######## pc_fetch_unit ########
Figure 1. M3 wires (pc_fetch_unit).
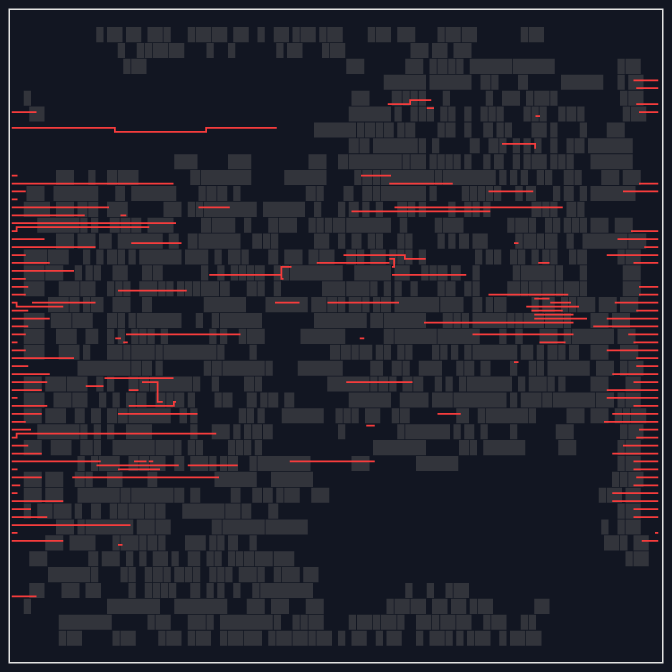

===== config.mk =====
export PLATFORM = sky130hd
export DESIGN_NAME = pc_fetch_unit
export DESIGN_NICKNAME = d
export VERILOG_FILES = /design/src/rtl/mips_pkg.sv /design/src/rtl/pc_next_sel.sv /design/src/rtl/pc_fetch_unit.sv
export SDC_FILE = /design/constraint.sdc
export NUM_CORES = 1
export LEC_CHECK = 0
export ABC_AREA = 1
export CORE_MARGIN = 2
export CORE_UTILIZATION = 36
export DETAILED_ROUTE_END_ITERATION = 8
export GPL_TIMING_DRIVEN = 0
export PLACE_DENSITY = 0.78
export SLEW_MARGIN = 0
export SYNTH_ARGS = -nofsm -noshare
export SYNTH_HDL_FRONTEND = slang
export SYNTH_SLANG_ARGS = --single-unit

===== constraint.sdc =====
create_clock -name clk -period 1.9 [get_ports clk]
set_clock_uncertainty 0.15 [all_clocks]
set_input_delay 0.57 -clock clk [delete_from_list [all_inputs] [get_ports clk]]
set_output_delay 0.57 -clock clk [all_outputs]
set_load 0.01 [all_outputs]

===== src/rtl/mips_pkg.sv =====
// Shared fetch-stage types and MIPS opcode/function constants.
package mips_pkg;

    typedef enum logic [1:0] {
        RUN  = 2'd0,
        KILL = 2'd1,
        HALT = 2'd2
    } fetch_state_t;

    localparam logic [5:0] OP_J   = 6'h02;
    localparam logic [5:0] OP_JAL = 6'h03;
    localparam logic [5:0] OP_BEQ = 6'h04;
    localparam logic [5:0] OP_BNE = 6'h05;
    localparam logic [5:0] FN_JR  = 6'h08;

    localparam int unsigned IM_DEPTH_DEF = 256;
    localparam int unsigned IM_AW        = $clog2(IM_DEPTH_DEF);

endpackage


===== src/rtl/pc_next_sel.sv =====
// Next-PC priority mux: halt, jr, jump, taken branch, sequential; all targets wrap mod IM_DEPTH.
module pc_next_sel
    import mips_pkg::*;
#(
    parameter int unsigned IM_DEPTH = 256
) (
    input  logic        active,
    input  logic        halt_req,
    input  logic        jr,
    input  logic [31:0] jr_tgt,
    input  logic        jump,
    input  logic [25:0] jump_tgt,
    input  logic        branch_taken,
    input  logic [31:0] branch_off,
    input  logic [31:0] addr,
    input  logic [31:0] instr_pc,
    output logic [31:0] next_addr,
    output logic [31:0] addr_plus1,
    output logic        redirect,
    output logic        go_halt
);

    localparam logic [31:0] MASK = 32'(IM_DEPTH - 1);

    logic [31:0] raw;

    assign addr_plus1 = (addr + 32'd1) & MASK;

    // Redirects are only honoured when the instruction on IM output is on the correct path.
    always_comb begin
        raw      = addr + 32'd1;
        redirect = 1'b0;
        go_halt  = 1'b0;
        if (halt_req) begin
            go_halt = 1'b1;
            raw     = addr;
        end else if (active && jr) begin
            redirect = 1'b1;
            raw      = jr_tgt;
        end else if (active && jump) begin
            redirect = 1'b1;
            raw      = {addr[31:26], jump_tgt};
        end else if (active && branch_taken) begin
            redirect = 1'b1;
            raw      = instr_pc + 32'd1 + branch_off;
        end
        next_addr = raw & MASK;
    end

endmodule


===== src/rtl/pc_fetch_unit.sv =====
// PC/fetch-control stage: drives IM word address and tags the IM output with its PC and valid bit.
module pc_fetch_unit
    import mips_pkg::*;
#(
    parameter logic [31:0] RESET_PC   = 32'd0,
    parameter int unsigned IM_DEPTH   = 256,
    parameter bit          DELAY_SLOT = 1'b0
) (
    input  logic        clk,
    input  logic        rst_n,
    input  logic        stall,
    input  logic        branch_taken,
    input  logic [31:0] branch_off,
    input  logic        jump,
    input  logic [25:0] jump_tgt,
    input  logic        jr,
    input  logic [31:0] jr_tgt,
    input  logic        halt_req,
    output logic [31:0] addr,
    output logic [31:0] instr_pc,
    output logic [31:0] pc_plus1,
    output logic        fetch_valid,
    output logic        halted,
    output logic [31:0] fetch_count
);

    fetch_state_t state, state_n;
    logic [31:0]  next_addr;
    logic [31:0]  addr_plus1;
    logic         redirect;
    logic         go_halt;

    assign fetch_valid = (state == RUN);
    assign halted      = (state == HALT);

    pc_next_sel #(
        .IM_DEPTH(IM_DEPTH)
    ) u_next_sel (
        .active       (fetch_valid),
        .halt_req     (halt_req),
        .jr           (jr),
        .jr_tgt       (jr_tgt),
        .jump         (jump),
        .jump_tgt     (jump_tgt),
        .branch_taken (branch_taken),
        .branch_off   (branch_off),
        .addr         (addr),
        .instr_pc     (instr_pc),
        .next_addr    (next_addr),
        .addr_plus1   (addr_plus1),
        .redirect     (redirect),
        .go_halt      (go_halt)
    );

    always_comb begin
        state_n = state;
        case (state)
            RUN, KILL: begin
                if (go_halt)
                    state_n = HALT;
                else if (redirect && !DELAY_SLOT)
                    state_n = KILL;
                else
                    state_n = RUN;
            end
            HALT:    state_n = HALT;
            default: state_n = KILL;
        endcase
    end

    always_ff @(posedge clk) begin
        if (!rst_n) begin
            state       <= KILL;
            addr        <= RESET_PC;
            instr_pc    <= '0;
            pc_plus1    <= 32'd1;
            fetch_count <= '0;
        end else if (!stall && state != HALT) begin
            state    <= state_n;
            addr     <= next_addr;
            instr_pc <= addr;
            pc_plus1 <= addr_plus1;
            if (fetch_valid)
                fetch_count <= fetch_count + 32'd1;
        end
    end

endmodule

######## sipo_deserializer_flat ########
<file path="src/rtl/sipo_deserializer_if.sv">
// sipo_deserializer_if
//   Bundles the serial link inputs and the parallel valid/ready output of
//   the SIPO deserializer.
//   master : deserializer side (consumes the serial bits, drives the word and
//            status flags)
//   slave  : environment side (drives the serial bits and out_ready)
//   Signals: serial_in, serial_valid, frame_start, out_ready (to deserializer)
//            parallel_out[WIDTH-1:0], out_valid, busy, frame_error, overrun
//            (from deserializer)
interface sipo_deserializer_if #(
    parameter int unsigned WIDTH = 4
);
    logic             serial_in;
    logic             serial_valid;
    logic             frame_start;
    logic             out_ready;
    logic [WIDTH-1:0] parallel_out;
    logic             out_valid;
    logic             busy;
    logic             frame_error;
    logic             overrun;

    modport master (
        input  serial_in, serial_valid, frame_start, out_ready,
        output parallel_out, out_valid, busy, frame_error, overrun
    );

    modport slave (
        output serial_in, serial_valid, frame_start, out_ready,
        input  parallel_out, out_valid, busy, frame_error, overrun
    );
endinterface

</file>
<file path="src/rtl/sipo_deserializer.sv">
// sipo_deserializer
//   Receive end of the MSB-first serial link. Collects WIDTH bits, aligned by
//   frame_start, into a word and presents it on a valid/ready output register.
//   Ports:
//     clock  : system clock, rising edge
//     reset  : synchronous, active-high; discards any partial or held word
//     bus    : sipo_deserializer_if.master
//              serial_in/serial_valid/frame_start : serial link, MSB first
//              parallel_out/out_valid/out_ready   : word output handshake
//              busy        : partial word in progress
//              frame_error : one-cycle pulse, frame_start arrived mid-word
//              overrun     : sticky, a completed word was dropped
module sipo_deserializer #(
    parameter int unsigned WIDTH = 4
) (
    input  logic                    clock,
    input  logic                    reset,
    sipo_deserializer_if.master     bus
);
    localparam int unsigned CW = $clog2(WIDTH + 1);
    localparam logic [CW-1:0] LAST = CW'(WIDTH - 1);

    typedef enum logic {
        HUNT,
        SHIFT
    } state_t;

    state_t           state_q, state_d;
    logic [CW-1:0]    count_q, count_d;
    logic [WIDTH-1:0] shift_q, shift_d;
    logic [WIDTH-1:0] data_q, data_d;
    logic             valid_q, valid_d;
    logic             busy_q, busy_d;
    logic             frame_error_q, frame_error_d;
    logic             overrun_q, overrun_d;

    logic [WIDTH-1:0] shifted;
    logic             word_done;
    logic             transfer;

    always_comb begin
        state_d       = state_q;
        count_d       = count_q;
        shift_d       = shift_q;
        data_d        = data_q;
        valid_d       = valid_q;
        overrun_d     = overrun_q;
        frame_error_d = 1'b0;
        word_done     = 1'b0;
        shifted       = {shift_q[WIDTH-2:0], bus.serial_in};
        transfer      = valid_q && bus.out_ready;

        if (bus.serial_valid) begin
            if (bus.frame_start) begin
                // Restart alignment; only an error if a word was partially
                // collected.
                if (state_q == SHIFT && count_q != '0) begin
                    frame_error_d = 1'b1;
                end
                state_d = SHIFT;
                count_d = CW'(1);
                shift_d = {{(WIDTH-1){1'b0}}, bus.serial_in};
            end else if (state_q == SHIFT) begin
                shift_d = shifted;
                if (count_q == LAST) begin
                    word_done = 1'b1;
                    count_d   = '0;
                end else begin
                    count_d = count_q + CW'(1);
                end
            end
        end

        // A completion may reuse the output register on the same edge it is
        // being drained; otherwise the held word wins and the new one is lost.
        if (word_done) begin
            if (!valid_q || transfer) begin
                data_d  = shifted;
                valid_d = 1'b1;
            end else begin
                overrun_d = 1'b1;
            end
        end else if (transfer) begin
            valid_d = 1'b0;
        end

        busy_d = (count_d != '0);
    end

    always_ff @(posedge clock) begin
        if (reset) begin
            state_q       <= HUNT;
            count_q       <= '0;
            shift_q       <= '0;
            data_q        <= '0;
            valid_q       <= 1'b0;
            busy_q        <= 1'b0;
            frame_error_q <= 1'b0;
            overrun_q     <= 1'b0;
        end else begin
            state_q       <= state_d;
            count_q       <= count_d;
            shift_q       <= shift_d;
            data_q        <= data_d;
            valid_q       <= valid_d;
            busy_q        <= busy_d;
            frame_error_q <= frame_error_d;
            overrun_q     <= overrun_d;
        end
    end

    assign bus.parallel_out = data_q;
    assign bus.out_valid    = valid_q;
    assign bus.busy         = busy_q;
    assign bus.frame_error  = frame_error_q;
    assign bus.overrun      = overrun_q;
endmodule

</file>
<file path="src/flat_wrapper.sv">
// flat-port wrapper written by rule: the top's interface ports become plain ports
module sipo_deserializer_flat 
#(
    parameter int unsigned WIDTH = 4
)
  (clock, reset, bus_serial_in, bus_serial_valid, bus_frame_start, bus_out_ready, bus_parallel_out, bus_out_valid, bus_busy, bus_frame_error, bus_overrun);
  sipo_deserializer_if #(.WIDTH(WIDTH)) bus_i ();
  input  logic clock;
  input  logic reset;
  input wire logic [$bits(bus_i.serial_in)-1:0] bus_serial_in;
  input wire logic [$bits(bus_i.serial_valid)-1:0] bus_serial_valid;
  input wire logic [$bits(bus_i.frame_start)-1:0] bus_frame_start;
  input wire logic [$bits(bus_i.out_ready)-1:0] bus_out_ready;
  output wire logic [$bits(bus_i.parallel_out)-1:0] bus_parallel_out;
  output wire logic [$bits(bus_i.out_valid)-1:0] bus_out_valid;
  output wire logic [$bits(bus_i.busy)-1:0] bus_busy;
  output wire logic [$bits(bus_i.frame_error)-1:0] bus_frame_error;
  output wire logic [$bits(bus_i.overrun)-1:0] bus_overrun;
  assign bus_i.serial_in = bus_serial_in;
  assign bus_i.serial_valid = bus_serial_valid;
  assign bus_i.frame_start = bus_frame_start;
  assign bus_i.out_ready = bus_out_ready;
  assign bus_parallel_out = bus_i.parallel_out;
  assign bus_out_valid = bus_i.out_valid;
  assign bus_busy = bus_i.busy;
  assign bus_frame_error = bus_i.frame_error;
  assign bus_overrun = bus_i.overrun;
  sipo_deserializer #(.WIDTH(WIDTH)) u_core (.clock(clock), .reset(reset), .bus(bus_i));
endmodule
</file>
<file path="config.mk">
export PLATFORM = sky130hd
export DESIGN_NAME = sipo_deserializer_flat
export DESIGN_NICKNAME = d
export VERILOG_FILES = /design/src/rtl/sipo_deserializer_if.sv /design/src/rtl/sipo_deserializer.sv /design/src/flat_wrapper.sv
export SDC_FILE = /design/constraint.sdc
export NUM_CORES = 1
export LEC_CHECK = 0
export CAP_MARGIN = 20
export CORE_MARGIN = 2
export CORE_UTILIZATION = 34
export CTS_CLUSTER_DIAMETER = 150
export DETAILED_ROUTE_END_ITERATION = 10
export MAX_ROUTING_LAYER = met4
export PLACE_DENSITY = 0.6
export SYNTH_ARGS = -nofsm -noshare
export SYNTH_HDL_FRONTEND = slang
export SYNTH_SLANG_ARGS = --single-unit
</file>
<file path="constraint.sdc">
create_clock -name clock -period 4.2 [get_ports clock]
set_input_delay 0.84 -clock clock [delete_from_list [all_inputs] [get_ports clock]]
set_output_delay 0.84 -clock clock [all_outputs]
set_load 0.02 [all_outputs]
</file>
######## unprojector ########
[src/rtl/unprojector_pkg.sv]
// Shared screen/view-space vertex types and projection constants, kept common
// with the forward projector so both directions agree on the camera model.
package unprojector_pkg;

   localparam int SCREEN_CX    = 320;
   localparam int SCREEN_CY    = 240;
   localparam int FOCAL_LENGTH = 400;
   localparam int Z_OFFSET     = 400;

   typedef struct packed {
      logic        [9:0] x;
      logic        [9:0] y;
      logic signed [9:0] z;
   } vertex_2d_t;

   typedef struct packed {
      logic signed [9:0] x;
      logic signed [9:0] y;
      logic signed [9:0] z;
   } vertex_3d_t;

endpackage

[src/rtl/unprojector_udiv_iter.sv]
// Unsigned restoring divider, one quotient bit per clock. Dividend bits are
// shifted out of the quotient register as quotient bits shift in.
module udiv_iter #(
   parameter int unsigned W = 20
) (
   input  logic         clk,
   input  logic         rst_n,
   input  logic         load,
   input  logic [W-1:0] dividend,
   input  logic [W-1:0] divisor,
   output logic         busy,
   output logic         done,
   output logic [W-1:0] quotient
);

   localparam int unsigned CW = $clog2(W + 1);

   logic [W-1:0]  rem_q, rem_d;
   logic [W-1:0]  quo_q, quo_d;
   logic [W-1:0]  dvs_q;
   logic [CW-1:0] cnt_q, cnt_d;
   logic [W:0]    shift;
   logic [W:0]    diff;
   logic          ge;

   always_comb begin
      shift = {rem_q, quo_q[W-1]};
      diff  = shift - {1'b0, dvs_q};
      ge    = shift >= {1'b0, dvs_q};
      rem_d = rem_q;
      quo_d = quo_q;
      cnt_d = cnt_q;
      if (cnt_q != '0) begin
         rem_d = W'(ge ? diff : shift);
         quo_d = {quo_q[W-2:0], ge};
         cnt_d = cnt_q - CW'(1);
      end
   end

   always_ff @(posedge clk or negedge rst_n) begin
      if (!rst_n) begin
         rem_q <= '0;
         quo_q <= '0;
         dvs_q <= '0;
         cnt_q <= '0;
      end else if (load) begin
         rem_q <= '0;
         quo_q <= dividend;
         dvs_q <= divisor;
         cnt_q <= CW'(W);
      end else begin
         rem_q <= rem_d;
         quo_q <= quo_d;
         cnt_q <= cnt_d;
      end
   end

   assign busy     = (cnt_q != '0);
   assign done     = (cnt_q == CW'(1));
   assign quotient = quo_q;

endmodule

[src/rtl/unprojector.sv]
// Screen-space to view-space unprojection: x' = (x-cx)*(z+zoff)/f, same for y,
// with sign-magnitude division so results truncate toward zero.
module unprojector
   import unprojector_pkg::vertex_2d_t, unprojector_pkg::vertex_3d_t;
#(
   parameter int FOCAL_LENGTH = unprojector_pkg::FOCAL_LENGTH,
   parameter int Z_OFFSET     = unprojector_pkg::Z_OFFSET,
   parameter int CENTER_X     = unprojector_pkg::SCREEN_CX,
   parameter int CENTER_Y     = unprojector_pkg::SCREEN_CY,
   parameter int QUOT_W       = 20
) (
   input  logic       clk,
   input  logic       rst_n,
   input  logic       in_valid,
   output logic       in_ready,
   input  vertex_2d_t in_v,
   output logic       out_valid,
   input  logic       out_ready,
   output vertex_3d_t out_v,
   output logic       out_err,
   output logic       out_sat
);

   typedef enum logic [1:0] {S_IDLE, S_MUL, S_DIV, S_DONE} state_e;

   state_e            state_q, state_d;
   vertex_2d_t        vtx_q, vtx_d;
   logic              err_q, err_d;
   logic              negx_q, negx_d;
   logic              negy_q, negy_d;
   logic              div_load;

   logic signed [10:0] dx, dy;
   logic signed [11:0] zd;
   logic signed [22:0] px, py;
   logic        [22:0] ax, ay;
   logic [QUOT_W-1:0]  mag_x, mag_y, qx, qy;
   logic               x_busy, y_busy, x_done, y_done;
   logic [10:0]        rx, ry;

   // Returns {clipped, value} for a sign-magnitude quotient clamped to [-512, 511].
   function automatic logic [10:0] sat_axis(input logic neg, input logic [QUOT_W-1:0] mag);
      if (!neg) begin
         if (mag > QUOT_W'(511)) return {1'b1, 10'h1FF};
         return {1'b0, mag[9:0]};
      end
      if (mag > QUOT_W'(512)) return {1'b1, 10'h200};
      return {1'b0, 10'(~mag[9:0] + 10'd1)};
   endfunction

   always_comb begin
      dx    = $signed({1'b0, vtx_q.x}) - 11'(CENTER_X);
      dy    = $signed({1'b0, vtx_q.y}) - 11'(CENTER_Y);
      zd    = {{2{vtx_q.z[9]}}, vtx_q.z} + 12'(Z_OFFSET);
      px    = 23'(dx) * 23'(zd);
      py    = 23'(dy) * 23'(zd);
      ax    = px[22] ? 23'(-px) : px;
      ay    = py[22] ? 23'(-py) : py;
      mag_x = QUOT_W'(ax);
      mag_y = QUOT_W'(ay);
   end

   udiv_iter #(.W(QUOT_W)) u_div_x (
      .clk      (clk),
      .rst_n    (rst_n),
      .load     (div_load),
      .dividend (mag_x),
      .divisor  (QUOT_W'(FOCAL_LENGTH)),
      .busy     (x_busy),
      .done     (x_done),
      .quotient (qx)
   );

   udiv_iter #(.W(QUOT_W)) u_div_y (
      .clk      (clk),
      .rst_n    (rst_n),
      .load     (div_load),
      .dividend (mag_y),
      .divisor  (QUOT_W'(FOCAL_LENGTH)),
      .busy     (y_busy),
      .done     (y_done),
      .quotient (qy)
   );

   always_comb begin
      state_d  = state_q;
      vtx_d    = vtx_q;
      err_d    = err_q;
      negx_d   = negx_q;
      negy_d   = negy_q;
      div_load = 1'b0;
      unique case (state_q)
         S_IDLE: if (in_valid) begin
            vtx_d   = in_v;
            err_d   = 1'b0;
            state_d = S_MUL;
         end
         S_MUL: if (zd <= 12'sd0) begin
            err_d   = 1'b1;
            state_d = S_DONE;
         end else begin
            negx_d   = px[22];
            negy_d   = py[22];
            div_load = 1'b1;
            state_d  = S_DIV;
         end
         // The idle-divider exit only guards against a stuck DIV state.
         S_DIV: if ((x_done && y_done) || !(x_busy || y_busy)) state_d = S_DONE;
         S_DONE: if (out_ready) begin
            err_d   = 1'b0;
            state_d = S_IDLE;
         end
         default: state_d = S_IDLE;
      endcase
   end

   always_ff @(posedge clk or negedge rst_n) begin
      if (!rst_n) begin
         state_q <= S_IDLE;
         vtx_q   <= '0;
         err_q   <= 1'b0;
         negx_q  <= 1'b0;
         negy_q  <= 1'b0;
      end else begin
         state_q <= state_d;
         vtx_q   <= vtx_d;
         err_q   <= err_d;
         negx_q  <= negx_d;
         negy_q  <= negy_d;
      end
   end

   always_comb begin
      rx        = sat_axis(negx_q, qx);
      ry        = sat_axis(negy_q, qy);
      in_ready  = (state_q == S_IDLE);
      out_valid = (state_q == S_DONE);
      out_v     = '0;
      out_err   = 1'b0;
      out_sat   = 1'b0;
      if (state_q == S_DONE) begin
         out_v.z = vtx_q.z;
         out_err = err_q;
         if (!err_q) begin
            out_v.x = rx[9:0];
            out_v.y = ry[9:0];
            out_sat = rx[10] | ry[10];
         end
      end
   end

endmodule

[config.mk]
export PLATFORM = sky130hd
export DESIGN_NAME = unprojector
export DESIGN_NICKNAME = d
export VERILOG_FILES = /design/src/rtl/unprojector_pkg.sv /design/src/rtl/unprojector_udiv_iter.sv /design/src/rtl/unprojector.sv
export SDC_FILE = /design/constraint.sdc
export NUM_CORES = 1
export LEC_CHECK = 0
export ABC_AREA = 1
export CAP_MARGIN = 30
export CORE_ASPECT_RATIO = 1.2
export CORE_MARGIN = 10
export CORE_UTILIZATION = 55
export DETAILED_ROUTE_END_ITERATION = 16
export PLACE_DENSITY = 0.82
export SLEW_MARGIN = 20
export SYNTH_ARGS = -nofsm -noshare
export SYNTH_HDL_FRONTEND = slang
export SYNTH_SLANG_ARGS = --single-unit
[constraint.sdc]
create_clock -name clk -period 7.8 [get_ports clk]
set_clock_uncertainty 0.2 [all_clocks]
set_input_delay 0.78 -clock clk [delete_from_list [all_inputs] [get_ports clk]]
set_output_delay 0.78 -clock clk [all_outputs]
set_load 0.02 [all_outputs]
######## led_fade_ctrl ########
==> src/rtl/led_ctrl_defs.vh <==
// Shared LED controller defaults: brightness/slot widths, fade prescale
// default and the 16-entry perceptual gamma curve. Meant to be included
// inside a package or module body.
`ifndef LED_CTRL_DEFS_VH
`define LED_CTRL_DEFS_VH

localparam int LED_PWM_W_DEF    = 4;
localparam int LED_SLOT_W_DEF   = 4;
localparam int LED_FADE_DIV_DEF = 1024;

// Maps a linear 4-bit level onto a rough perceptual curve.
function automatic logic [3:0] led_gamma(input logic [3:0] v);
  logic [3:0] g;
  case (v)
    4'd0, 4'd1, 4'd2:   g = 4'd0;
    4'd3, 4'd4, 4'd5:   g = 4'd1;
    4'd6, 4'd7:         g = 4'd2;
    4'd8:               g = 4'd3;
    4'd9:               g = 4'd4;
    4'd10:              g = 4'd5;
    4'd11:              g = 4'd6;
    4'd12:              g = 4'd8;
    4'd13:              g = 4'd10;
    4'd14:              g = 4'd12;
    default:            g = 4'd15;
  endcase
  return g;
endfunction

`endif

==> src/rtl/led_fade_ctrl_pkg.sv <==
// led_fade_ctrl_pkg: shared defaults and helpers for the LED fade
// controller. Pulls in led_ctrl_defs.vh (widths, FADE_DIV default,
// gamma LUT function led_gamma).
package led_fade_ctrl_pkg;
  `include "led_ctrl_defs.vh"
endpackage

==> src/rtl/led_rr_arb.sv <==
// led_rr_arb: N-wide round-robin arbiter for a shared resource.
//   clk, rst_n  : clock, synchronous active-low reset
//   valid[N]    : request valids
//   grant[N]    : one-hot grant (combinational); a grant always completes
//                 a transfer since it is only raised on a valid requester
//   grant_idx   : binary index of the granted requester
// The search starts at the pointer and wraps; after a grant the pointer
// moves one past the winner, so a waiting requester is served within N cycles.
module led_rr_arb #(
  parameter int N = 2
) (
  input  logic                            clk,
  input  logic                            rst_n,
  input  logic [N-1:0]                    valid,
  output logic [N-1:0]                    grant,
  output logic [(N>1?$clog2(N):1)-1:0]    grant_idx
);
  localparam int PW = (N > 1) ? $clog2(N) : 1;

  logic [PW-1:0] ptr;
  logic          hit;

  always_comb begin
    grant     = '0;
    grant_idx = ptr;
    hit       = 1'b0;
    for (int k = 0; k < N; k++) begin
      if (!hit && valid[(int'(ptr) + k) % N]) begin
        hit       = 1'b1;
        grant_idx = PW'((int'(ptr) + k) % N);
      end
    end
    // nothing is accepted while reset is held
    if (hit && rst_n) grant[grant_idx] = 1'b1;
  end

  always_ff @(posedge clk) begin
    if (!rst_n)
      ptr <= '0;
    else if (hit)
      ptr <= (grant_idx == PW'(N-1)) ? '0 : grant_idx + PW'(1);
  end
endmodule

==> src/rtl/led_fade_ctrl.sv <==
// led_fade_ctrl: multi-channel LED fade controller with one shared
// first-order PWM accumulator scanned across NCH outputs.
//   clk, rst_n   : clock, synchronous active-low reset
//   req_valid    : per-requester valid          [NREQ]
//   req_ch       : per-requester channel        [NREQ*CH_W]
//   req_level    : per-requester target level   [NREQ*PWM_W]
//   req_ready    : one-hot accept (combinational)
//   out          : registered LED drives        [NCH]
//   scan_ch      : channel owning the accumulator this slot
//   fade_busy    : some channel has not yet reached its target
// Optional macro LED_GAMMA_EN: PWM level goes through the gamma LUT.
module led_fade_ctrl
  import led_fade_ctrl_pkg::*;
#(
  parameter int NCH      = 8,
  parameter int CH_W     = 3,
  parameter int NREQ     = 2,
  parameter int PWM_W    = LED_PWM_W_DEF,
  parameter int SLOT_W   = LED_SLOT_W_DEF,
  parameter int FADE_DIV = LED_FADE_DIV_DEF
) (
  input  logic                  clk,
  input  logic                  rst_n,
  input  logic [NREQ-1:0]       req_valid,
  input  logic [NREQ*CH_W-1:0]  req_ch,
  input  logic [NREQ*PWM_W-1:0] req_level,
  output logic [NREQ-1:0]       req_ready,
  output logic [NCH-1:0]        out,
  output logic [CH_W-1:0]       scan_ch,
  output logic                  fade_busy
);
  localparam int PS_W = (FADE_DIV > 1) ? $clog2(FADE_DIV) : 1;
  localparam int GW   = (NREQ > 1) ? $clog2(NREQ) : 1;

  logic [NCH-1:0][PWM_W-1:0] tgt, cur;
  logic [PS_W-1:0]           presc;
  logic                      tick;
  logic [SLOT_W-1:0]         slot_cnt;
  logic [PWM_W-1:0]          acc;   // residue only; the carry lands in out
  logic [PWM_W:0]            sum;
  logic [PWM_W-1:0]          lvl;
  logic [GW-1:0]             gidx;
  logic [CH_W-1:0]           wr_ch;
  logic [PWM_W-1:0]          wr_lvl;

  led_rr_arb #(.N(NREQ)) u_arb (
    .clk       (clk),
    .rst_n     (rst_n),
    .valid     (req_valid),
    .grant     (req_ready),
    .grant_idx (gidx)
  );

  assign wr_ch  = req_ch[int'(gidx)*CH_W +: CH_W];
  assign wr_lvl = req_level[int'(gidx)*PWM_W +: PWM_W];

  assign tick      = (presc == PS_W'(FADE_DIV-1));
  assign fade_busy = (cur != tgt);

`ifdef LED_GAMMA_EN
  assign lvl = PWM_W'(led_gamma(4'(cur[scan_ch])));
`else
  assign lvl = cur[scan_ch];
`endif

  // The residue restarts at zero on each slot so a slot of 2^SLOT_W
  // clocks produces exactly lvl carries.
  assign sum = ((slot_cnt == '0) ? {1'b0, {PWM_W{1'b0}}} : {1'b0, acc})
             + {1'b0, lvl};

  always_ff @(posedge clk) begin
    if (!rst_n) begin
      tgt      <= '0;
      cur      <= '0;
      presc    <= '0;
      slot_cnt <= '0;
      scan_ch  <= '0;
      acc      <= '0;
      out      <= '0;
    end else begin
      presc <= tick ? '0 : presc + PS_W'(1);

      // all channels step in parallel against the pre-write targets
      if (tick) begin
        for (int i = 0; i < NCH; i++) begin
          if (cur[i] < tgt[i])      cur[i] <= cur[i] + PWM_W'(1);
          else if (cur[i] > tgt[i]) cur[i] <= cur[i] - PWM_W'(1);
        end
      end

      if (|req_ready) tgt[wr_ch] <= wr_lvl;

      if (slot_cnt == {SLOT_W{1'b1}}) begin
        slot_cnt <= '0;
        scan_ch  <= scan_ch + CH_W'(1);
      end else begin
        slot_cnt <= slot_cnt + SLOT_W'(1);
      end

      acc <= sum[PWM_W-1:0];
      out <= '0;
      if (sum[PWM_W]) out[scan_ch] <= 1'b1;
    end
  end
endmodule

==> config.mk <==
export PLATFORM = sky130hd
export DESIGN_NAME = led_fade_ctrl
export DESIGN_NICKNAME = d
export VERILOG_FILES = /design/src/rtl/led_fade_ctrl_pkg.sv /design/src/rtl/led_rr_arb.sv /design/src/rtl/led_fade_ctrl.sv
export VERILOG_INCLUDE_DIRS = /design/src /design/src/rtl
export SDC_FILE = /design/constraint.sdc
export NUM_CORES = 1
export LEC_CHECK = 0
export ABC_AREA = 1
export CAP_MARGIN = 5
export CORE_AREA = 4 4 134 136
export CTS_BUF_LIST = sky130_fd_sc_hd__clkbuf_4 sky130_fd_sc_hd__clkbuf_8 sky130_fd_sc_hd__clkbuf_16
export CTS_CLUSTER_SIZE = 30
export DETAILED_ROUTE_END_ITERATION = 10
export DIE_AREA = 0 0 138 140
export HOLD_SLACK_MARGIN = 0.08
export PLACE_DENSITY = 0.54
export SKIP_CTS_REPAIR_TIMING = 1
export SYNTH_ARGS = -nofsm -noshare
export SYNTH_HDL_FRONTEND = slang
export SYNTH_SLANG_ARGS = --single-unit
==> constraint.sdc <==
create_clock -name clk -period 5.65 [get_ports clk]
set_input_delay 0.565 -clock clk [delete_from_list [all_inputs] [get_ports clk]]
set_output_delay 0.565 -clock clk [all_outputs]
set_load 0.01 [all_outputs]
Figure 2. The metal 4 layer (pc_fetch_unit).
Scale bar: 20 um.
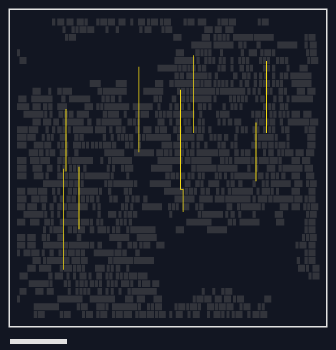
wire length on this layer: 225 um
share of all routed wire: 1.9%
main direction: vertical
nets with wire on the layer: 8
longest straight run: 35.4 um
via count: 4443
final wirelength: 11.98 mm

Notes on Figure 1 above:
wire length on this layer: 1060 um
longest straight run: 34.0 um
share of all routed wire: 8.8%
main direction: horizontal
nets with wire on the layer: 132
met3 Usage GRT: 5.770%

==> results_dict.tcl, pc_fetch_unit <==
# flow metrics
set metrics [dict create \
    status "finished, violations left" \
    violations "design-rule violations" \
    hpwl_mm 9.185 \
    io_pins 227 \
    ys_types 31 \
    comb_area_um2 2592 \
    postRouteAntennaNets 0 \
    wl_met3_mm 1.057 \
    remaining_drc_errors 4 \
    vias_per_cell 4.552 \
    gr-total-overflow 0 \
    setup_viol_count_final 0 \
    synth-seq-area-share_pct 27.83 \
    met2_usage_pct 31.76 \
    xor_area_share_pct 2.099 \
    hold_viol 0 \
    cap_violations 0 \
    nClkBuffers 14 \
    ys_sh_simple_pct 34.96 \
    ys_sh_adder_pct 3.178 \
    h-tree-depth 3 \
    seq_area_share_pct 20.07 \
    cts-resized-gates 101 \
    fmaxAchievable_ghz 0.5384 \
    wl_met1_mm 5.029 \
    register_area_um2 1185 \
    netlist.area_leader.share_pct 27.83 \
    hold_ws_ns 0.3389 \
    cts_setup_buffers 2 \
    drtPass1Iterations 9 \
    ys_ff 58 \
]
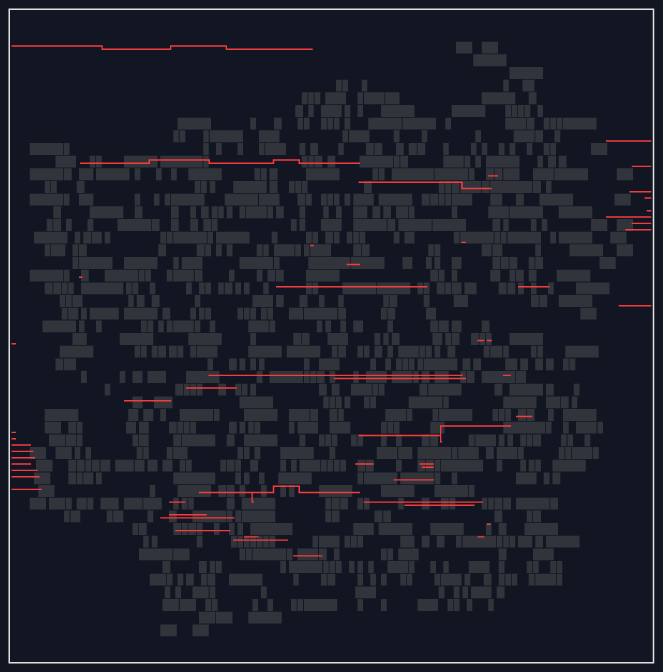
Figure 3: led_fade_ctrl, M3 wires.
nets with wire on the layer: 42
main direction: horizontal
final wirelength: 13.56 mm
via count: 5014
met3 Usage GRT: 3.892%

==> results_dict.tcl, led_fade_ctrl <==
# flow metrics
set metrics [dict create \
    status "finished, final reports clean" \
    area_leaders "dfxtp_1 (33%), ha_1 (12%), nand2_1 (12%)" \
    cts_root_buf "clkbuf_16" \
    cts_tree "done" \
    cts_buffers 9 \
    fillers 1870 \
    nFlopsAndLatches 94 \
    grt_pass1_vias 4661 \
    die_w_um 138 \
    fin_area_um2 6575 \
    regToRegStartpoint "scan_ch[2]" \
    netlist.area_leader.share_pct 32.57 \
    clock_cell_area_share_pct 4.148 \
    cts.sinks 94 \
    yosysTopAreaCell "dfxtp_1" \
    seq_area_share_pct 28.62 \
    postRouteAntennaNets 0 \
    register_area_um2 1882 \
    min_period_ns 2.912 \
    tightest_slew_ns 0.7801 \
    max_stage_delay_ns 0.49 \
    wl_met1_mm 6.825 \
    final_nets 958 \
    clockBufferDepth 2 \
    synthCells 844 \
    end_kind "output pin" \
    startpoint "cur[8]" \
    num-multi-input-gates 600 \
    maxSlewHeadroom_pct 47.65 \
    clk_pin_slew_ns 0.07 \
    remaining_drc_errors 0 \
    dieHeight_um 140 \
    top_layer "met5" \
    hold_ws_ns 0.4449 \
    fmaxAchievable_ghz 0.3434 \
    wl_met3_um 585 \
    core_area_um2 16940 \
    cp.depth 7 \
    ys_sh_simple_pct 30.47 \
    cp_slowest_cell "clkdlybuf4s50_1" \
]
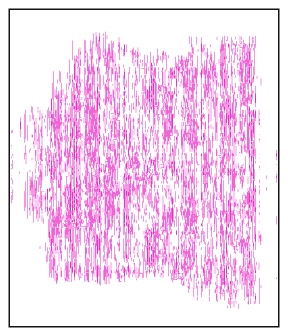
Figure 4: unprojector, met2 routing.
nets with wire on the layer: 2452
main direction: vertical
wire length on this layer: 22.0 mm
longest straight run: 76.0 um
via count: 16210
met2 usage: 37.86%

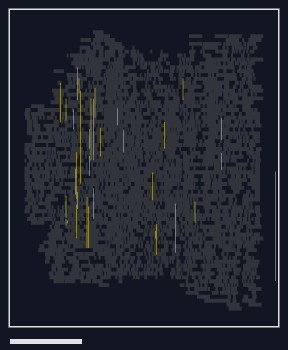
Figure 5: unprojector, the metal 4 layer.
Scale bar: 50 um.
main direction: vertical
share of all routed wire: 1.7%
wire length on this layer: 753 um
nets with wire on the layer: 25
longest straight run: 76.2 um
final wirelength: 45.06 mm

==> results_dict.tcl, unprojector <==
# flow metrics
set metrics [dict create \
    synthCells 2545 \
    critical_path.endpoint "u_div_y.quotient[12]" \
    status "finished, final reports clean" \
    postSynth.asyncResetShare_pct 100.0 \
    cp.required_ns 7.90 \
    fin_crit_sh_pct 91.10 \
    fp_nets 2933 \
    rows 73 \
    yosysTopAreaCell "fa_1" \
    cp_top_family "adder cells" \
    clock_latency_ns 0.43 \
    dp.cells 3008 \
    fin_area_um2 20100 \
    top_cell "inv_1" \
    stdcell_count 3039 \
    gr-total-overflow 0 \
    grt.met3_usage_pct 4.232 \
    nClkBuffers 17 \
    startpoint "vtx_q[14]" \
    top_register "vtx_q" \
    fin_setup_tns_ns 0 \
    final_nets 2965 \
    comb_area_um2 12580 \
    buffers_excl_clock 78 \
    first_iter_violations 1189 \
    area_leaders "fa_1 (25%), dfrtp_1 (17%), inv_1 (13%)" \
    cts_setup_buffers 0 \
    fmaxAchievable_ghz 0.1407 \
    grt_pass1_vias 16430 \
    ys_sh_aoi_pct 6.562 \
    antennaDiodeCount 0 \
    min_path_type "primary input to async pin" \
    inv_count 644 \
    synth-edff-count 0 \
    initial_core_util_pct 55.79 \
]
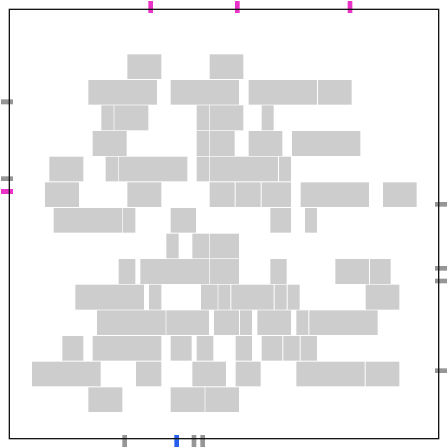
Figure 6: sipo_deserializer_flat, pin map.
Pins as bars across the die edge, other pins in gray.
| color | port | pins | direction | edge |
|---|---|---|---|---|
| magenta | bus_parallel_out | 4 | output | 3 top, 1 left |
| blue | reset | 1 | input | bottom |
all pins by edge: 4 bottom, 4 right, 3 left, 3 top
die extent in y: 45.46 um
I/O Buffers: 13

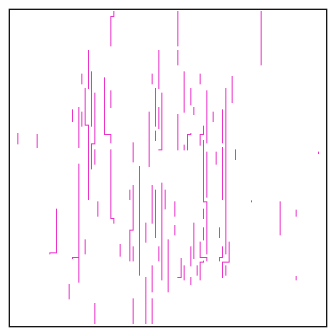
Figure 7: sipo_deserializer_flat, met2 routing.
wire length on this layer: 406 um
longest straight run: 23.8 um
via count: 442
met2 usage: 14.08%

==> results_dict.tcl, sipo_deserializer_flat <==
# flow metrics
set metrics [dict create \
    nonClkBufAreaFrac_pct 17.45 \
    area_leaders "dfxtp_1 (51%), mux2i_1 (8.6%), nor2_1 (6.4%)" \
    io_pins 14 \
    ys_sh_mux_pct 8.565 \
    buffers_excl_clock 13 \
    comb_area_share_pct 34.56 \
    drive_gt1_share_pct 5.333 \
    ys_top_logic_family "simple AND/OR/NAND/NOR gates" \
    top_usage_layer "met1" \
    grt_pass1_wl_mm 1.580 \
    antenna_found_initial 0 \
    wl_um 953 \
    comb_area_um2 257.7 \
    vias_per_cell 4.857 \
    ys_ff 15 \
    inv_count 3 \
    status "finished, final reports clean" \
    clock_latency_ns 0.27 \
    areaGrowthSynthToFinish_pct 27.62 \
    nClkBuffers 4 \
    dp.cells 87 \
    crit_buf_inv 1 \
    r2r_setup_slack_ns 2.75 \
    setup_viol_count_final 0 \
]

==> notes/layouts.md <==
Pictures saved along the way, in no particular order.

Signal wires on met1.
Plate I
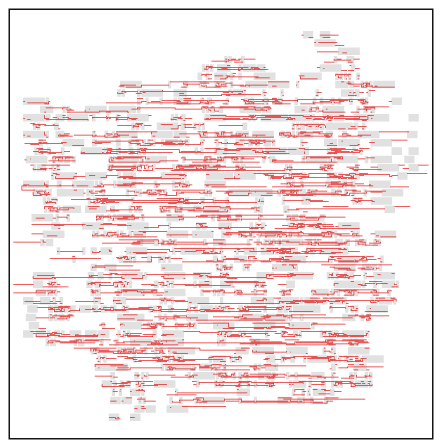
Plate II
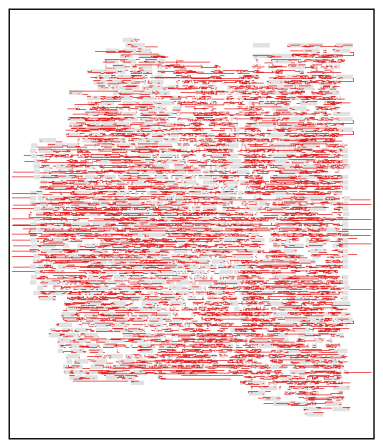
Plate III
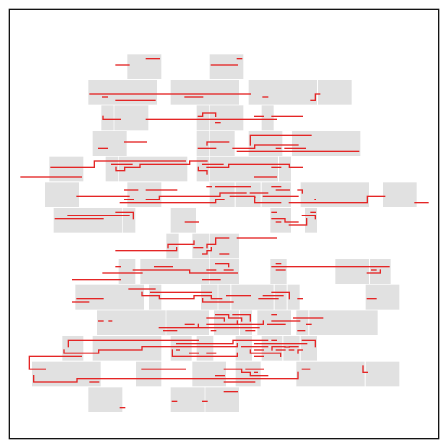
Plate IV
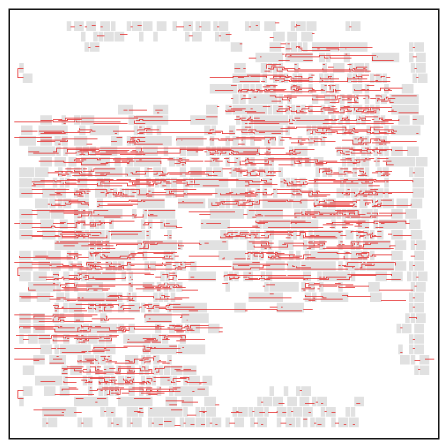
pc_fetch_unit: Plate IV
unprojector: Plate II
led_fade_ctrl: Plate I
sipo_deserializer_flat: Plate III


######## fptd_iter_ctrl ########
Figure 8. Congestion heat map (fptd_iter_ctrl).
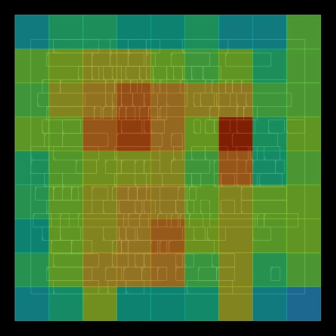

`src/rtl/fptd_iter_ctrl.sv`:
```
// Iteration sequencer for a turbo-decoder section: CLEAR -> RUN (2*iter_lim cycles) -> FLUSH (PIPE_LAT) -> DONE.
// Start to first RUN cycle is 2 cycles; done holds until done_ack, abort wins. Macro FPTD_EARLY_STOP_EN adds stop_req/early_stop.
module fptd_iter_ctrl #(
  parameter int ITW      = 6,
  parameter int PIPE_LAT = 2
) (
  input  logic           Clock,
  input  logic           nReset,
  input  logic           start,
  input  logic [ITW-1:0] iter_max,
  input  logic           abort,
  input  logic           done_ack,
  output logic           nClear,
  output logic           Enable,
  output logic           even_phase,
  output logic [ITW-1:0] iter_cnt,
  output logic           busy,
  output logic           out_valid,
  output logic           done
`ifdef FPTD_EARLY_STOP_EN
  ,
  input  logic           stop_req,
  output logic           early_stop
`endif
);

  typedef enum logic [2:0] {
    ST_IDLE  = 3'd0,
    ST_CLEAR = 3'd1,
    ST_RUN   = 3'd2,
    ST_FLUSH = 3'd3,
    ST_DONE  = 3'd4
  } state_t;

  localparam logic [3:0] FLUSH_LAST  = 4'(PIPE_LAT - 1);
  // With a single flush cycle, out_valid must already be set on entry to FLUSH.
  localparam logic       OV_ON_ENTRY = (PIPE_LAT == 1);

  state_t         state_q;
  logic [ITW-1:0] iter_lim_q;
  logic [ITW-1:0] iter_cnt_q;
  logic [ITW-1:0] iter_cnt_d;
  logic [3:0]     flush_cnt_q;
  logic [3:0]     flush_cnt_d;
  logic           nclear_q;
  logic           enable_q;
  logic           even_q;
  logic           busy_q;
  logic           out_valid_q;
  logic           done_q;
  logic           last_iter;
  logic           stop_hit;

  // iter_cnt_q < iter_lim_q <= 2^ITW-1 inside RUN, so the increment never wraps.
  assign iter_cnt_d  = iter_cnt_q + ITW'(1);
  assign flush_cnt_d = flush_cnt_q + 4'd1;
  assign last_iter   = (iter_cnt_d == iter_lim_q) || (iter_cnt_d == {ITW{1'b1}});

`ifdef FPTD_EARLY_STOP_EN
  logic early_stop_q;
  assign stop_hit   = stop_req;
  assign early_stop = early_stop_q;
`else
  assign stop_hit   = 1'b0;
`endif

  always_ff @(posedge Clock or negedge nReset) begin
    if (!nReset) begin
      state_q     <= ST_IDLE;
      iter_lim_q  <= '0;
      iter_cnt_q  <= '0;
      flush_cnt_q <= '0;
      nclear_q    <= 1'b1;
      enable_q    <= 1'b0;
      even_q      <= 1'b1;
      busy_q      <= 1'b0;
      out_valid_q <= 1'b0;
      done_q      <= 1'b0;
`ifdef FPTD_EARLY_STOP_EN
      early_stop_q <= 1'b0;
`endif
    end else if (abort && (state_q != ST_IDLE)) begin
      // Abort beats done_ack and the RUN->FLUSH hand-off; the frame leaves no trace.
      state_q     <= ST_IDLE;
      nclear_q    <= 1'b1;
      enable_q    <= 1'b0;
      even_q      <= 1'b1;
      busy_q      <= 1'b0;
      out_valid_q <= 1'b0;
      done_q      <= 1'b0;
    end else begin
      unique case (state_q)
        ST_IDLE: begin
          if (start) begin
            state_q    <= ST_CLEAR;
            iter_lim_q <= (iter_max == '0) ? ITW'(1) : iter_max;
            iter_cnt_q <= '0;
            nclear_q   <= 1'b0;
            busy_q     <= 1'b1;
`ifdef FPTD_EARLY_STOP_EN
            early_stop_q <= 1'b0;
`endif
          end
        end
        ST_CLEAR: begin
          state_q  <= ST_RUN;
          nclear_q <= 1'b1;
          enable_q <= 1'b1;
          even_q   <= 1'b1;
        end
        ST_RUN: begin
          even_q <= ~even_q;
          if (!even_q) begin
            iter_cnt_q <= iter_cnt_d;
            if (last_iter || stop_hit) begin
              state_q     <= ST_FLUSH;
              enable_q    <= 1'b0;
              flush_cnt_q <= '0;
              out_valid_q <= OV_ON_ENTRY;
`ifdef FPTD_EARLY_STOP_EN
              if (stop_hit) early_stop_q <= 1'b1;
`endif
            end
          end
        end
        ST_FLUSH: begin
          if (flush_cnt_q == FLUSH_LAST) begin
            state_q     <= ST_DONE;
            out_valid_q <= 1'b0;
            done_q      <= 1'b1;
            even_q      <= 1'b1;
          end else begin
            flush_cnt_q <= flush_cnt_d;
            out_valid_q <= (flush_cnt_d == FLUSH_LAST);
            even_q      <= ~even_q;
          end
        end
        ST_DONE: begin
          // A start arriving with done_ack is dropped: IDLE must be seen first.
          if (done_ack) begin
            state_q <= ST_IDLE;
            done_q  <= 1'b0;
            busy_q  <= 1'b0;
          end
        end
        default: begin
          state_q     <= ST_IDLE;
          nclear_q    <= 1'b1;
          enable_q    <= 1'b0;
          even_q      <= 1'b1;
          busy_q      <= 1'b0;
          out_valid_q <= 1'b0;
          done_q      <= 1'b0;
        end
      endcase
    end
  end

  assign nClear     = nclear_q;
  assign Enable     = enable_q;
  assign even_phase = even_q;
  assign iter_cnt   = iter_cnt_q;
  assign busy       = busy_q;
  assign out_valid  = out_valid_q;
  assign done       = done_q;

endmodule

```
`config.mk`:
```
export PLATFORM = sky130hd
export DESIGN_NAME = fptd_iter_ctrl
export DESIGN_NICKNAME = d
export VERILOG_FILES = /design/src/rtl/fptd_iter_ctrl.sv
export SDC_FILE = /design/constraint.sdc
export NUM_CORES = 1
export LEC_CHECK = 0
export CORE_MARGIN = 3
export CORE_UTILIZATION = 50
export DETAILED_ROUTE_END_ITERATION = 10
export PLACE_DENSITY = 0.74
export SLEW_MARGIN = 25
export SYNTH_ARGS = -nofsm -noshare
export SYNTH_HDL_FRONTEND = slang
export SYNTH_SLANG_ARGS = --single-unit
export TNS_END_PERCENT = 1
```
`constraint.sdc`:
```
create_clock -name Clock -period 4.2 [get_ports Clock]
set_clock_uncertainty 0.15 [all_clocks]
set_input_delay 0.63 -clock Clock [delete_from_list [all_inputs] [get_ports Clock]]
set_output_delay 0.63 -clock Clock [all_outputs]
set_load 0.02 [all_outputs]
```
######## ctrl_reg_file ########
===== src/rtl/ctrl_reg_file_pkg.sv =====
// ctrl_reg_file_pkg: shared FSM state type and helpers for ctrl_reg_file
package ctrl_reg_file_pkg;
  typedef enum logic {IDLE, CLEAR} state_t;
  localparam int PAR_W = 256;
  function automatic int addr_w(input int depth);
    return ($clog2(depth) > 1) ? $clog2(depth) : 1;
  endfunction
  function automatic logic even_par(input logic [PAR_W-1:0] d);
    return ^d;
  endfunction
endpackage


===== src/rtl/ctrl_reg_file_word.sv =====
// cr_word: one byte-enabled controlled register with a data/RST_VAL load mux
module cr_word #(
  parameter int WIDTH = 16,
  parameter logic [WIDTH-1:0] RST_VAL = '0
) (
  input  logic             clk,
  input  logic             rst_n,
  input  logic             wr,
  input  logic             clr,
  input  logic [WIDTH/8-1:0] be,
  input  logic [WIDTH-1:0] data,
  output logic [WIDTH-1:0] merged,
  output logic [WIDTH-1:0] q
);
  logic [WIDTH-1:0] mask;
  always_comb begin
    mask = '0;
    for (int i = 0; i < WIDTH/8; i++) mask[8*i +: 8] = {8{be[i]}};
  end
  assign merged = (data & mask) | (q & ~mask);
  always_ff @(posedge clk or negedge rst_n)
    if (!rst_n) q <= RST_VAL;
    else if (clr || wr) q <= clr ? RST_VAL : merged;
endmodule


===== src/rtl/ctrl_reg_file.sv =====
// ctrl_reg_file: DEPTH x WIDTH register bank with byte-enabled write, registered read, clear engine
// Optional per-word even parity when CTRL_REG_FILE_PARITY_EN is defined.
module ctrl_reg_file
  import ctrl_reg_file_pkg::*;
#(
  parameter int WIDTH = 16,
  parameter int DEPTH = 8,
  parameter logic [WIDTH-1:0] RST_VAL = '0,
  localparam int AW = addr_w(DEPTH)
) (
  input  logic               clk_in,
  input  logic               rst_n_in,
  input  logic               wr_en_in,
  input  logic [AW-1:0]      wr_addr_in,
  input  logic [WIDTH/8-1:0] wr_be_in,
  input  logic [WIDTH-1:0]   wr_data_in,
  input  logic               rd_en_in,
  input  logic [AW-1:0]      rd_addr_in,
  output logic [WIDTH-1:0]   rd_data_out,
  output logic               rd_valid_out,
  input  logic               clr_in,
`ifdef CTRL_REG_FILE_PARITY_EN
  input  logic               err_inject_in,
  output logic               parity_err_out,
`endif
  output logic               busy_out
);
  localparam logic [AW:0] DEPTH_A = (AW+1)'(DEPTH);
  localparam logic [AW-1:0] LAST = AW'(DEPTH-1);
  state_t state, state_d;
  logic [AW-1:0] cnt, cnt_d;
  logic idle, wr_ok, rd_ok, rd_in, wr_hit;
  logic [WIDTH-1:0] q [DEPTH];
  logic [WIDTH-1:0] merged [DEPTH];
  logic [WIDTH-1:0] rd_word;
  assign idle = state == IDLE;
  assign wr_ok = idle && !clr_in && wr_en_in && ({1'b0, wr_addr_in} < DEPTH_A);
  assign rd_ok = idle && !clr_in && rd_en_in;
  assign rd_in = {1'b0, rd_addr_in} < DEPTH_A;
  assign wr_hit = wr_ok && wr_addr_in == rd_addr_in;
  assign busy_out = !idle;
  for (genvar g = 0; g < DEPTH; g++) begin : g_word
    cr_word #(.WIDTH(WIDTH), .RST_VAL(RST_VAL)) u_word (
      .clk(clk_in),
      .rst_n(rst_n_in),
      .wr(wr_ok && wr_addr_in == AW'(g)),
      .clr(state == CLEAR && cnt == AW'(g)),
      .be(wr_be_in),
      .data(wr_data_in),
      .merged(merged[g]),
      .q(q[g])
    );
  end
  // write-first: a same-address write is forwarded from the merge path
  always_comb rd_word = !rd_in ? '0 : wr_hit ? merged[rd_addr_in] : q[rd_addr_in];
  always_comb begin
    state_d = idle ? (clr_in ? CLEAR : IDLE) : (cnt == LAST ? IDLE : CLEAR);
    cnt_d = (idle || cnt == LAST) ? '0 : cnt + 1'b1;
  end
  always_ff @(posedge clk_in or negedge rst_n_in)
    if (!rst_n_in) begin
      state <= IDLE;
      cnt <= '0;
      rd_data_out <= '0;
      rd_valid_out <= 1'b0;
    end else begin
      state <= state_d;
      cnt <= cnt_d;
      rd_valid_out <= rd_ok;
      if (rd_ok) rd_data_out <= rd_word;
    end
`ifdef CTRL_REG_FILE_PARITY_EN
  localparam logic RST_PAR = even_par(PAR_W'(RST_VAL));
  logic [DEPTH-1:0] par;
  logic rd_par;
  always_comb rd_par = !rd_in ? 1'b0 :
                       wr_hit ? even_par(PAR_W'(rd_word)) ^ err_inject_in : par[rd_addr_in];
  always_ff @(posedge clk_in or negedge rst_n_in)
    if (!rst_n_in) begin
      par <= {DEPTH{RST_PAR}};
      parity_err_out <= 1'b0;
    end else begin
      for (int i = 0; i < DEPTH; i++)
        if (state == CLEAR && cnt == AW'(i)) par[i] <= RST_PAR;
        else if (wr_ok && wr_addr_in == AW'(i)) par[i] <= even_par(PAR_W'(merged[i])) ^ err_inject_in;
      parity_err_out <= rd_ok && (even_par(PAR_W'(rd_word)) != rd_par);
    end
`endif
endmodule


===== config.mk =====
export PLATFORM = sky130hd
export DESIGN_NAME = ctrl_reg_file
export DESIGN_NICKNAME = d
export VERILOG_FILES = /design/src/rtl/ctrl_reg_file_pkg.sv /design/src/rtl/ctrl_reg_file_word.sv /design/src/rtl/ctrl_reg_file.sv
export SDC_FILE = /design/constraint.sdc
export NUM_CORES = 1
export LEC_CHECK = 0
export ABC_AREA = 1
export CORE_MARGIN = 3
export CORE_UTILIZATION = 25
export DETAILED_ROUTE_END_ITERATION = 16
export SLEW_MARGIN = 20
export SYNTH_ARGS = -nofsm -noshare
export SYNTH_HDL_FRONTEND = slang
export SYNTH_SLANG_ARGS = --single-unit

===== constraint.sdc =====
create_clock -name clk_in -period 2.3 [get_ports clk_in]
set_clock_uncertainty 0.2 [all_clocks]
set_input_delay 0.69 -clock clk_in [delete_from_list [all_inputs] [get_ports clk_in]]
set_output_delay 0.69 -clock clk_in [all_outputs]
set_load 0.1 [all_outputs]

######## encoder ########
--- config.mk ---
export PLATFORM = sky130hd
export DESIGN_NAME = encoder
export DESIGN_NICKNAME = d
export VERILOG_FILES = /design/src/rtl/encoder.sv
export SDC_FILE = /design/constraint.sdc
export NUM_CORES = 1
export LEC_CHECK = 0
export ABC_CLOCK_PERIOD_IN_PS = 800
export CORE_AREA = 2 2 39 41
export CTS_CLUSTER_SIZE = 10
export DETAILED_ROUTE_END_ITERATION = 8
export DIE_AREA = 0 0 41 43
export SETUP_SLACK_MARGIN = 0.02
export SLEW_MARGIN = 20
export SYNTH_ARGS = -nofsm -noshare
export SYNTH_HDL_FRONTEND = slang
export SYNTH_SLANG_ARGS = --single-unit
--- constraint.sdc ---
create_clock -name clk -period 0.8 [get_ports clk]
set_input_delay 0.08 -clock clk [delete_from_list [all_inputs] [get_ports clk]]
set_output_delay 0.08 -clock clk [all_outputs]
set_load 0.02 [all_outputs]
--- src/rtl/encoder.sv ---
// rtl/encoder.sv - registered MSB-priority encoder with valid and non-one-hot error flags
//
// Ports:
//   clk   in   rising-edge clock for every register
//   rst   in   asynchronous active-high reset, clears all outputs
//   Y     in   [IN_W-1:0] request lines, Y[i] high = input i active
//   A     out  [OUT_W-1:0] registered index of the highest active request
//   valid out  registered, high when any request was active
//   err   out  registered, high when more than one request was active
module encoder #(
  parameter int IN_W = 4
) (
  input  logic                     clk,
  input  logic                     rst,
  input  logic [IN_W-1:0]          Y,
  output logic [$clog2(IN_W)-1:0]  A,
  output logic                     valid,
  output logic                     err
);

  localparam int OUT_W = $clog2(IN_W);

  logic [OUT_W-1:0] a_d;
  logic [OUT_W-1:0] a_q;
  logic             valid_d;
  logic             valid_q;
  logic             err_d;
  logic             err_q;

  // Ascending scan: a later (higher) set bit overwrites the index, giving MSB
  // priority. "seen" is the OR of all bits so far; a set bit arriving once
  // "seen" is already high means the population count exceeds one, so err is
  // exact for any width without building a full adder tree.
  always_comb begin
    logic seen;
    logic multi;
    a_d   = '0;
    seen  = 1'b0;
    multi = 1'b0;
    for (int i = 0; i < IN_W; i++) begin
      if (Y[i]) begin
        a_d   = OUT_W'(i);
        multi = multi | seen;
        seen  = 1'b1;
      end
    end
    valid_d = seen;
    err_d   = multi;
  end

  always_ff @(posedge clk or posedge rst) begin
    if (rst) begin
      a_q     <= '0;
      valid_q <= 1'b0;
      err_q   <= 1'b0;
    end else begin
      a_q     <= a_d;
      valid_q <= valid_d;
      err_q   <= err_d;
    end
  end

  assign A     = a_q;
  assign valid = valid_q;
  assign err   = err_q;

endmodule

Figure 9. Met2 routing (encoder).
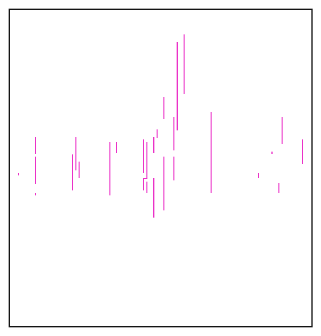
main direction: vertical
share of all routed wire: 34%
longest straight run: 11.9 um
nets with wire on the layer: 24
via count: 141
met2 usage: 5.000%
final wirelength: 306 um

==> results_dict.tcl, encoder <==
# flow metrics
set metrics [dict create \
    cts_root_buf "clkbuf_4" \
    violations "negative setup slack" \
    arrival_ns 0.72 \
    crit_buf_inv 1 \
    ys_sh_adder_pct 0 \
    setup_viol_count_final 2 \
    die_w_um 41 \
    cts_tree "done" \
    cp_top_family "flip-flops" \
    power_sequential_uw 220 \
    clk_pin_slew_ns 0.04 \
    top_usage_layer "met4" \
    postSynth.asyncResetShare_pct 100.0 \
    postLayoutSetupSlackWorst_ns -0.002553 \
    io_pins 10 \
    ys_sh_simple_pct 11.76 \
    tightest_slew_ns 0.1884 \
    h-tree-depth 1 \
    synthCells 12 \
    stdcell_count 44 \
    status "finished, violations left" \
    fin_util_pct 22.51 \
    p_sw_share_pct 21.37 \
    dr_wl_met2_um 103 \
    postRouteAntennaNets 0 \
]
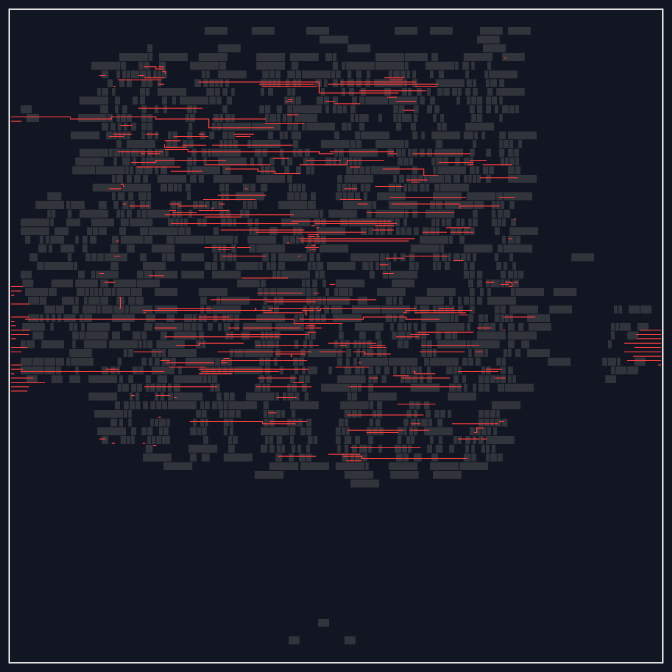
Figure 10: ctrl_reg_file, M3 wires.
wire length on this layer: 2830 um
share of all routed wire: 8.4%
main direction: horizontal
longest straight run: 84.0 um
via count: 10290
final wirelength: 33.84 mm
met3 Usage GRT: 2.937%

==> results_dict.tcl, ctrl_reg_file <==
# flow metrics
set metrics [dict create \
    wl_met3_mm 2.831 \
    drtPass1Iterations 6 \
    final_nets 1492 \
    grt_max_degree 111 \
    lay_top_cells "nand3_1 (357), nand2_1 (301), inv_1 (165)" \
    vias_per_cell 5.194 \
    max_stage_delay_ns 0.36 \
    yosysChipArea_um2 9774 \
    dp_slack_ns -0.1789 \
    status "finished, final reports clean" \
    fillers 3968 \
    tapCellCount 511 \
    rsz0062_at_grt "false" \
    hold_ws_ns 0.2977 \
    cts_tree "done" \
    crit_chain "buf_4 > buf_12" \
    end_kind "output pin" \
]
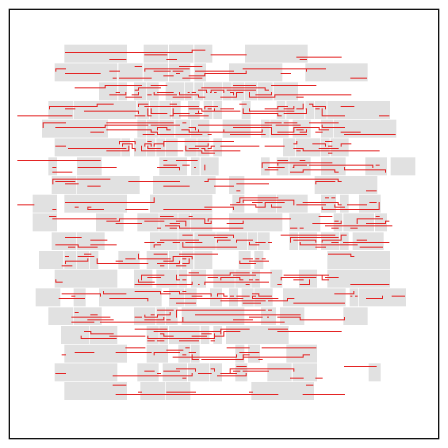
Figure 11: fptd_iter_ctrl, signal wires on met1.
share of all routed wire: 47%
longest straight run: 26.7 um
main direction: horizontal
wire length on this layer: 1470 um
via count: 1269
final wirelength: 3.161 mm
grt met1 use: 22.69%

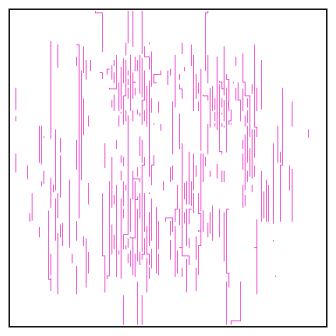
Figure 12: fptd_iter_ctrl, met2 routing.
share of all routed wire: 47%
longest straight run: 34.0 um
wire length on this layer: 1480 um
main direction: vertical
nets with wire on the layer: 164
met2 usage: 29.17%

About Figure 8:
Total GRT Usage: 17.52%
met3 Usage GRT: 3.243%
most used routing layer: met2
Util after Layout: 63.33%
routed len/inst: 13.86 um

==> results_dict.tcl, fptd_iter_ctrl <==
# flow metrics
set metrics [dict create \
    r2r_cells 6 \
    wl_met1_mm 1.474 \
    remaining_drc_errors 0 \
    maxSlewHeadroom_pct 62.35 \
    cp.depth 6 \
    min_path_type "primary input to async pin" \
    grt_pass1_vias 1253 \
    final_nets 203 \
    nClkBuffers 3 \
    comb_area_share_pct 48.08 \
    placed_area_um2 1794 \
    antenna_found_initial 0 \
    stdcell_count 228 \
    clkPwrFrac_pct 13.5 \
    h-tree-depth 1 \
    area_leaders "dfrtp_1 (37%), o21ai_0 (4.5%), mux2_2 (4.3%)" \
    seq_area_share_pct 34.48 \
    top_cell "dfrtp_1" \
    synth-edff-count 0 \
    status "finished, final reports clean" \
    netlist.area_leader.share_pct 36.57 \
    cts_setup_buffers 0 \
    cts_buffers 3 \
    pwr-share-comb_pct 38.4 \
    areaGrowthSynthToFinish_pct 15.74 \
    gp_congestion 0.8354 \
    cts-resized-gates 0 \
    leakagePower_nw 0.7354 \
    drv_slew 0 \
    buffers_excl_clock 22 \
    dr_wl_met2_mm 1.479 \
    clock_latency_ns 0.32 \
    fmaxAchievable_ghz 0.4058 \
    dp.cells 224 \
    ys_types 43 \
    nonClkBufAreaFrac_pct 11.81 \
]

######## alu_exec_unit ########
<file path="src/rtl/alu_exec_unit.sv">
// Single-cycle ALU execute stage: control decode, ALU and PC adders,
// with every output captured in one register bank.
module alu_exec_unit #(
  parameter int unsigned PC_INC = 4
) (
  input  logic        clk,
  input  logic        rst,
  input  logic [1:0]  alu_op,
  input  logic [5:0]  funct,
  input  logic [31:0] a,
  input  logic [31:0] b,
  input  logic [31:0] pc,
  input  logic [31:0] imm_ext,
  output logic [3:0]  alu_ctrl,
  output logic [31:0] result,
  output logic        zero,
  output logic        overflow,
  output logic [31:0] pc_plus4,
  output logic [31:0] branch_target
);

  localparam logic [3:0] C_AND = 4'b0000;
  localparam logic [3:0] C_OR  = 4'b0001;
  localparam logic [3:0] C_ADD = 4'b0010;
  localparam logic [3:0] C_SUB = 4'b0110;
  localparam logic [3:0] C_SLT = 4'b0111;
  localparam logic [3:0] C_NOR = 4'b1100;
  localparam logic [3:0] C_BAD = 4'b1111;

  localparam logic [31:0] INC = 32'(PC_INC);

  logic [3:0]  ctrl_d;
  logic [31:0] sum;
  logic [31:0] diff;
  logic [31:0] res_d;
  logic        ovf_d;
  logic [31:0] pp4_d;
  logic [31:0] bt_d;

  always_comb begin
    ctrl_d = C_BAD;
    case (alu_op)
      2'b00: ctrl_d = C_ADD;
      2'b01: ctrl_d = C_SUB;
      2'b11: ctrl_d = C_OR;
      default: begin
        case (funct)
          6'b100000: ctrl_d = C_ADD;
          6'b100010: ctrl_d = C_SUB;
          6'b100100: ctrl_d = C_AND;
          6'b100101: ctrl_d = C_OR;
          6'b100111: ctrl_d = C_NOR;
          6'b101010: ctrl_d = C_SLT;
          default:   ctrl_d = C_BAD;
        endcase
      end
    endcase
  end

  assign sum  = a + b;
  assign diff = a - b;

  always_comb begin
    res_d = '0;
    ovf_d = 1'b0;
    case (ctrl_d)
      C_AND: res_d = a & b;
      C_OR:  res_d = a | b;
      C_NOR: res_d = ~(a | b);
      C_SLT: res_d = {31'd0, $signed(a) < $signed(b)};
      C_ADD: begin
        res_d = sum;
        ovf_d = (a[31] == b[31]) && (sum[31] != a[31]);
      end
      C_SUB: begin
        res_d = diff;
        ovf_d = (a[31] != b[31]) && (diff[31] != a[31]);
      end
      default: res_d = '0;
    endcase
  end

  // Branch offset is a word count, so shift before adding.
  assign pp4_d = pc + INC;
  assign bt_d  = pp4_d + {imm_ext[29:0], 2'b00};

  always_ff @(posedge clk or posedge rst) begin
    if (rst) begin
      alu_ctrl      <= '0;
      result        <= '0;
      zero          <= 1'b0;
      overflow      <= 1'b0;
      pc_plus4      <= '0;
      branch_target <= '0;
    end else begin
      alu_ctrl      <= ctrl_d;
      result        <= res_d;
      zero          <= (res_d == '0);
      overflow      <= ovf_d;
      pc_plus4      <= pp4_d;
      branch_target <= bt_d;
    end
  end

endmodule

</file>
<file path="config.mk">
export PLATFORM = sky130hd
export DESIGN_NAME = alu_exec_unit
export DESIGN_NICKNAME = d
export VERILOG_FILES = /design/src/rtl/alu_exec_unit.sv
export SDC_FILE = /design/constraint.sdc
export NUM_CORES = 1
export LEC_CHECK = 0
export CORE_MARGIN = 1
export CORE_UTILIZATION = 57
export CTS_BUF_LIST = sky130_fd_sc_hd__clkbuf_8
export DETAILED_ROUTE_END_ITERATION = 12
export PLACE_DENSITY_LB_ADDON = 0.15
export SLEW_MARGIN = 20
export SYNTH_ARGS = -nofsm -noshare
export SYNTH_HDL_FRONTEND = slang
export SYNTH_SLANG_ARGS = --single-unit
</file>
<file path="constraint.sdc">
create_clock -name clk -period 7.26 [get_ports clk]
set_clock_uncertainty 0.05 [all_clocks]
set_input_delay 1.452 -clock clk [delete_from_list [all_inputs] [get_ports clk]]
set_output_delay 1.452 -clock clk [all_outputs]
set_load 0.01 [all_outputs]
</file>
######## debounce_multi ########
<file path="src/rtl/debounce_pkg.sv">
`default_nettype none
// ============================================================================
//  Module      : debounce_pkg
//  Description : Shared defaults and width helpers for the multi-channel
//                button debouncer.
//  Revision    : 1.0 - initial release
// ============================================================================
package debounce_pkg;

    localparam int c_def_channels    = 4;
    localparam int c_def_sync_stages = 2;
    localparam int c_def_cnt_w       = 21;
    localparam int c_def_th_on       = 1000000;
    localparam int c_def_th_off      = 500000;
    localparam int c_def_hold_cycles = 50000000;

    // Saturation value of an integrating counter of the given width.
    function automatic longint unsigned cnt_max(input int width);
        return (64'd1 << width) - 64'd1;
    endfunction

    // Bits needed to hold the values 0..hold inclusive.
    function automatic int hold_width(input longint hold);
        return (hold < 1) ? 1 : $clog2(hold + 1);
    endfunction

endpackage
`default_nettype wire

</file>
<file path="src/rtl/debounce_channel.sv">
`default_nettype none
// ============================================================================
//  Module      : debounce_channel
//  Description : One debounce channel: synchroniser, saturating integrator,
//                hysteresis level, edge pulses and long-press detection.
//  Revision    : 1.0 - initial release
// ============================================================================
module debounce_channel
    import debounce_pkg::*;
#(
    parameter int SYNC_STAGES = c_def_sync_stages,
    parameter int CNT_W       = c_def_cnt_w,
    parameter int TH_ON       = c_def_th_on,
    parameter int TH_OFF      = c_def_th_off,
    parameter int HOLD_CYCLES = c_def_hold_cycles
) (
    input  logic clk,
    input  logic rst,
    input  logic btn,
    output logic level,
    output logic rise,
    output logic fall,
    output logic long_press
);

    localparam logic [CNT_W-1:0] c_cnt_max = CNT_W'(cnt_max(CNT_W));
    localparam logic [CNT_W-1:0] c_th_on   = CNT_W'(TH_ON);
    localparam logic [CNT_W-1:0] c_th_off  = CNT_W'(TH_OFF);
    localparam int               c_hold_w  = hold_width(HOLD_CYCLES);
    localparam logic [c_hold_w-1:0] c_hold_max  = c_hold_w'(HOLD_CYCLES);
    localparam logic [c_hold_w-1:0] c_hold_last = c_hold_w'(HOLD_CYCLES - 1);

    logic [SYNC_STAGES-1:0] r_sync;
    logic [CNT_W-1:0]       r_cnt;
    logic                   r_level;
    logic                   r_rise;
    logic                   r_fall;
    logic [c_hold_w-1:0]    r_hold;
    logic                   r_long;
    logic                   w_s;

    assign w_s = r_sync[SYNC_STAGES-1];

    always_ff @(posedge clk or posedge rst) begin
        if (rst) begin
            r_sync <= '0;
        end else begin
            r_sync <= {r_sync[SYNC_STAGES-2:0], btn};
        end
    end

    // Integrator saturates at both ends so a long press never wraps to zero.
    always_ff @(posedge clk or posedge rst) begin
        if (rst) begin
            r_cnt <= '0;
        end else if (w_s && (r_cnt != c_cnt_max)) begin
            r_cnt <= r_cnt + 1'b1;
        end else if (!w_s && (r_cnt != '0)) begin
            r_cnt <= r_cnt - 1'b1;
        end
    end

    // Decisions use the pre-update count; the gap between thresholds holds level.
    always_ff @(posedge clk or posedge rst) begin
        if (rst) begin
            r_level <= 1'b0;
            r_rise  <= 1'b0;
            r_fall  <= 1'b0;
        end else begin
            r_rise <= 1'b0;
            r_fall <= 1'b0;
            if (!r_level && (r_cnt > c_th_on)) begin
                r_level <= 1'b1;
                r_rise  <= 1'b1;
            end else if (r_level && (r_cnt < c_th_off)) begin
                r_level <= 1'b0;
                r_fall  <= 1'b1;
            end
        end
    end

    always_ff @(posedge clk or posedge rst) begin
        if (rst) begin
            r_hold <= '0;
            r_long <= 1'b0;
        end else begin
            r_long <= 1'b0;
            if (!r_level) begin
                r_hold <= '0;
            end else if (r_hold != c_hold_max) begin
                r_hold <= r_hold + 1'b1;
                r_long <= (r_hold == c_hold_last);
            end
        end
    end

    assign level      = r_level;
    assign rise       = r_rise;
    assign fall       = r_fall;
    assign long_press = r_long;

endmodule
`default_nettype wire

</file>
<file path="src/rtl/debounce_multi.sv">
`default_nettype none
// ============================================================================
//  Module      : debounce_multi
//  Description : Array of independent debounce channels plus a registered
//                "any button down" flag.
//  Revision    : 1.0 - initial release
// ============================================================================
module debounce_multi
    import debounce_pkg::*;
#(
    parameter int CHANNELS    = c_def_channels,
    parameter int SYNC_STAGES = c_def_sync_stages,
    parameter int CNT_W       = c_def_cnt_w,
    parameter int TH_ON       = c_def_th_on,
    parameter int TH_OFF      = c_def_th_off,
    parameter int HOLD_CYCLES = c_def_hold_cycles
) (
    input  logic                clk,
    input  logic                rst,
    input  logic [CHANNELS-1:0] btn,
    output logic [CHANNELS-1:0] level,
    output logic [CHANNELS-1:0] rise,
    output logic [CHANNELS-1:0] fall,
    output logic [CHANNELS-1:0] long_press,
    output logic                any_level
);

    if (CHANNELS < 1) begin : g_chk_channels
        $fatal(1, "debounce_multi: CHANNELS must be >= 1");
    end
    if (TH_OFF >= TH_ON) begin : g_chk_th_order
        $fatal(1, "debounce_multi: TH_OFF must be below TH_ON");
    end
    if ((64'(TH_ON) + 64'd1) > cnt_max(CNT_W)) begin : g_chk_th_range
        $fatal(1, "debounce_multi: TH_ON must not exceed CNT_MAX-1");
    end
    if (SYNC_STAGES < 2) begin : g_chk_sync
        $fatal(1, "debounce_multi: SYNC_STAGES must be >= 2");
    end
    if (HOLD_CYCLES < 1) begin : g_chk_hold
        $fatal(1, "debounce_multi: HOLD_CYCLES must be >= 1");
    end

    logic r_any_level;

    for (genvar i = 0; i < CHANNELS; i++) begin : g_ch
        debounce_channel #(
            .SYNC_STAGES (SYNC_STAGES),
            .CNT_W       (CNT_W),
            .TH_ON       (TH_ON),
            .TH_OFF      (TH_OFF),
            .HOLD_CYCLES (HOLD_CYCLES)
        ) u_channel (
            .clk        (clk),
            .rst        (rst),
            .btn        (btn[i]),
            .level      (level[i]),
            .rise       (rise[i]),
            .fall       (fall[i]),
            .long_press (long_press[i])
        );
    end

    // Built from the registered levels, so it trails them by one cycle.
    always_ff @(posedge clk or posedge rst) begin
        if (rst) begin
            r_any_level <= 1'b0;
        end else begin
            r_any_level <= |level;
        end
    end

    assign any_level = r_any_level;

endmodule
`default_nettype wire
</file>
<file path="config.mk">
export PLATFORM = sky130hd
export DESIGN_NAME = debounce_multi
export DESIGN_NICKNAME = d
export VERILOG_FILES = /design/src/rtl/debounce_pkg.sv /design/src/rtl/debounce_channel.sv /design/src/rtl/debounce_multi.sv
export SDC_FILE = /design/constraint.sdc
export NUM_CORES = 1
export LEC_CHECK = 0
export CELL_PAD_IN_SITES_DETAIL_PLACEMENT = 0
export CELL_PAD_IN_SITES_GLOBAL_PLACEMENT = 1
export CORE_MARGIN = 2
export CORE_UTILIZATION = 54
export DETAILED_ROUTE_END_ITERATION = 12
export HOLD_SLACK_MARGIN = 0.15
export PLACE_DENSITY = 0.95
export SYNTH_ARGS = -nofsm -noshare
export SYNTH_HDL_FRONTEND = slang
export SYNTH_SLANG_ARGS = --single-unit
</file>
<file path="constraint.sdc">
create_clock -name clk -period 14.5 [get_ports clk]
set_input_delay 2.9 -clock clk [delete_from_list [all_inputs] [get_ports clk]]
set_output_delay 2.9 -clock clk [all_outputs]
set_load 0.01 [all_outputs]
</file>
######## mem_port_arbiter_flat ########
### src/rtl/mem_port_arbiter_pkg.sv
// Shared definitions for the memory port arbiter: default widths, timeout and
// the arbiter state encoding.
package mem_pkg;

    localparam int AW_DEF          = 16;
    localparam int DW_DEF          = 16;
    localparam int TIMEOUT_CYC_DEF = 64;
    localparam int CNT_W_DEF       = 7;

    typedef enum logic [2:0] {
        ST_IDLE    = 3'd0,
        ST_D_ISSUE = 3'd1,
        ST_D_WAIT  = 3'd2,
        ST_F_ISSUE = 3'd3,
        ST_F_WAIT  = 3'd4,
        ST_HALTED  = 3'd5,
        ST_ERR     = 3'd6
    } state_e;

    function automatic logic is_wait(input state_e s);
        return (s == ST_D_WAIT) || (s == ST_F_WAIT);
    endfunction

endpackage

### src/rtl/mem_port_arbiter_if.sv
// Bundle of requester, memory and status signals around the arbiter.
// master = core/memory environment, slave = arbiter.
interface mem_port_arbiter_if
    import mem_pkg::*;
#(
    parameter int AW = AW_DEF,
    parameter int DW = DW_DEF
);

    logic          if_req;
    logic [AW-1:0] if_addr;
    logic          d_rd;
    logic          d_wr;
    logic [AW-1:0] d_addr;
    logic [DW-1:0] d_wdata;
    logic          halt;
    logic          m_busy;
    logic          m_done;
    logic [DW-1:0] m_rdata;

    logic          m_en;
    logic          m_wr;
    logic [AW-1:0] m_addr;
    logic [DW-1:0] m_wdata;
    logic [DW-1:0] if_rdata;
    logic          if_valid;
    logic [DW-1:0] d_rdata;
    logic          d_valid;
    logic          stall_if;
    logic          stall_mem;
    logic          halted;
    logic          err;

    modport master (
        output if_req, if_addr, d_rd, d_wr, d_addr, d_wdata, halt,
               m_busy, m_done, m_rdata,
        input  m_en, m_wr, m_addr, m_wdata, if_rdata, if_valid,
               d_rdata, d_valid, stall_if, stall_mem, halted, err
    );

    modport slave (
        input  if_req, if_addr, d_rd, d_wr, d_addr, d_wdata, halt,
               m_busy, m_done, m_rdata,
        output m_en, m_wr, m_addr, m_wdata, if_rdata, if_valid,
               d_rdata, d_valid, stall_if, stall_mem, halted, err
    );

endinterface

### src/rtl/mem_port_arbiter_wait_timer.sv
// Saturating wait-cycle counter; expired flags the last permitted WAIT cycle.
module wait_timer
    import mem_pkg::*;
#(
    parameter int CNT_W       = CNT_W_DEF,
    parameter int TIMEOUT_CYC = TIMEOUT_CYC_DEF
) (
    input  logic clk,
    input  logic rst,
    input  logic clear,
    input  logic inc,
    output logic expired
);

    localparam logic [CNT_W-1:0] CNT_MAX = '1;
    localparam logic [CNT_W-1:0] CNT_EXP = CNT_W'(TIMEOUT_CYC - 1);

    logic [CNT_W-1:0] cnt_q, cnt_d;

    always_comb begin
        cnt_d = cnt_q;
        if (clear) begin
            cnt_d = '0;
        end else if (inc && (cnt_q != CNT_MAX)) begin
            cnt_d = cnt_q + CNT_W'(1);
        end
    end

    always_ff @(posedge clk or posedge rst) begin
        if (rst) cnt_q <= '0;
        else     cnt_q <= cnt_d;
    end

    assign expired = (cnt_q == CNT_EXP);

endmodule

### src/rtl/mem_port_arbiter.sv
// Shares one stalling memory port between instruction fetch and data access,
// drives pipeline stalls and enforces HALT drain and sticky error.
module mem_port_arbiter
    import mem_pkg::*;
#(
    parameter int AW          = AW_DEF,
    parameter int DW          = DW_DEF,
    parameter int TIMEOUT_CYC = TIMEOUT_CYC_DEF,
    parameter int CNT_W       = CNT_W_DEF
) (
    input logic              clk,
    input logic              rst,
    mem_port_arbiter_if.slave bus
);

    state_e        state_q, state_d;
    logic [AW-1:0] addr_q, addr_d;
    logic          wr_q, wr_d;
    logic [DW-1:0] wdata_q, wdata_d;

    logic d_req;
    logic d_valid;
    logic if_valid;
    logic expired;
    logic m_en;

    assign d_req = bus.d_rd | bus.d_wr;

    always_comb begin
        // NOTE: every combinational output gets a default first so no path infers a latch.
        state_d  = state_q;
        addr_d   = addr_q;
        wr_d     = wr_q;
        wdata_d  = wdata_q;
        d_valid  = 1'b0;
        if_valid = 1'b0;

        case (state_q)
            ST_IDLE: begin
                // A data request, even one blocked by m_busy, outranks halt and fetch.
                if (d_req && bus.d_addr[0]) begin
                    state_d = ST_ERR;
                end else if (d_req) begin
                    if (!bus.m_busy) begin
                        state_d = ST_D_ISSUE;
                        addr_d  = bus.d_addr;
                        wr_d    = bus.d_wr;
                        wdata_d = bus.d_wdata;
                    end
                end else if (bus.halt) begin
                    state_d = ST_HALTED;
                end else if (bus.if_req && bus.if_addr[0]) begin
                    state_d = ST_ERR;
                end else if (bus.if_req && !bus.m_busy) begin
                    state_d = ST_F_ISSUE;
                    addr_d  = bus.if_addr;
                    wr_d    = 1'b0;
                end
            end
            ST_D_ISSUE: state_d = ST_D_WAIT;
            ST_F_ISSUE: state_d = ST_F_WAIT;
            ST_D_WAIT: begin
                if (bus.m_done) begin
                    d_valid = 1'b1;
                    state_d = ST_IDLE;
                end else if (expired) begin
                    state_d = ST_ERR;
                end
            end
            ST_F_WAIT: begin
                if (bus.m_done) begin
                    if_valid = 1'b1;
                    state_d  = ST_IDLE;
                end else if (expired) begin
                    state_d = ST_ERR;
                end
            end
            ST_HALTED, ST_ERR: state_d = state_q;
            default:           state_d = ST_IDLE;
        endcase
    end

    // NOTE: sequential state uses non-blocking assignments so all flops update together.
    always_ff @(posedge clk or posedge rst) begin
        if (rst) begin
            state_q <= ST_IDLE;
            addr_q  <= '0;
            wr_q    <= 1'b0;
            wdata_q <= '0;
        end else begin
            state_q <= state_d;
            addr_q  <= addr_d;
            wr_q    <= wr_d;
            wdata_q <= wdata_d;
        end
    end

    // Counter runs only while staying in a WAIT state, so it reads 0 on entry.
    wait_timer #(
        .CNT_W       (CNT_W),
        .TIMEOUT_CYC (TIMEOUT_CYC)
    ) u_wait_timer (
        .clk     (clk),
        .rst     (rst),
        .clear   (!is_wait(state_d)),
        .inc     (is_wait(state_q)),
        .expired (expired)
    );

    assign m_en          = (state_q == ST_D_ISSUE) || (state_q == ST_F_ISSUE);
    assign bus.m_en      = m_en;
    assign bus.m_wr      = m_en & wr_q;
    assign bus.m_addr    = addr_q;
    assign bus.m_wdata   = wdata_q;
    assign bus.if_valid  = if_valid;
    assign bus.if_rdata  = if_valid ? bus.m_rdata : '0;
    assign bus.d_valid   = d_valid;
    assign bus.d_rdata   = (d_valid && !wr_q) ? bus.m_rdata : '0;
    assign bus.err       = (state_q == ST_ERR);
    assign bus.halted    = (state_q == ST_HALTED) || (state_q == ST_ERR);
    assign bus.stall_mem = d_req & ~d_valid & ~bus.err;
    assign bus.stall_if  = (bus.if_req & ~if_valid) | bus.stall_mem | bus.halted;

endmodule

### src/flat_wrapper.sv
// flat-port wrapper written by rule: the top's interface ports become plain ports
module mem_port_arbiter_flat import mem_pkg::*;
#(
    parameter int AW          = AW_DEF,
    parameter int DW          = DW_DEF,
    parameter int TIMEOUT_CYC = TIMEOUT_CYC_DEF,
    parameter int CNT_W       = CNT_W_DEF
)
  (clk, rst, bus_if_req, bus_if_addr, bus_d_rd, bus_d_wr, bus_d_addr, bus_d_wdata, bus_halt, bus_m_busy, bus_m_done, bus_m_rdata, bus_m_en, bus_m_wr, bus_m_addr, bus_m_wdata, bus_if_rdata, bus_if_valid, bus_d_rdata, bus_d_valid, bus_stall_if, bus_stall_mem, bus_halted, bus_err);
  mem_port_arbiter_if #(.AW(AW), .DW(DW)) bus_i ();
  input logic clk;
  input logic rst;
  input wire logic [$bits(bus_i.if_req)-1:0] bus_if_req;
  input wire logic [$bits(bus_i.if_addr)-1:0] bus_if_addr;
  input wire logic [$bits(bus_i.d_rd)-1:0] bus_d_rd;
  input wire logic [$bits(bus_i.d_wr)-1:0] bus_d_wr;
  input wire logic [$bits(bus_i.d_addr)-1:0] bus_d_addr;
  input wire logic [$bits(bus_i.d_wdata)-1:0] bus_d_wdata;
  input wire logic [$bits(bus_i.halt)-1:0] bus_halt;
  input wire logic [$bits(bus_i.m_busy)-1:0] bus_m_busy;
  input wire logic [$bits(bus_i.m_done)-1:0] bus_m_done;
  input wire logic [$bits(bus_i.m_rdata)-1:0] bus_m_rdata;
  output wire logic [$bits(bus_i.m_en)-1:0] bus_m_en;
  output wire logic [$bits(bus_i.m_wr)-1:0] bus_m_wr;
  output wire logic [$bits(bus_i.m_addr)-1:0] bus_m_addr;
  output wire logic [$bits(bus_i.m_wdata)-1:0] bus_m_wdata;
  output wire logic [$bits(bus_i.if_rdata)-1:0] bus_if_rdata;
  output wire logic [$bits(bus_i.if_valid)-1:0] bus_if_valid;
  output wire logic [$bits(bus_i.d_rdata)-1:0] bus_d_rdata;
  output wire logic [$bits(bus_i.d_valid)-1:0] bus_d_valid;
  output wire logic [$bits(bus_i.stall_if)-1:0] bus_stall_if;
  output wire logic [$bits(bus_i.stall_mem)-1:0] bus_stall_mem;
  output wire logic [$bits(bus_i.halted)-1:0] bus_halted;
  output wire logic [$bits(bus_i.err)-1:0] bus_err;
  assign bus_i.if_req = bus_if_req;
  assign bus_i.if_addr = bus_if_addr;
  assign bus_i.d_rd = bus_d_rd;
  assign bus_i.d_wr = bus_d_wr;
  assign bus_i.d_addr = bus_d_addr;
  assign bus_i.d_wdata = bus_d_wdata;
  assign bus_i.halt = bus_halt;
  assign bus_i.m_busy = bus_m_busy;
  assign bus_i.m_done = bus_m_done;
  assign bus_i.m_rdata = bus_m_rdata;
  assign bus_m_en = bus_i.m_en;
  assign bus_m_wr = bus_i.m_wr;
  assign bus_m_addr = bus_i.m_addr;
  assign bus_m_wdata = bus_i.m_wdata;
  assign bus_if_rdata = bus_i.if_rdata;
  assign bus_if_valid = bus_i.if_valid;
  assign bus_d_rdata = bus_i.d_rdata;
  assign bus_d_valid = bus_i.d_valid;
  assign bus_stall_if = bus_i.stall_if;
  assign bus_stall_mem = bus_i.stall_mem;
  assign bus_halted = bus_i.halted;
  assign bus_err = bus_i.err;
  mem_port_arbiter #(.AW(AW), .DW(DW), .TIMEOUT_CYC(TIMEOUT_CYC), .CNT_W(CNT_W)) u_core (.clk(clk), .rst(rst), .bus(bus_i));
endmodule
### config.mk
export PLATFORM = sky130hd
export DESIGN_NAME = mem_port_arbiter_flat
export DESIGN_NICKNAME = d
export VERILOG_FILES = /design/src/rtl/mem_port_arbiter_pkg.sv /design/src/rtl/mem_port_arbiter_if.sv /design/src/rtl/mem_port_arbiter_wait_timer.sv /design/src/rtl/mem_port_arbiter.sv /design/src/flat_wrapper.sv
export SDC_FILE = /design/constraint.sdc
export NUM_CORES = 1
export LEC_CHECK = 0
export CAP_MARGIN = 20
export CORE_ASPECT_RATIO = 1.75
export CORE_MARGIN = 2
export CORE_UTILIZATION = 40
export DETAILED_ROUTE_END_ITERATION = 10
export MAX_ROUTING_LAYER = met4
export PLACE_DENSITY = 0.85
export SLEW_MARGIN = 20
export SYNTH_ARGS = -nofsm -noshare
export SYNTH_HDL_FRONTEND = slang
export SYNTH_SLANG_ARGS = --single-unit
### constraint.sdc
create_clock -name clk -period 3.4 [get_ports clk]
set_input_delay 1.02 -clock clk [delete_from_list [all_inputs] [get_ports clk]]
set_output_delay 1.02 -clock clk [all_outputs]
set_load 0.1 [all_outputs]
######## retire_cycle_monitor ########
[config.mk]
export PLATFORM = sky130hd
export DESIGN_NAME = retire_cycle_monitor
export DESIGN_NICKNAME = d
export VERILOG_FILES = /design/src/rtl/riscv_pkg.sv /design/src/rtl/retire_cycle_monitor_sat_counter.sv /design/src/rtl/retire_cycle_monitor.sv
export SDC_FILE = /design/constraint.sdc
export NUM_CORES = 2
export LEC_CHECK = 0
export ABC_CLOCK_PERIOD_IN_PS = 2350
export CAP_MARGIN = 30
export CELL_PAD_IN_SITES_DETAIL_PLACEMENT = 1
export CELL_PAD_IN_SITES_GLOBAL_PLACEMENT = 1
export CORE_UTILIZATION = 36
export DETAILED_ROUTE_END_ITERATION = 10
export PLACE_DENSITY_LB_ADDON = 0.12
export REMOVE_ABC_BUFFERS = 1
export SLEW_MARGIN = 40
export SYNTH_ARGS = -nofsm -noshare
export SYNTH_HDL_FRONTEND = slang
export SYNTH_SLANG_ARGS = --single-unit
[constraint.sdc]
create_clock -name clk_i -period 2.35 [get_ports clk_i]
set_clock_uncertainty 0.05 [all_clocks]
set_input_delay 0.47 -clock clk_i [delete_from_list [all_inputs] [get_ports clk_i]]
set_output_delay 0.47 -clock clk_i [all_outputs]
set_load 0.1 [all_outputs]
[src/rtl/riscv_pkg.sv]
// -----------------------------------------------------------------------------
// riscv_pkg
// Shared RV32 definitions for the writeback-stage performance monitor.
//   - major opcode constants (instr[6:0])
//   - instr_class_t: the opcode classes the monitor counts separately
//   - decode_class(): combinational opcode -> class mapping
// No ports (package).
// -----------------------------------------------------------------------------
package riscv_pkg;

  localparam logic [6:0] OP_LOAD   = 7'b0000011;
  localparam logic [6:0] OP_STORE  = 7'b0100011;
  localparam logic [6:0] OP_BRANCH = 7'b1100011;
  localparam logic [6:0] OP_JAL    = 7'b1101111;
  localparam logic [6:0] OP_JALR   = 7'b1100111;
  localparam logic [6:0] OP_IMM    = 7'b0010011;
  localparam logic [6:0] OP_REG    = 7'b0110011;
  localparam logic [6:0] OP_LUI    = 7'b0110111;
  localparam logic [6:0] OP_AUIPC  = 7'b0010111;
  localparam logic [6:0] OP_SYSTEM = 7'b1110011;

  localparam int NUM_CLASSES = 8;

  typedef enum logic [2:0] {
    CLS_LOAD   = 3'd0,
    CLS_STORE  = 3'd1,
    CLS_BRANCH = 3'd2,
    CLS_JUMP   = 3'd3,
    CLS_ALU    = 3'd4,
    CLS_UPPER  = 3'd5,
    CLS_SYSTEM = 3'd6,
    CLS_OTHER  = 3'd7
  } instr_class_t;

  // Anything not recognised (including reserved/custom opcodes) lands in
  // CLS_OTHER so that every retired instruction is counted in exactly one class.
  function automatic instr_class_t decode_class(input logic [6:0] opcode);
    instr_class_t cls;
    cls = CLS_OTHER;
    case (opcode)
      OP_LOAD:           cls = CLS_LOAD;
      OP_STORE:          cls = CLS_STORE;
      OP_BRANCH:         cls = CLS_BRANCH;
      OP_JAL, OP_JALR:   cls = CLS_JUMP;
      OP_IMM, OP_REG:    cls = CLS_ALU;
      OP_LUI, OP_AUIPC:  cls = CLS_UPPER;
      OP_SYSTEM:         cls = CLS_SYSTEM;
      default:           cls = CLS_OTHER;
    endcase
    return cls;
  endfunction

endpackage

[src/rtl/retire_cycle_monitor_sat_counter.sv]
// -----------------------------------------------------------------------------
// sat_counter
// Saturating up-counter with asynchronous active-low clear.
// Ports:
//   clk_i    in   clock
//   reset_i  in   asynchronous active-low clear
//   inc_i    in   increment request, sampled on the rising edge
//   count_o  out  WIDTH-bit registered count, sticks at all-ones
// -----------------------------------------------------------------------------
module sat_counter #(
  parameter int WIDTH = 64
) (
  input  logic             clk_i,
  input  logic             reset_i,
  input  logic             inc_i,
  output logic [WIDTH-1:0] count_o
);

  localparam logic [WIDTH-1:0] MAX_VAL = {WIDTH{1'b1}};
  localparam logic [WIDTH-1:0] ONE     = WIDTH'(1);

  logic [WIDTH-1:0] r_count;

  // An unknown inc_i makes the if-condition false in simulation, so the
  // count holds rather than going to X.
  always_ff @(posedge clk_i or negedge reset_i) begin
    if (!reset_i) begin
      r_count <= '0;
    end else if (inc_i && (r_count != MAX_VAL)) begin
      r_count <= r_count + ONE;
    end
  end

  assign count_o = r_count;

endmodule

[src/rtl/retire_cycle_monitor.sv]
// -----------------------------------------------------------------------------
// retire_cycle_monitor
// Passive performance monitor on the writeback stage. Every cycle out of reset
// is exactly one of: retire (valid & !stall), stall (stall), bubble
// (!valid & !stall). Retires are further split by opcode class. All counters
// saturate independently and clear asynchronously on reset.
// Ports:
//   clk_i          in   core clock
//   reset_i        in   asynchronous active-low reset
//   valid_w_i      in   writeback holds a real instruction
//   stall_w_i      in   writeback stalled this cycle
//   instr_w_i      in   instruction word in writeback (only [6:0] used)
//   cycle_cnt_o    out  cycles since reset release
//   retired_cnt_o  out  retired instructions
//   stall_cnt_o    out  stall cycles
//   bubble_cnt_o   out  bubble cycles
//   *_cnt_o        out  retired instructions per opcode class
// -----------------------------------------------------------------------------
module retire_cycle_monitor
  import riscv_pkg::*;
#(
  parameter int CNT_W = 64
) (
  input  logic             clk_i,
  input  logic             reset_i,
  input  logic             valid_w_i,
  input  logic             stall_w_i,
  input  logic [31:0]      instr_w_i,
  output logic [CNT_W-1:0] cycle_cnt_o,
  output logic [CNT_W-1:0] retired_cnt_o,
  output logic [CNT_W-1:0] stall_cnt_o,
  output logic [CNT_W-1:0] bubble_cnt_o,
  output logic [CNT_W-1:0] load_cnt_o,
  output logic [CNT_W-1:0] store_cnt_o,
  output logic [CNT_W-1:0] branch_cnt_o,
  output logic [CNT_W-1:0] jump_cnt_o,
  output logic [CNT_W-1:0] alu_cnt_o,
  output logic [CNT_W-1:0] upper_cnt_o,
  output logic [CNT_W-1:0] system_cnt_o,
  output logic [CNT_W-1:0] other_cnt_o
);

  logic             w_retire;
  logic             w_stall;
  logic             w_bubble;
  instr_class_t     w_class;
  logic [NUM_CLASSES-1:0] w_class_inc;
  logic [CNT_W-1:0] w_class_cnt [NUM_CLASSES];

  // Kept under this name so benches can probe the cycle count hierarchically.
  logic [CNT_W-1:0] cycle_cnt;

  // Only the major opcode matters for classification.
  logic w_unused;
  assign w_unused = ^instr_w_i[31:7];

  // Stall dominates valid: a stalled valid instruction has not retired yet.
  assign w_stall  = stall_w_i;
  assign w_retire = valid_w_i & ~stall_w_i;
  assign w_bubble = ~valid_w_i & ~stall_w_i;
  assign w_class  = decode_class(instr_w_i[6:0]);

  sat_counter #(.WIDTH(CNT_W)) u_cycle_cnt (
    .clk_i   (clk_i),
    .reset_i (reset_i),
    .inc_i   (1'b1),
    .count_o (cycle_cnt)
  );

  sat_counter #(.WIDTH(CNT_W)) u_retired_cnt (
    .clk_i   (clk_i),
    .reset_i (reset_i),
    .inc_i   (w_retire),
    .count_o (retired_cnt_o)
  );

  sat_counter #(.WIDTH(CNT_W)) u_stall_cnt (
    .clk_i   (clk_i),
    .reset_i (reset_i),
    .inc_i   (w_stall),
    .count_o (stall_cnt_o)
  );

  sat_counter #(.WIDTH(CNT_W)) u_bubble_cnt (
    .clk_i   (clk_i),
    .reset_i (reset_i),
    .inc_i   (w_bubble),
    .count_o (bubble_cnt_o)
  );

  for (genvar g = 0; g < NUM_CLASSES; g++) begin : g_class
    assign w_class_inc[g] = w_retire && (w_class == instr_class_t'(g));

    sat_counter #(.WIDTH(CNT_W)) u_class_cnt (
      .clk_i   (clk_i),
      .reset_i (reset_i),
      .inc_i   (w_class_inc[g]),
      .count_o (w_class_cnt[g])
    );
  end

  assign cycle_cnt_o  = cycle_cnt;
  assign load_cnt_o   = w_class_cnt[CLS_LOAD];
  assign store_cnt_o  = w_class_cnt[CLS_STORE];
  assign branch_cnt_o = w_class_cnt[CLS_BRANCH];
  assign jump_cnt_o   = w_class_cnt[CLS_JUMP];
  assign alu_cnt_o    = w_class_cnt[CLS_ALU];
  assign upper_cnt_o  = w_class_cnt[CLS_UPPER];
  assign system_cnt_o = w_class_cnt[CLS_SYSTEM];
  assign other_cnt_o  = w_class_cnt[CLS_OTHER];

  // Simulation-only: unknown handshake bits would silently suppress counting.
  a_ctrl_known: assert property (
    @(posedge clk_i) disable iff (!reset_i) !$isunknown({valid_w_i, stall_w_i})
  ) else $error("retire_cycle_monitor: X/Z on valid_w_i/stall_w_i");

endmodule

Figure 13. Congestion heat map (mem_port_arbiter_flat).
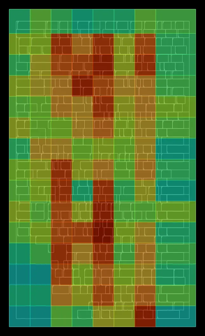
most used routing layer: met2
grt met1 use: 25.14%
Util after Layout: 78.52%
met2 usage: 43.69%
routed len/inst: 16.43 um

==> results_dict.tcl, mem_port_arbiter_flat <==
# flow metrics
set metrics [dict create \
    cts_root_buf "clkbuf_8" \
    arrival_ns 2.23 \
    r2r_end "u_core.u_wait_timer.cnt_q[3]" \
    netlist.area_leader.share_pct 46.54 \
    end_kind "output pin" \
    port_buffers 143 \
    fp_nets 296 \
    yosysTopAreaCell "dfrtp_1" \
    startpoint "bus_m_done" \
    cap_violations 0 \
    ys_sh_simple_pct 22.51 \
    wl_mm 7.458 \
    clockBufferDepth 2 \
    synth.avg_cell_area_um2 10.37 \
    status "finished, final reports clean" \
]
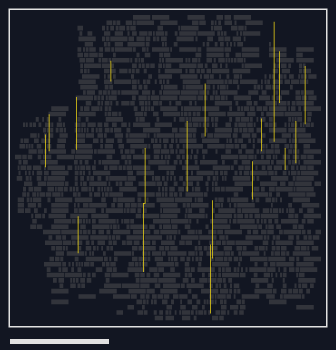
Figure 14: debounce_multi, the metal 4 layer.
Scale bar: 50 um.
wire length on this layer: 462 um
main direction: vertical
share of all routed wire: 1.7%
longest straight run: 60.5 um
via count: 10290
final wirelength: 26.82 mm

==> results_dict.tcl, debounce_multi <==
# flow metrics
set metrics [dict create \
    tool_warnings 32 \
    worstPathMaxFanout 32 \
    nClkBuffers 39 \
    nonClkBufAreaFrac_pct 1.688 \
    xor_area_share_pct 10.11 \
    hold_ws_ns 0.3478 \
    synth_area_um2 13170 \
    comb_area_um2 7393 \
    fillers 2108 \
    cp_slowest_cell "dfrtp_1" \
    dp.cells 1723 \
    dieHeight_um 160.1 \
    antennaDiodeCount 0 \
    use_met1_pct 29.44 \
    cts-resized-gates 0 \
    area_leaders "dfrtp_1 (40%), ha_1 (8.0%), xnor2_1 (5.5%)" \
    hold_path_startpoint "g_ch[1].u_channel.r_sync[0]" \
    status "finished, final reports clean" \
    top_usage_layer "met2" \
    dr_wl_met2_mm 12.51 \
    remaining_drc_errors 0 \
    cp.required_ns 11.60 \
    die_w_um 160.1 \
    num-multi-input-gates 1104 \
    cap_violations 0 \
    drv_slew 0 \
]
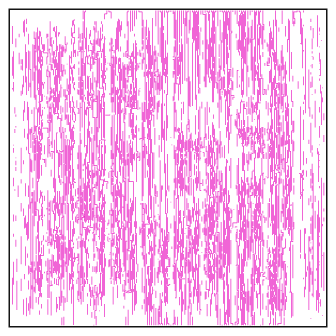
Figure 15: alu_exec_unit, met2 routing.
wire length on this layer: 16100 um
longest straight run: 54.6 um
nets with wire on the layer: 1436
main direction: vertical
share of all routed wire: 47%
met2 usage: 61.22%
final wirelength: 33.91 mm

==> results_dict.tcl, alu_exec_unit <==
# flow metrics
set metrics [dict create \
    status "finished, final reports clean" \
    lay_top_cells "clkdlybuf4s50_1 (237), ha_1 (137), inv_1 (117)" \
    rsz0062_at_grt "false" \
    netlist.area_leader.share_pct 24.46 \
    wl_met1_mm 13.67 \
    yosysChipArea_um2 10230 \
    ys_sh_adder_pct 17.34 \
    cts.sinks 100 \
    h-tree-depth 3 \
    comb_area_share_pct 54.50 \
    path_class "primary input to flop" \
    nClkBuffers 9 \
    yosysTopAreaCell "dfrtp_1" \
    grt_pass1_wl_mm 52.54 \
    drive_gt1_share_pct 4.815 \
    gr-total-overflow 0 \
    reg_top3 "branch_target x32, result x32, pc_plus4 x30" \
    cts_tree "done" \
    critical_path.endpoint "branch_target[20]" \
    cts_root_buf "clkbuf_8" \
    fmaxAchievable_ghz 0.1771 \
    dp.cells 1642 \
    nFlopsAndLatches 100 \
    hpwl_mm 26.97 \
    tool_warnings 103 \
]
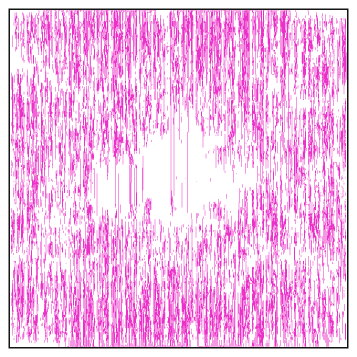
Figure 16: retire_cycle_monitor, met2 routing.
wire length on this layer: 71.2 mm
main direction: vertical
nets with wire on the layer: 4889
met2 usage: 44.95%
via count: 35160

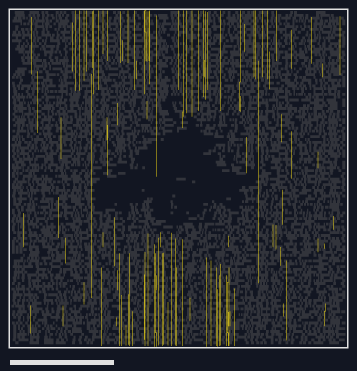
Figure 17: retire_cycle_monitor, the metal 4 layer.
Scale bar: 100 um.
wire length on this layer: 6440 um
share of all routed wire: 4.4%
longest straight run: 216 um
nets with wire on the layer: 86
main direction: vertical
final wirelength: 146.2 mm

==> results_dict.tcl, retire_cycle_monitor <==
# flow metrics
set metrics [dict create \
    ys_top_logic_family "simple AND/OR/NAND/NOR gates" \
    tapCellCount 1380 \
    fin_area_um2 54880 \
    top_cell "dfrtp_1" \
    dp.cells 6469 \
    postLayoutSetupSlackWorst_ns -0.03744 \
    die_w_um 324.7 \
    drv_slew 0 \
    cts.sinks 768 \
    postSynth.asyncResetShare_pct 100.0 \
    status "finished, violations left" \
    dr_wl_met2_mm 71.15 \
    yosys_cells 3671 \
    startpoint_type "flop" \
    drtPass1Iterations 7 \
    areaGrowthSynthToFinish_pct 46.35 \
    initial_core_util_pct 36.28 \
    core_area_um2 103300 \
    hold_ws_ns 0.4081 \
    violations "negative setup slack" \
    vias_per_cell 5.264 \
    cp.depth 9 \
    gp_congestion 0.8895 \
    setup_viol_count_final 2 \
    remaining_drc_errors 0 \
    path_class "flop to flop" \
]


==> notes/layouts.md <==
Pictures saved along the way, in no particular order.

Met2 routing.
panel A
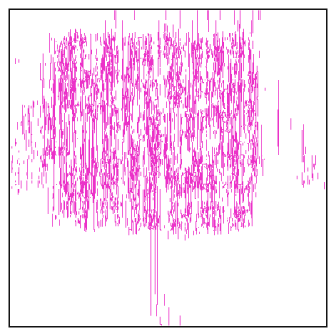
panel B
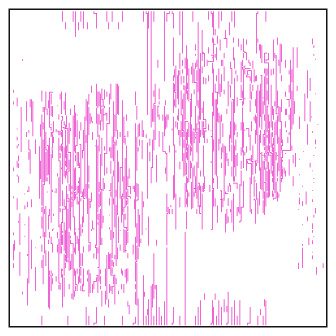
panel C
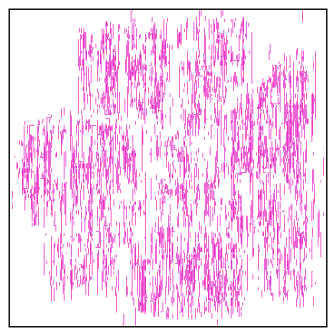
panel D
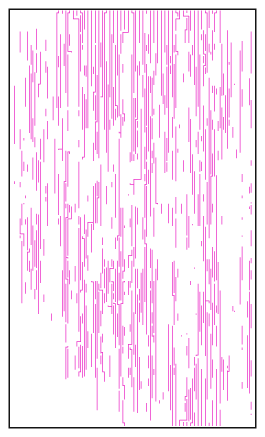
panel E
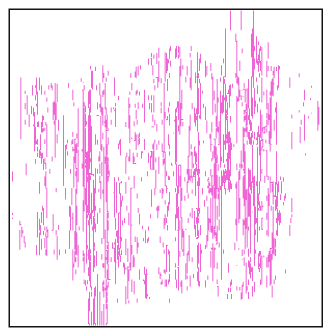
panel E -> led_fade_ctrl
panel B -> pc_fetch_unit
panel A -> ctrl_reg_file
panel D -> mem_port_arbiter_flat
panel C -> debounce_multi

Key to panel B:
wire length on this layer: 5670 um
nets with wire on the layer: 671
longest straight run: 41.0 um


==> layout pictures side by side <==
Signal wires on met1.
(a)
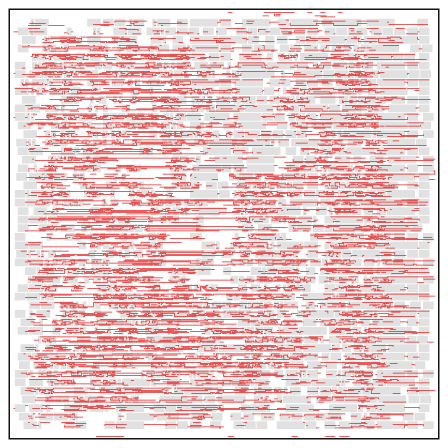
(b)
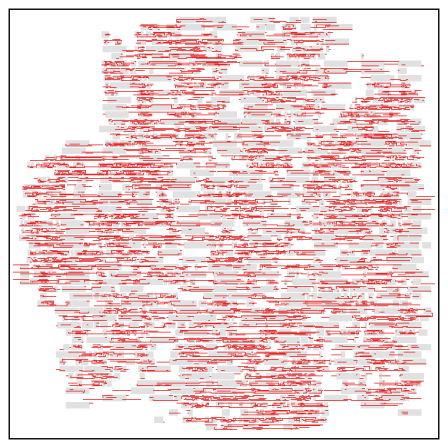
(c)
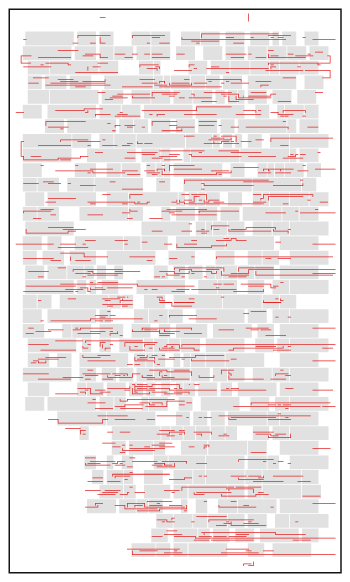
(d)
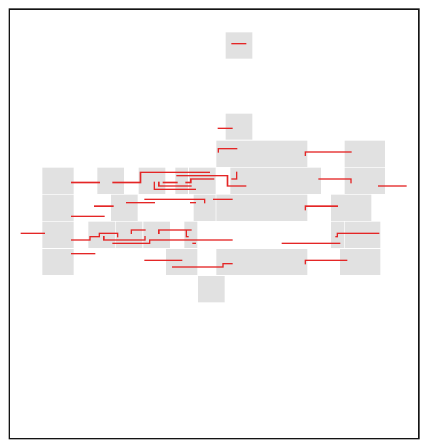
(e)
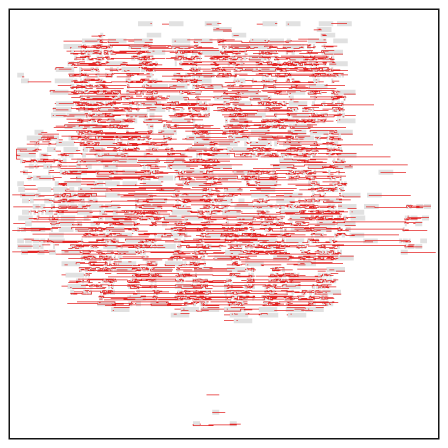
(f)
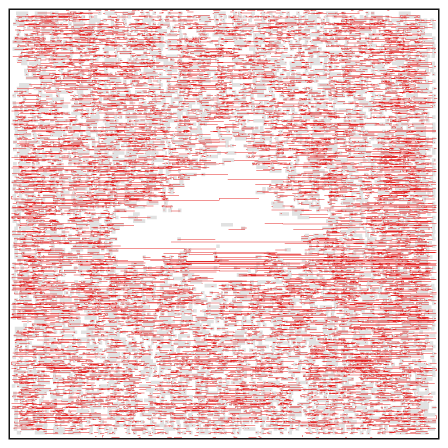
- retire_cycle_monitor = (f)
- debounce_multi = (b)
- alu_exec_unit = (a)
- ctrl_reg_file = (e)
- mem_port_arbiter_flat = (c)
- encoder = (d)

Key to (e):
nets with wire on the layer: 1348
share of all routed wire: 45%

Power figures rest on the tool's default switching activity, not on a simulated workload.
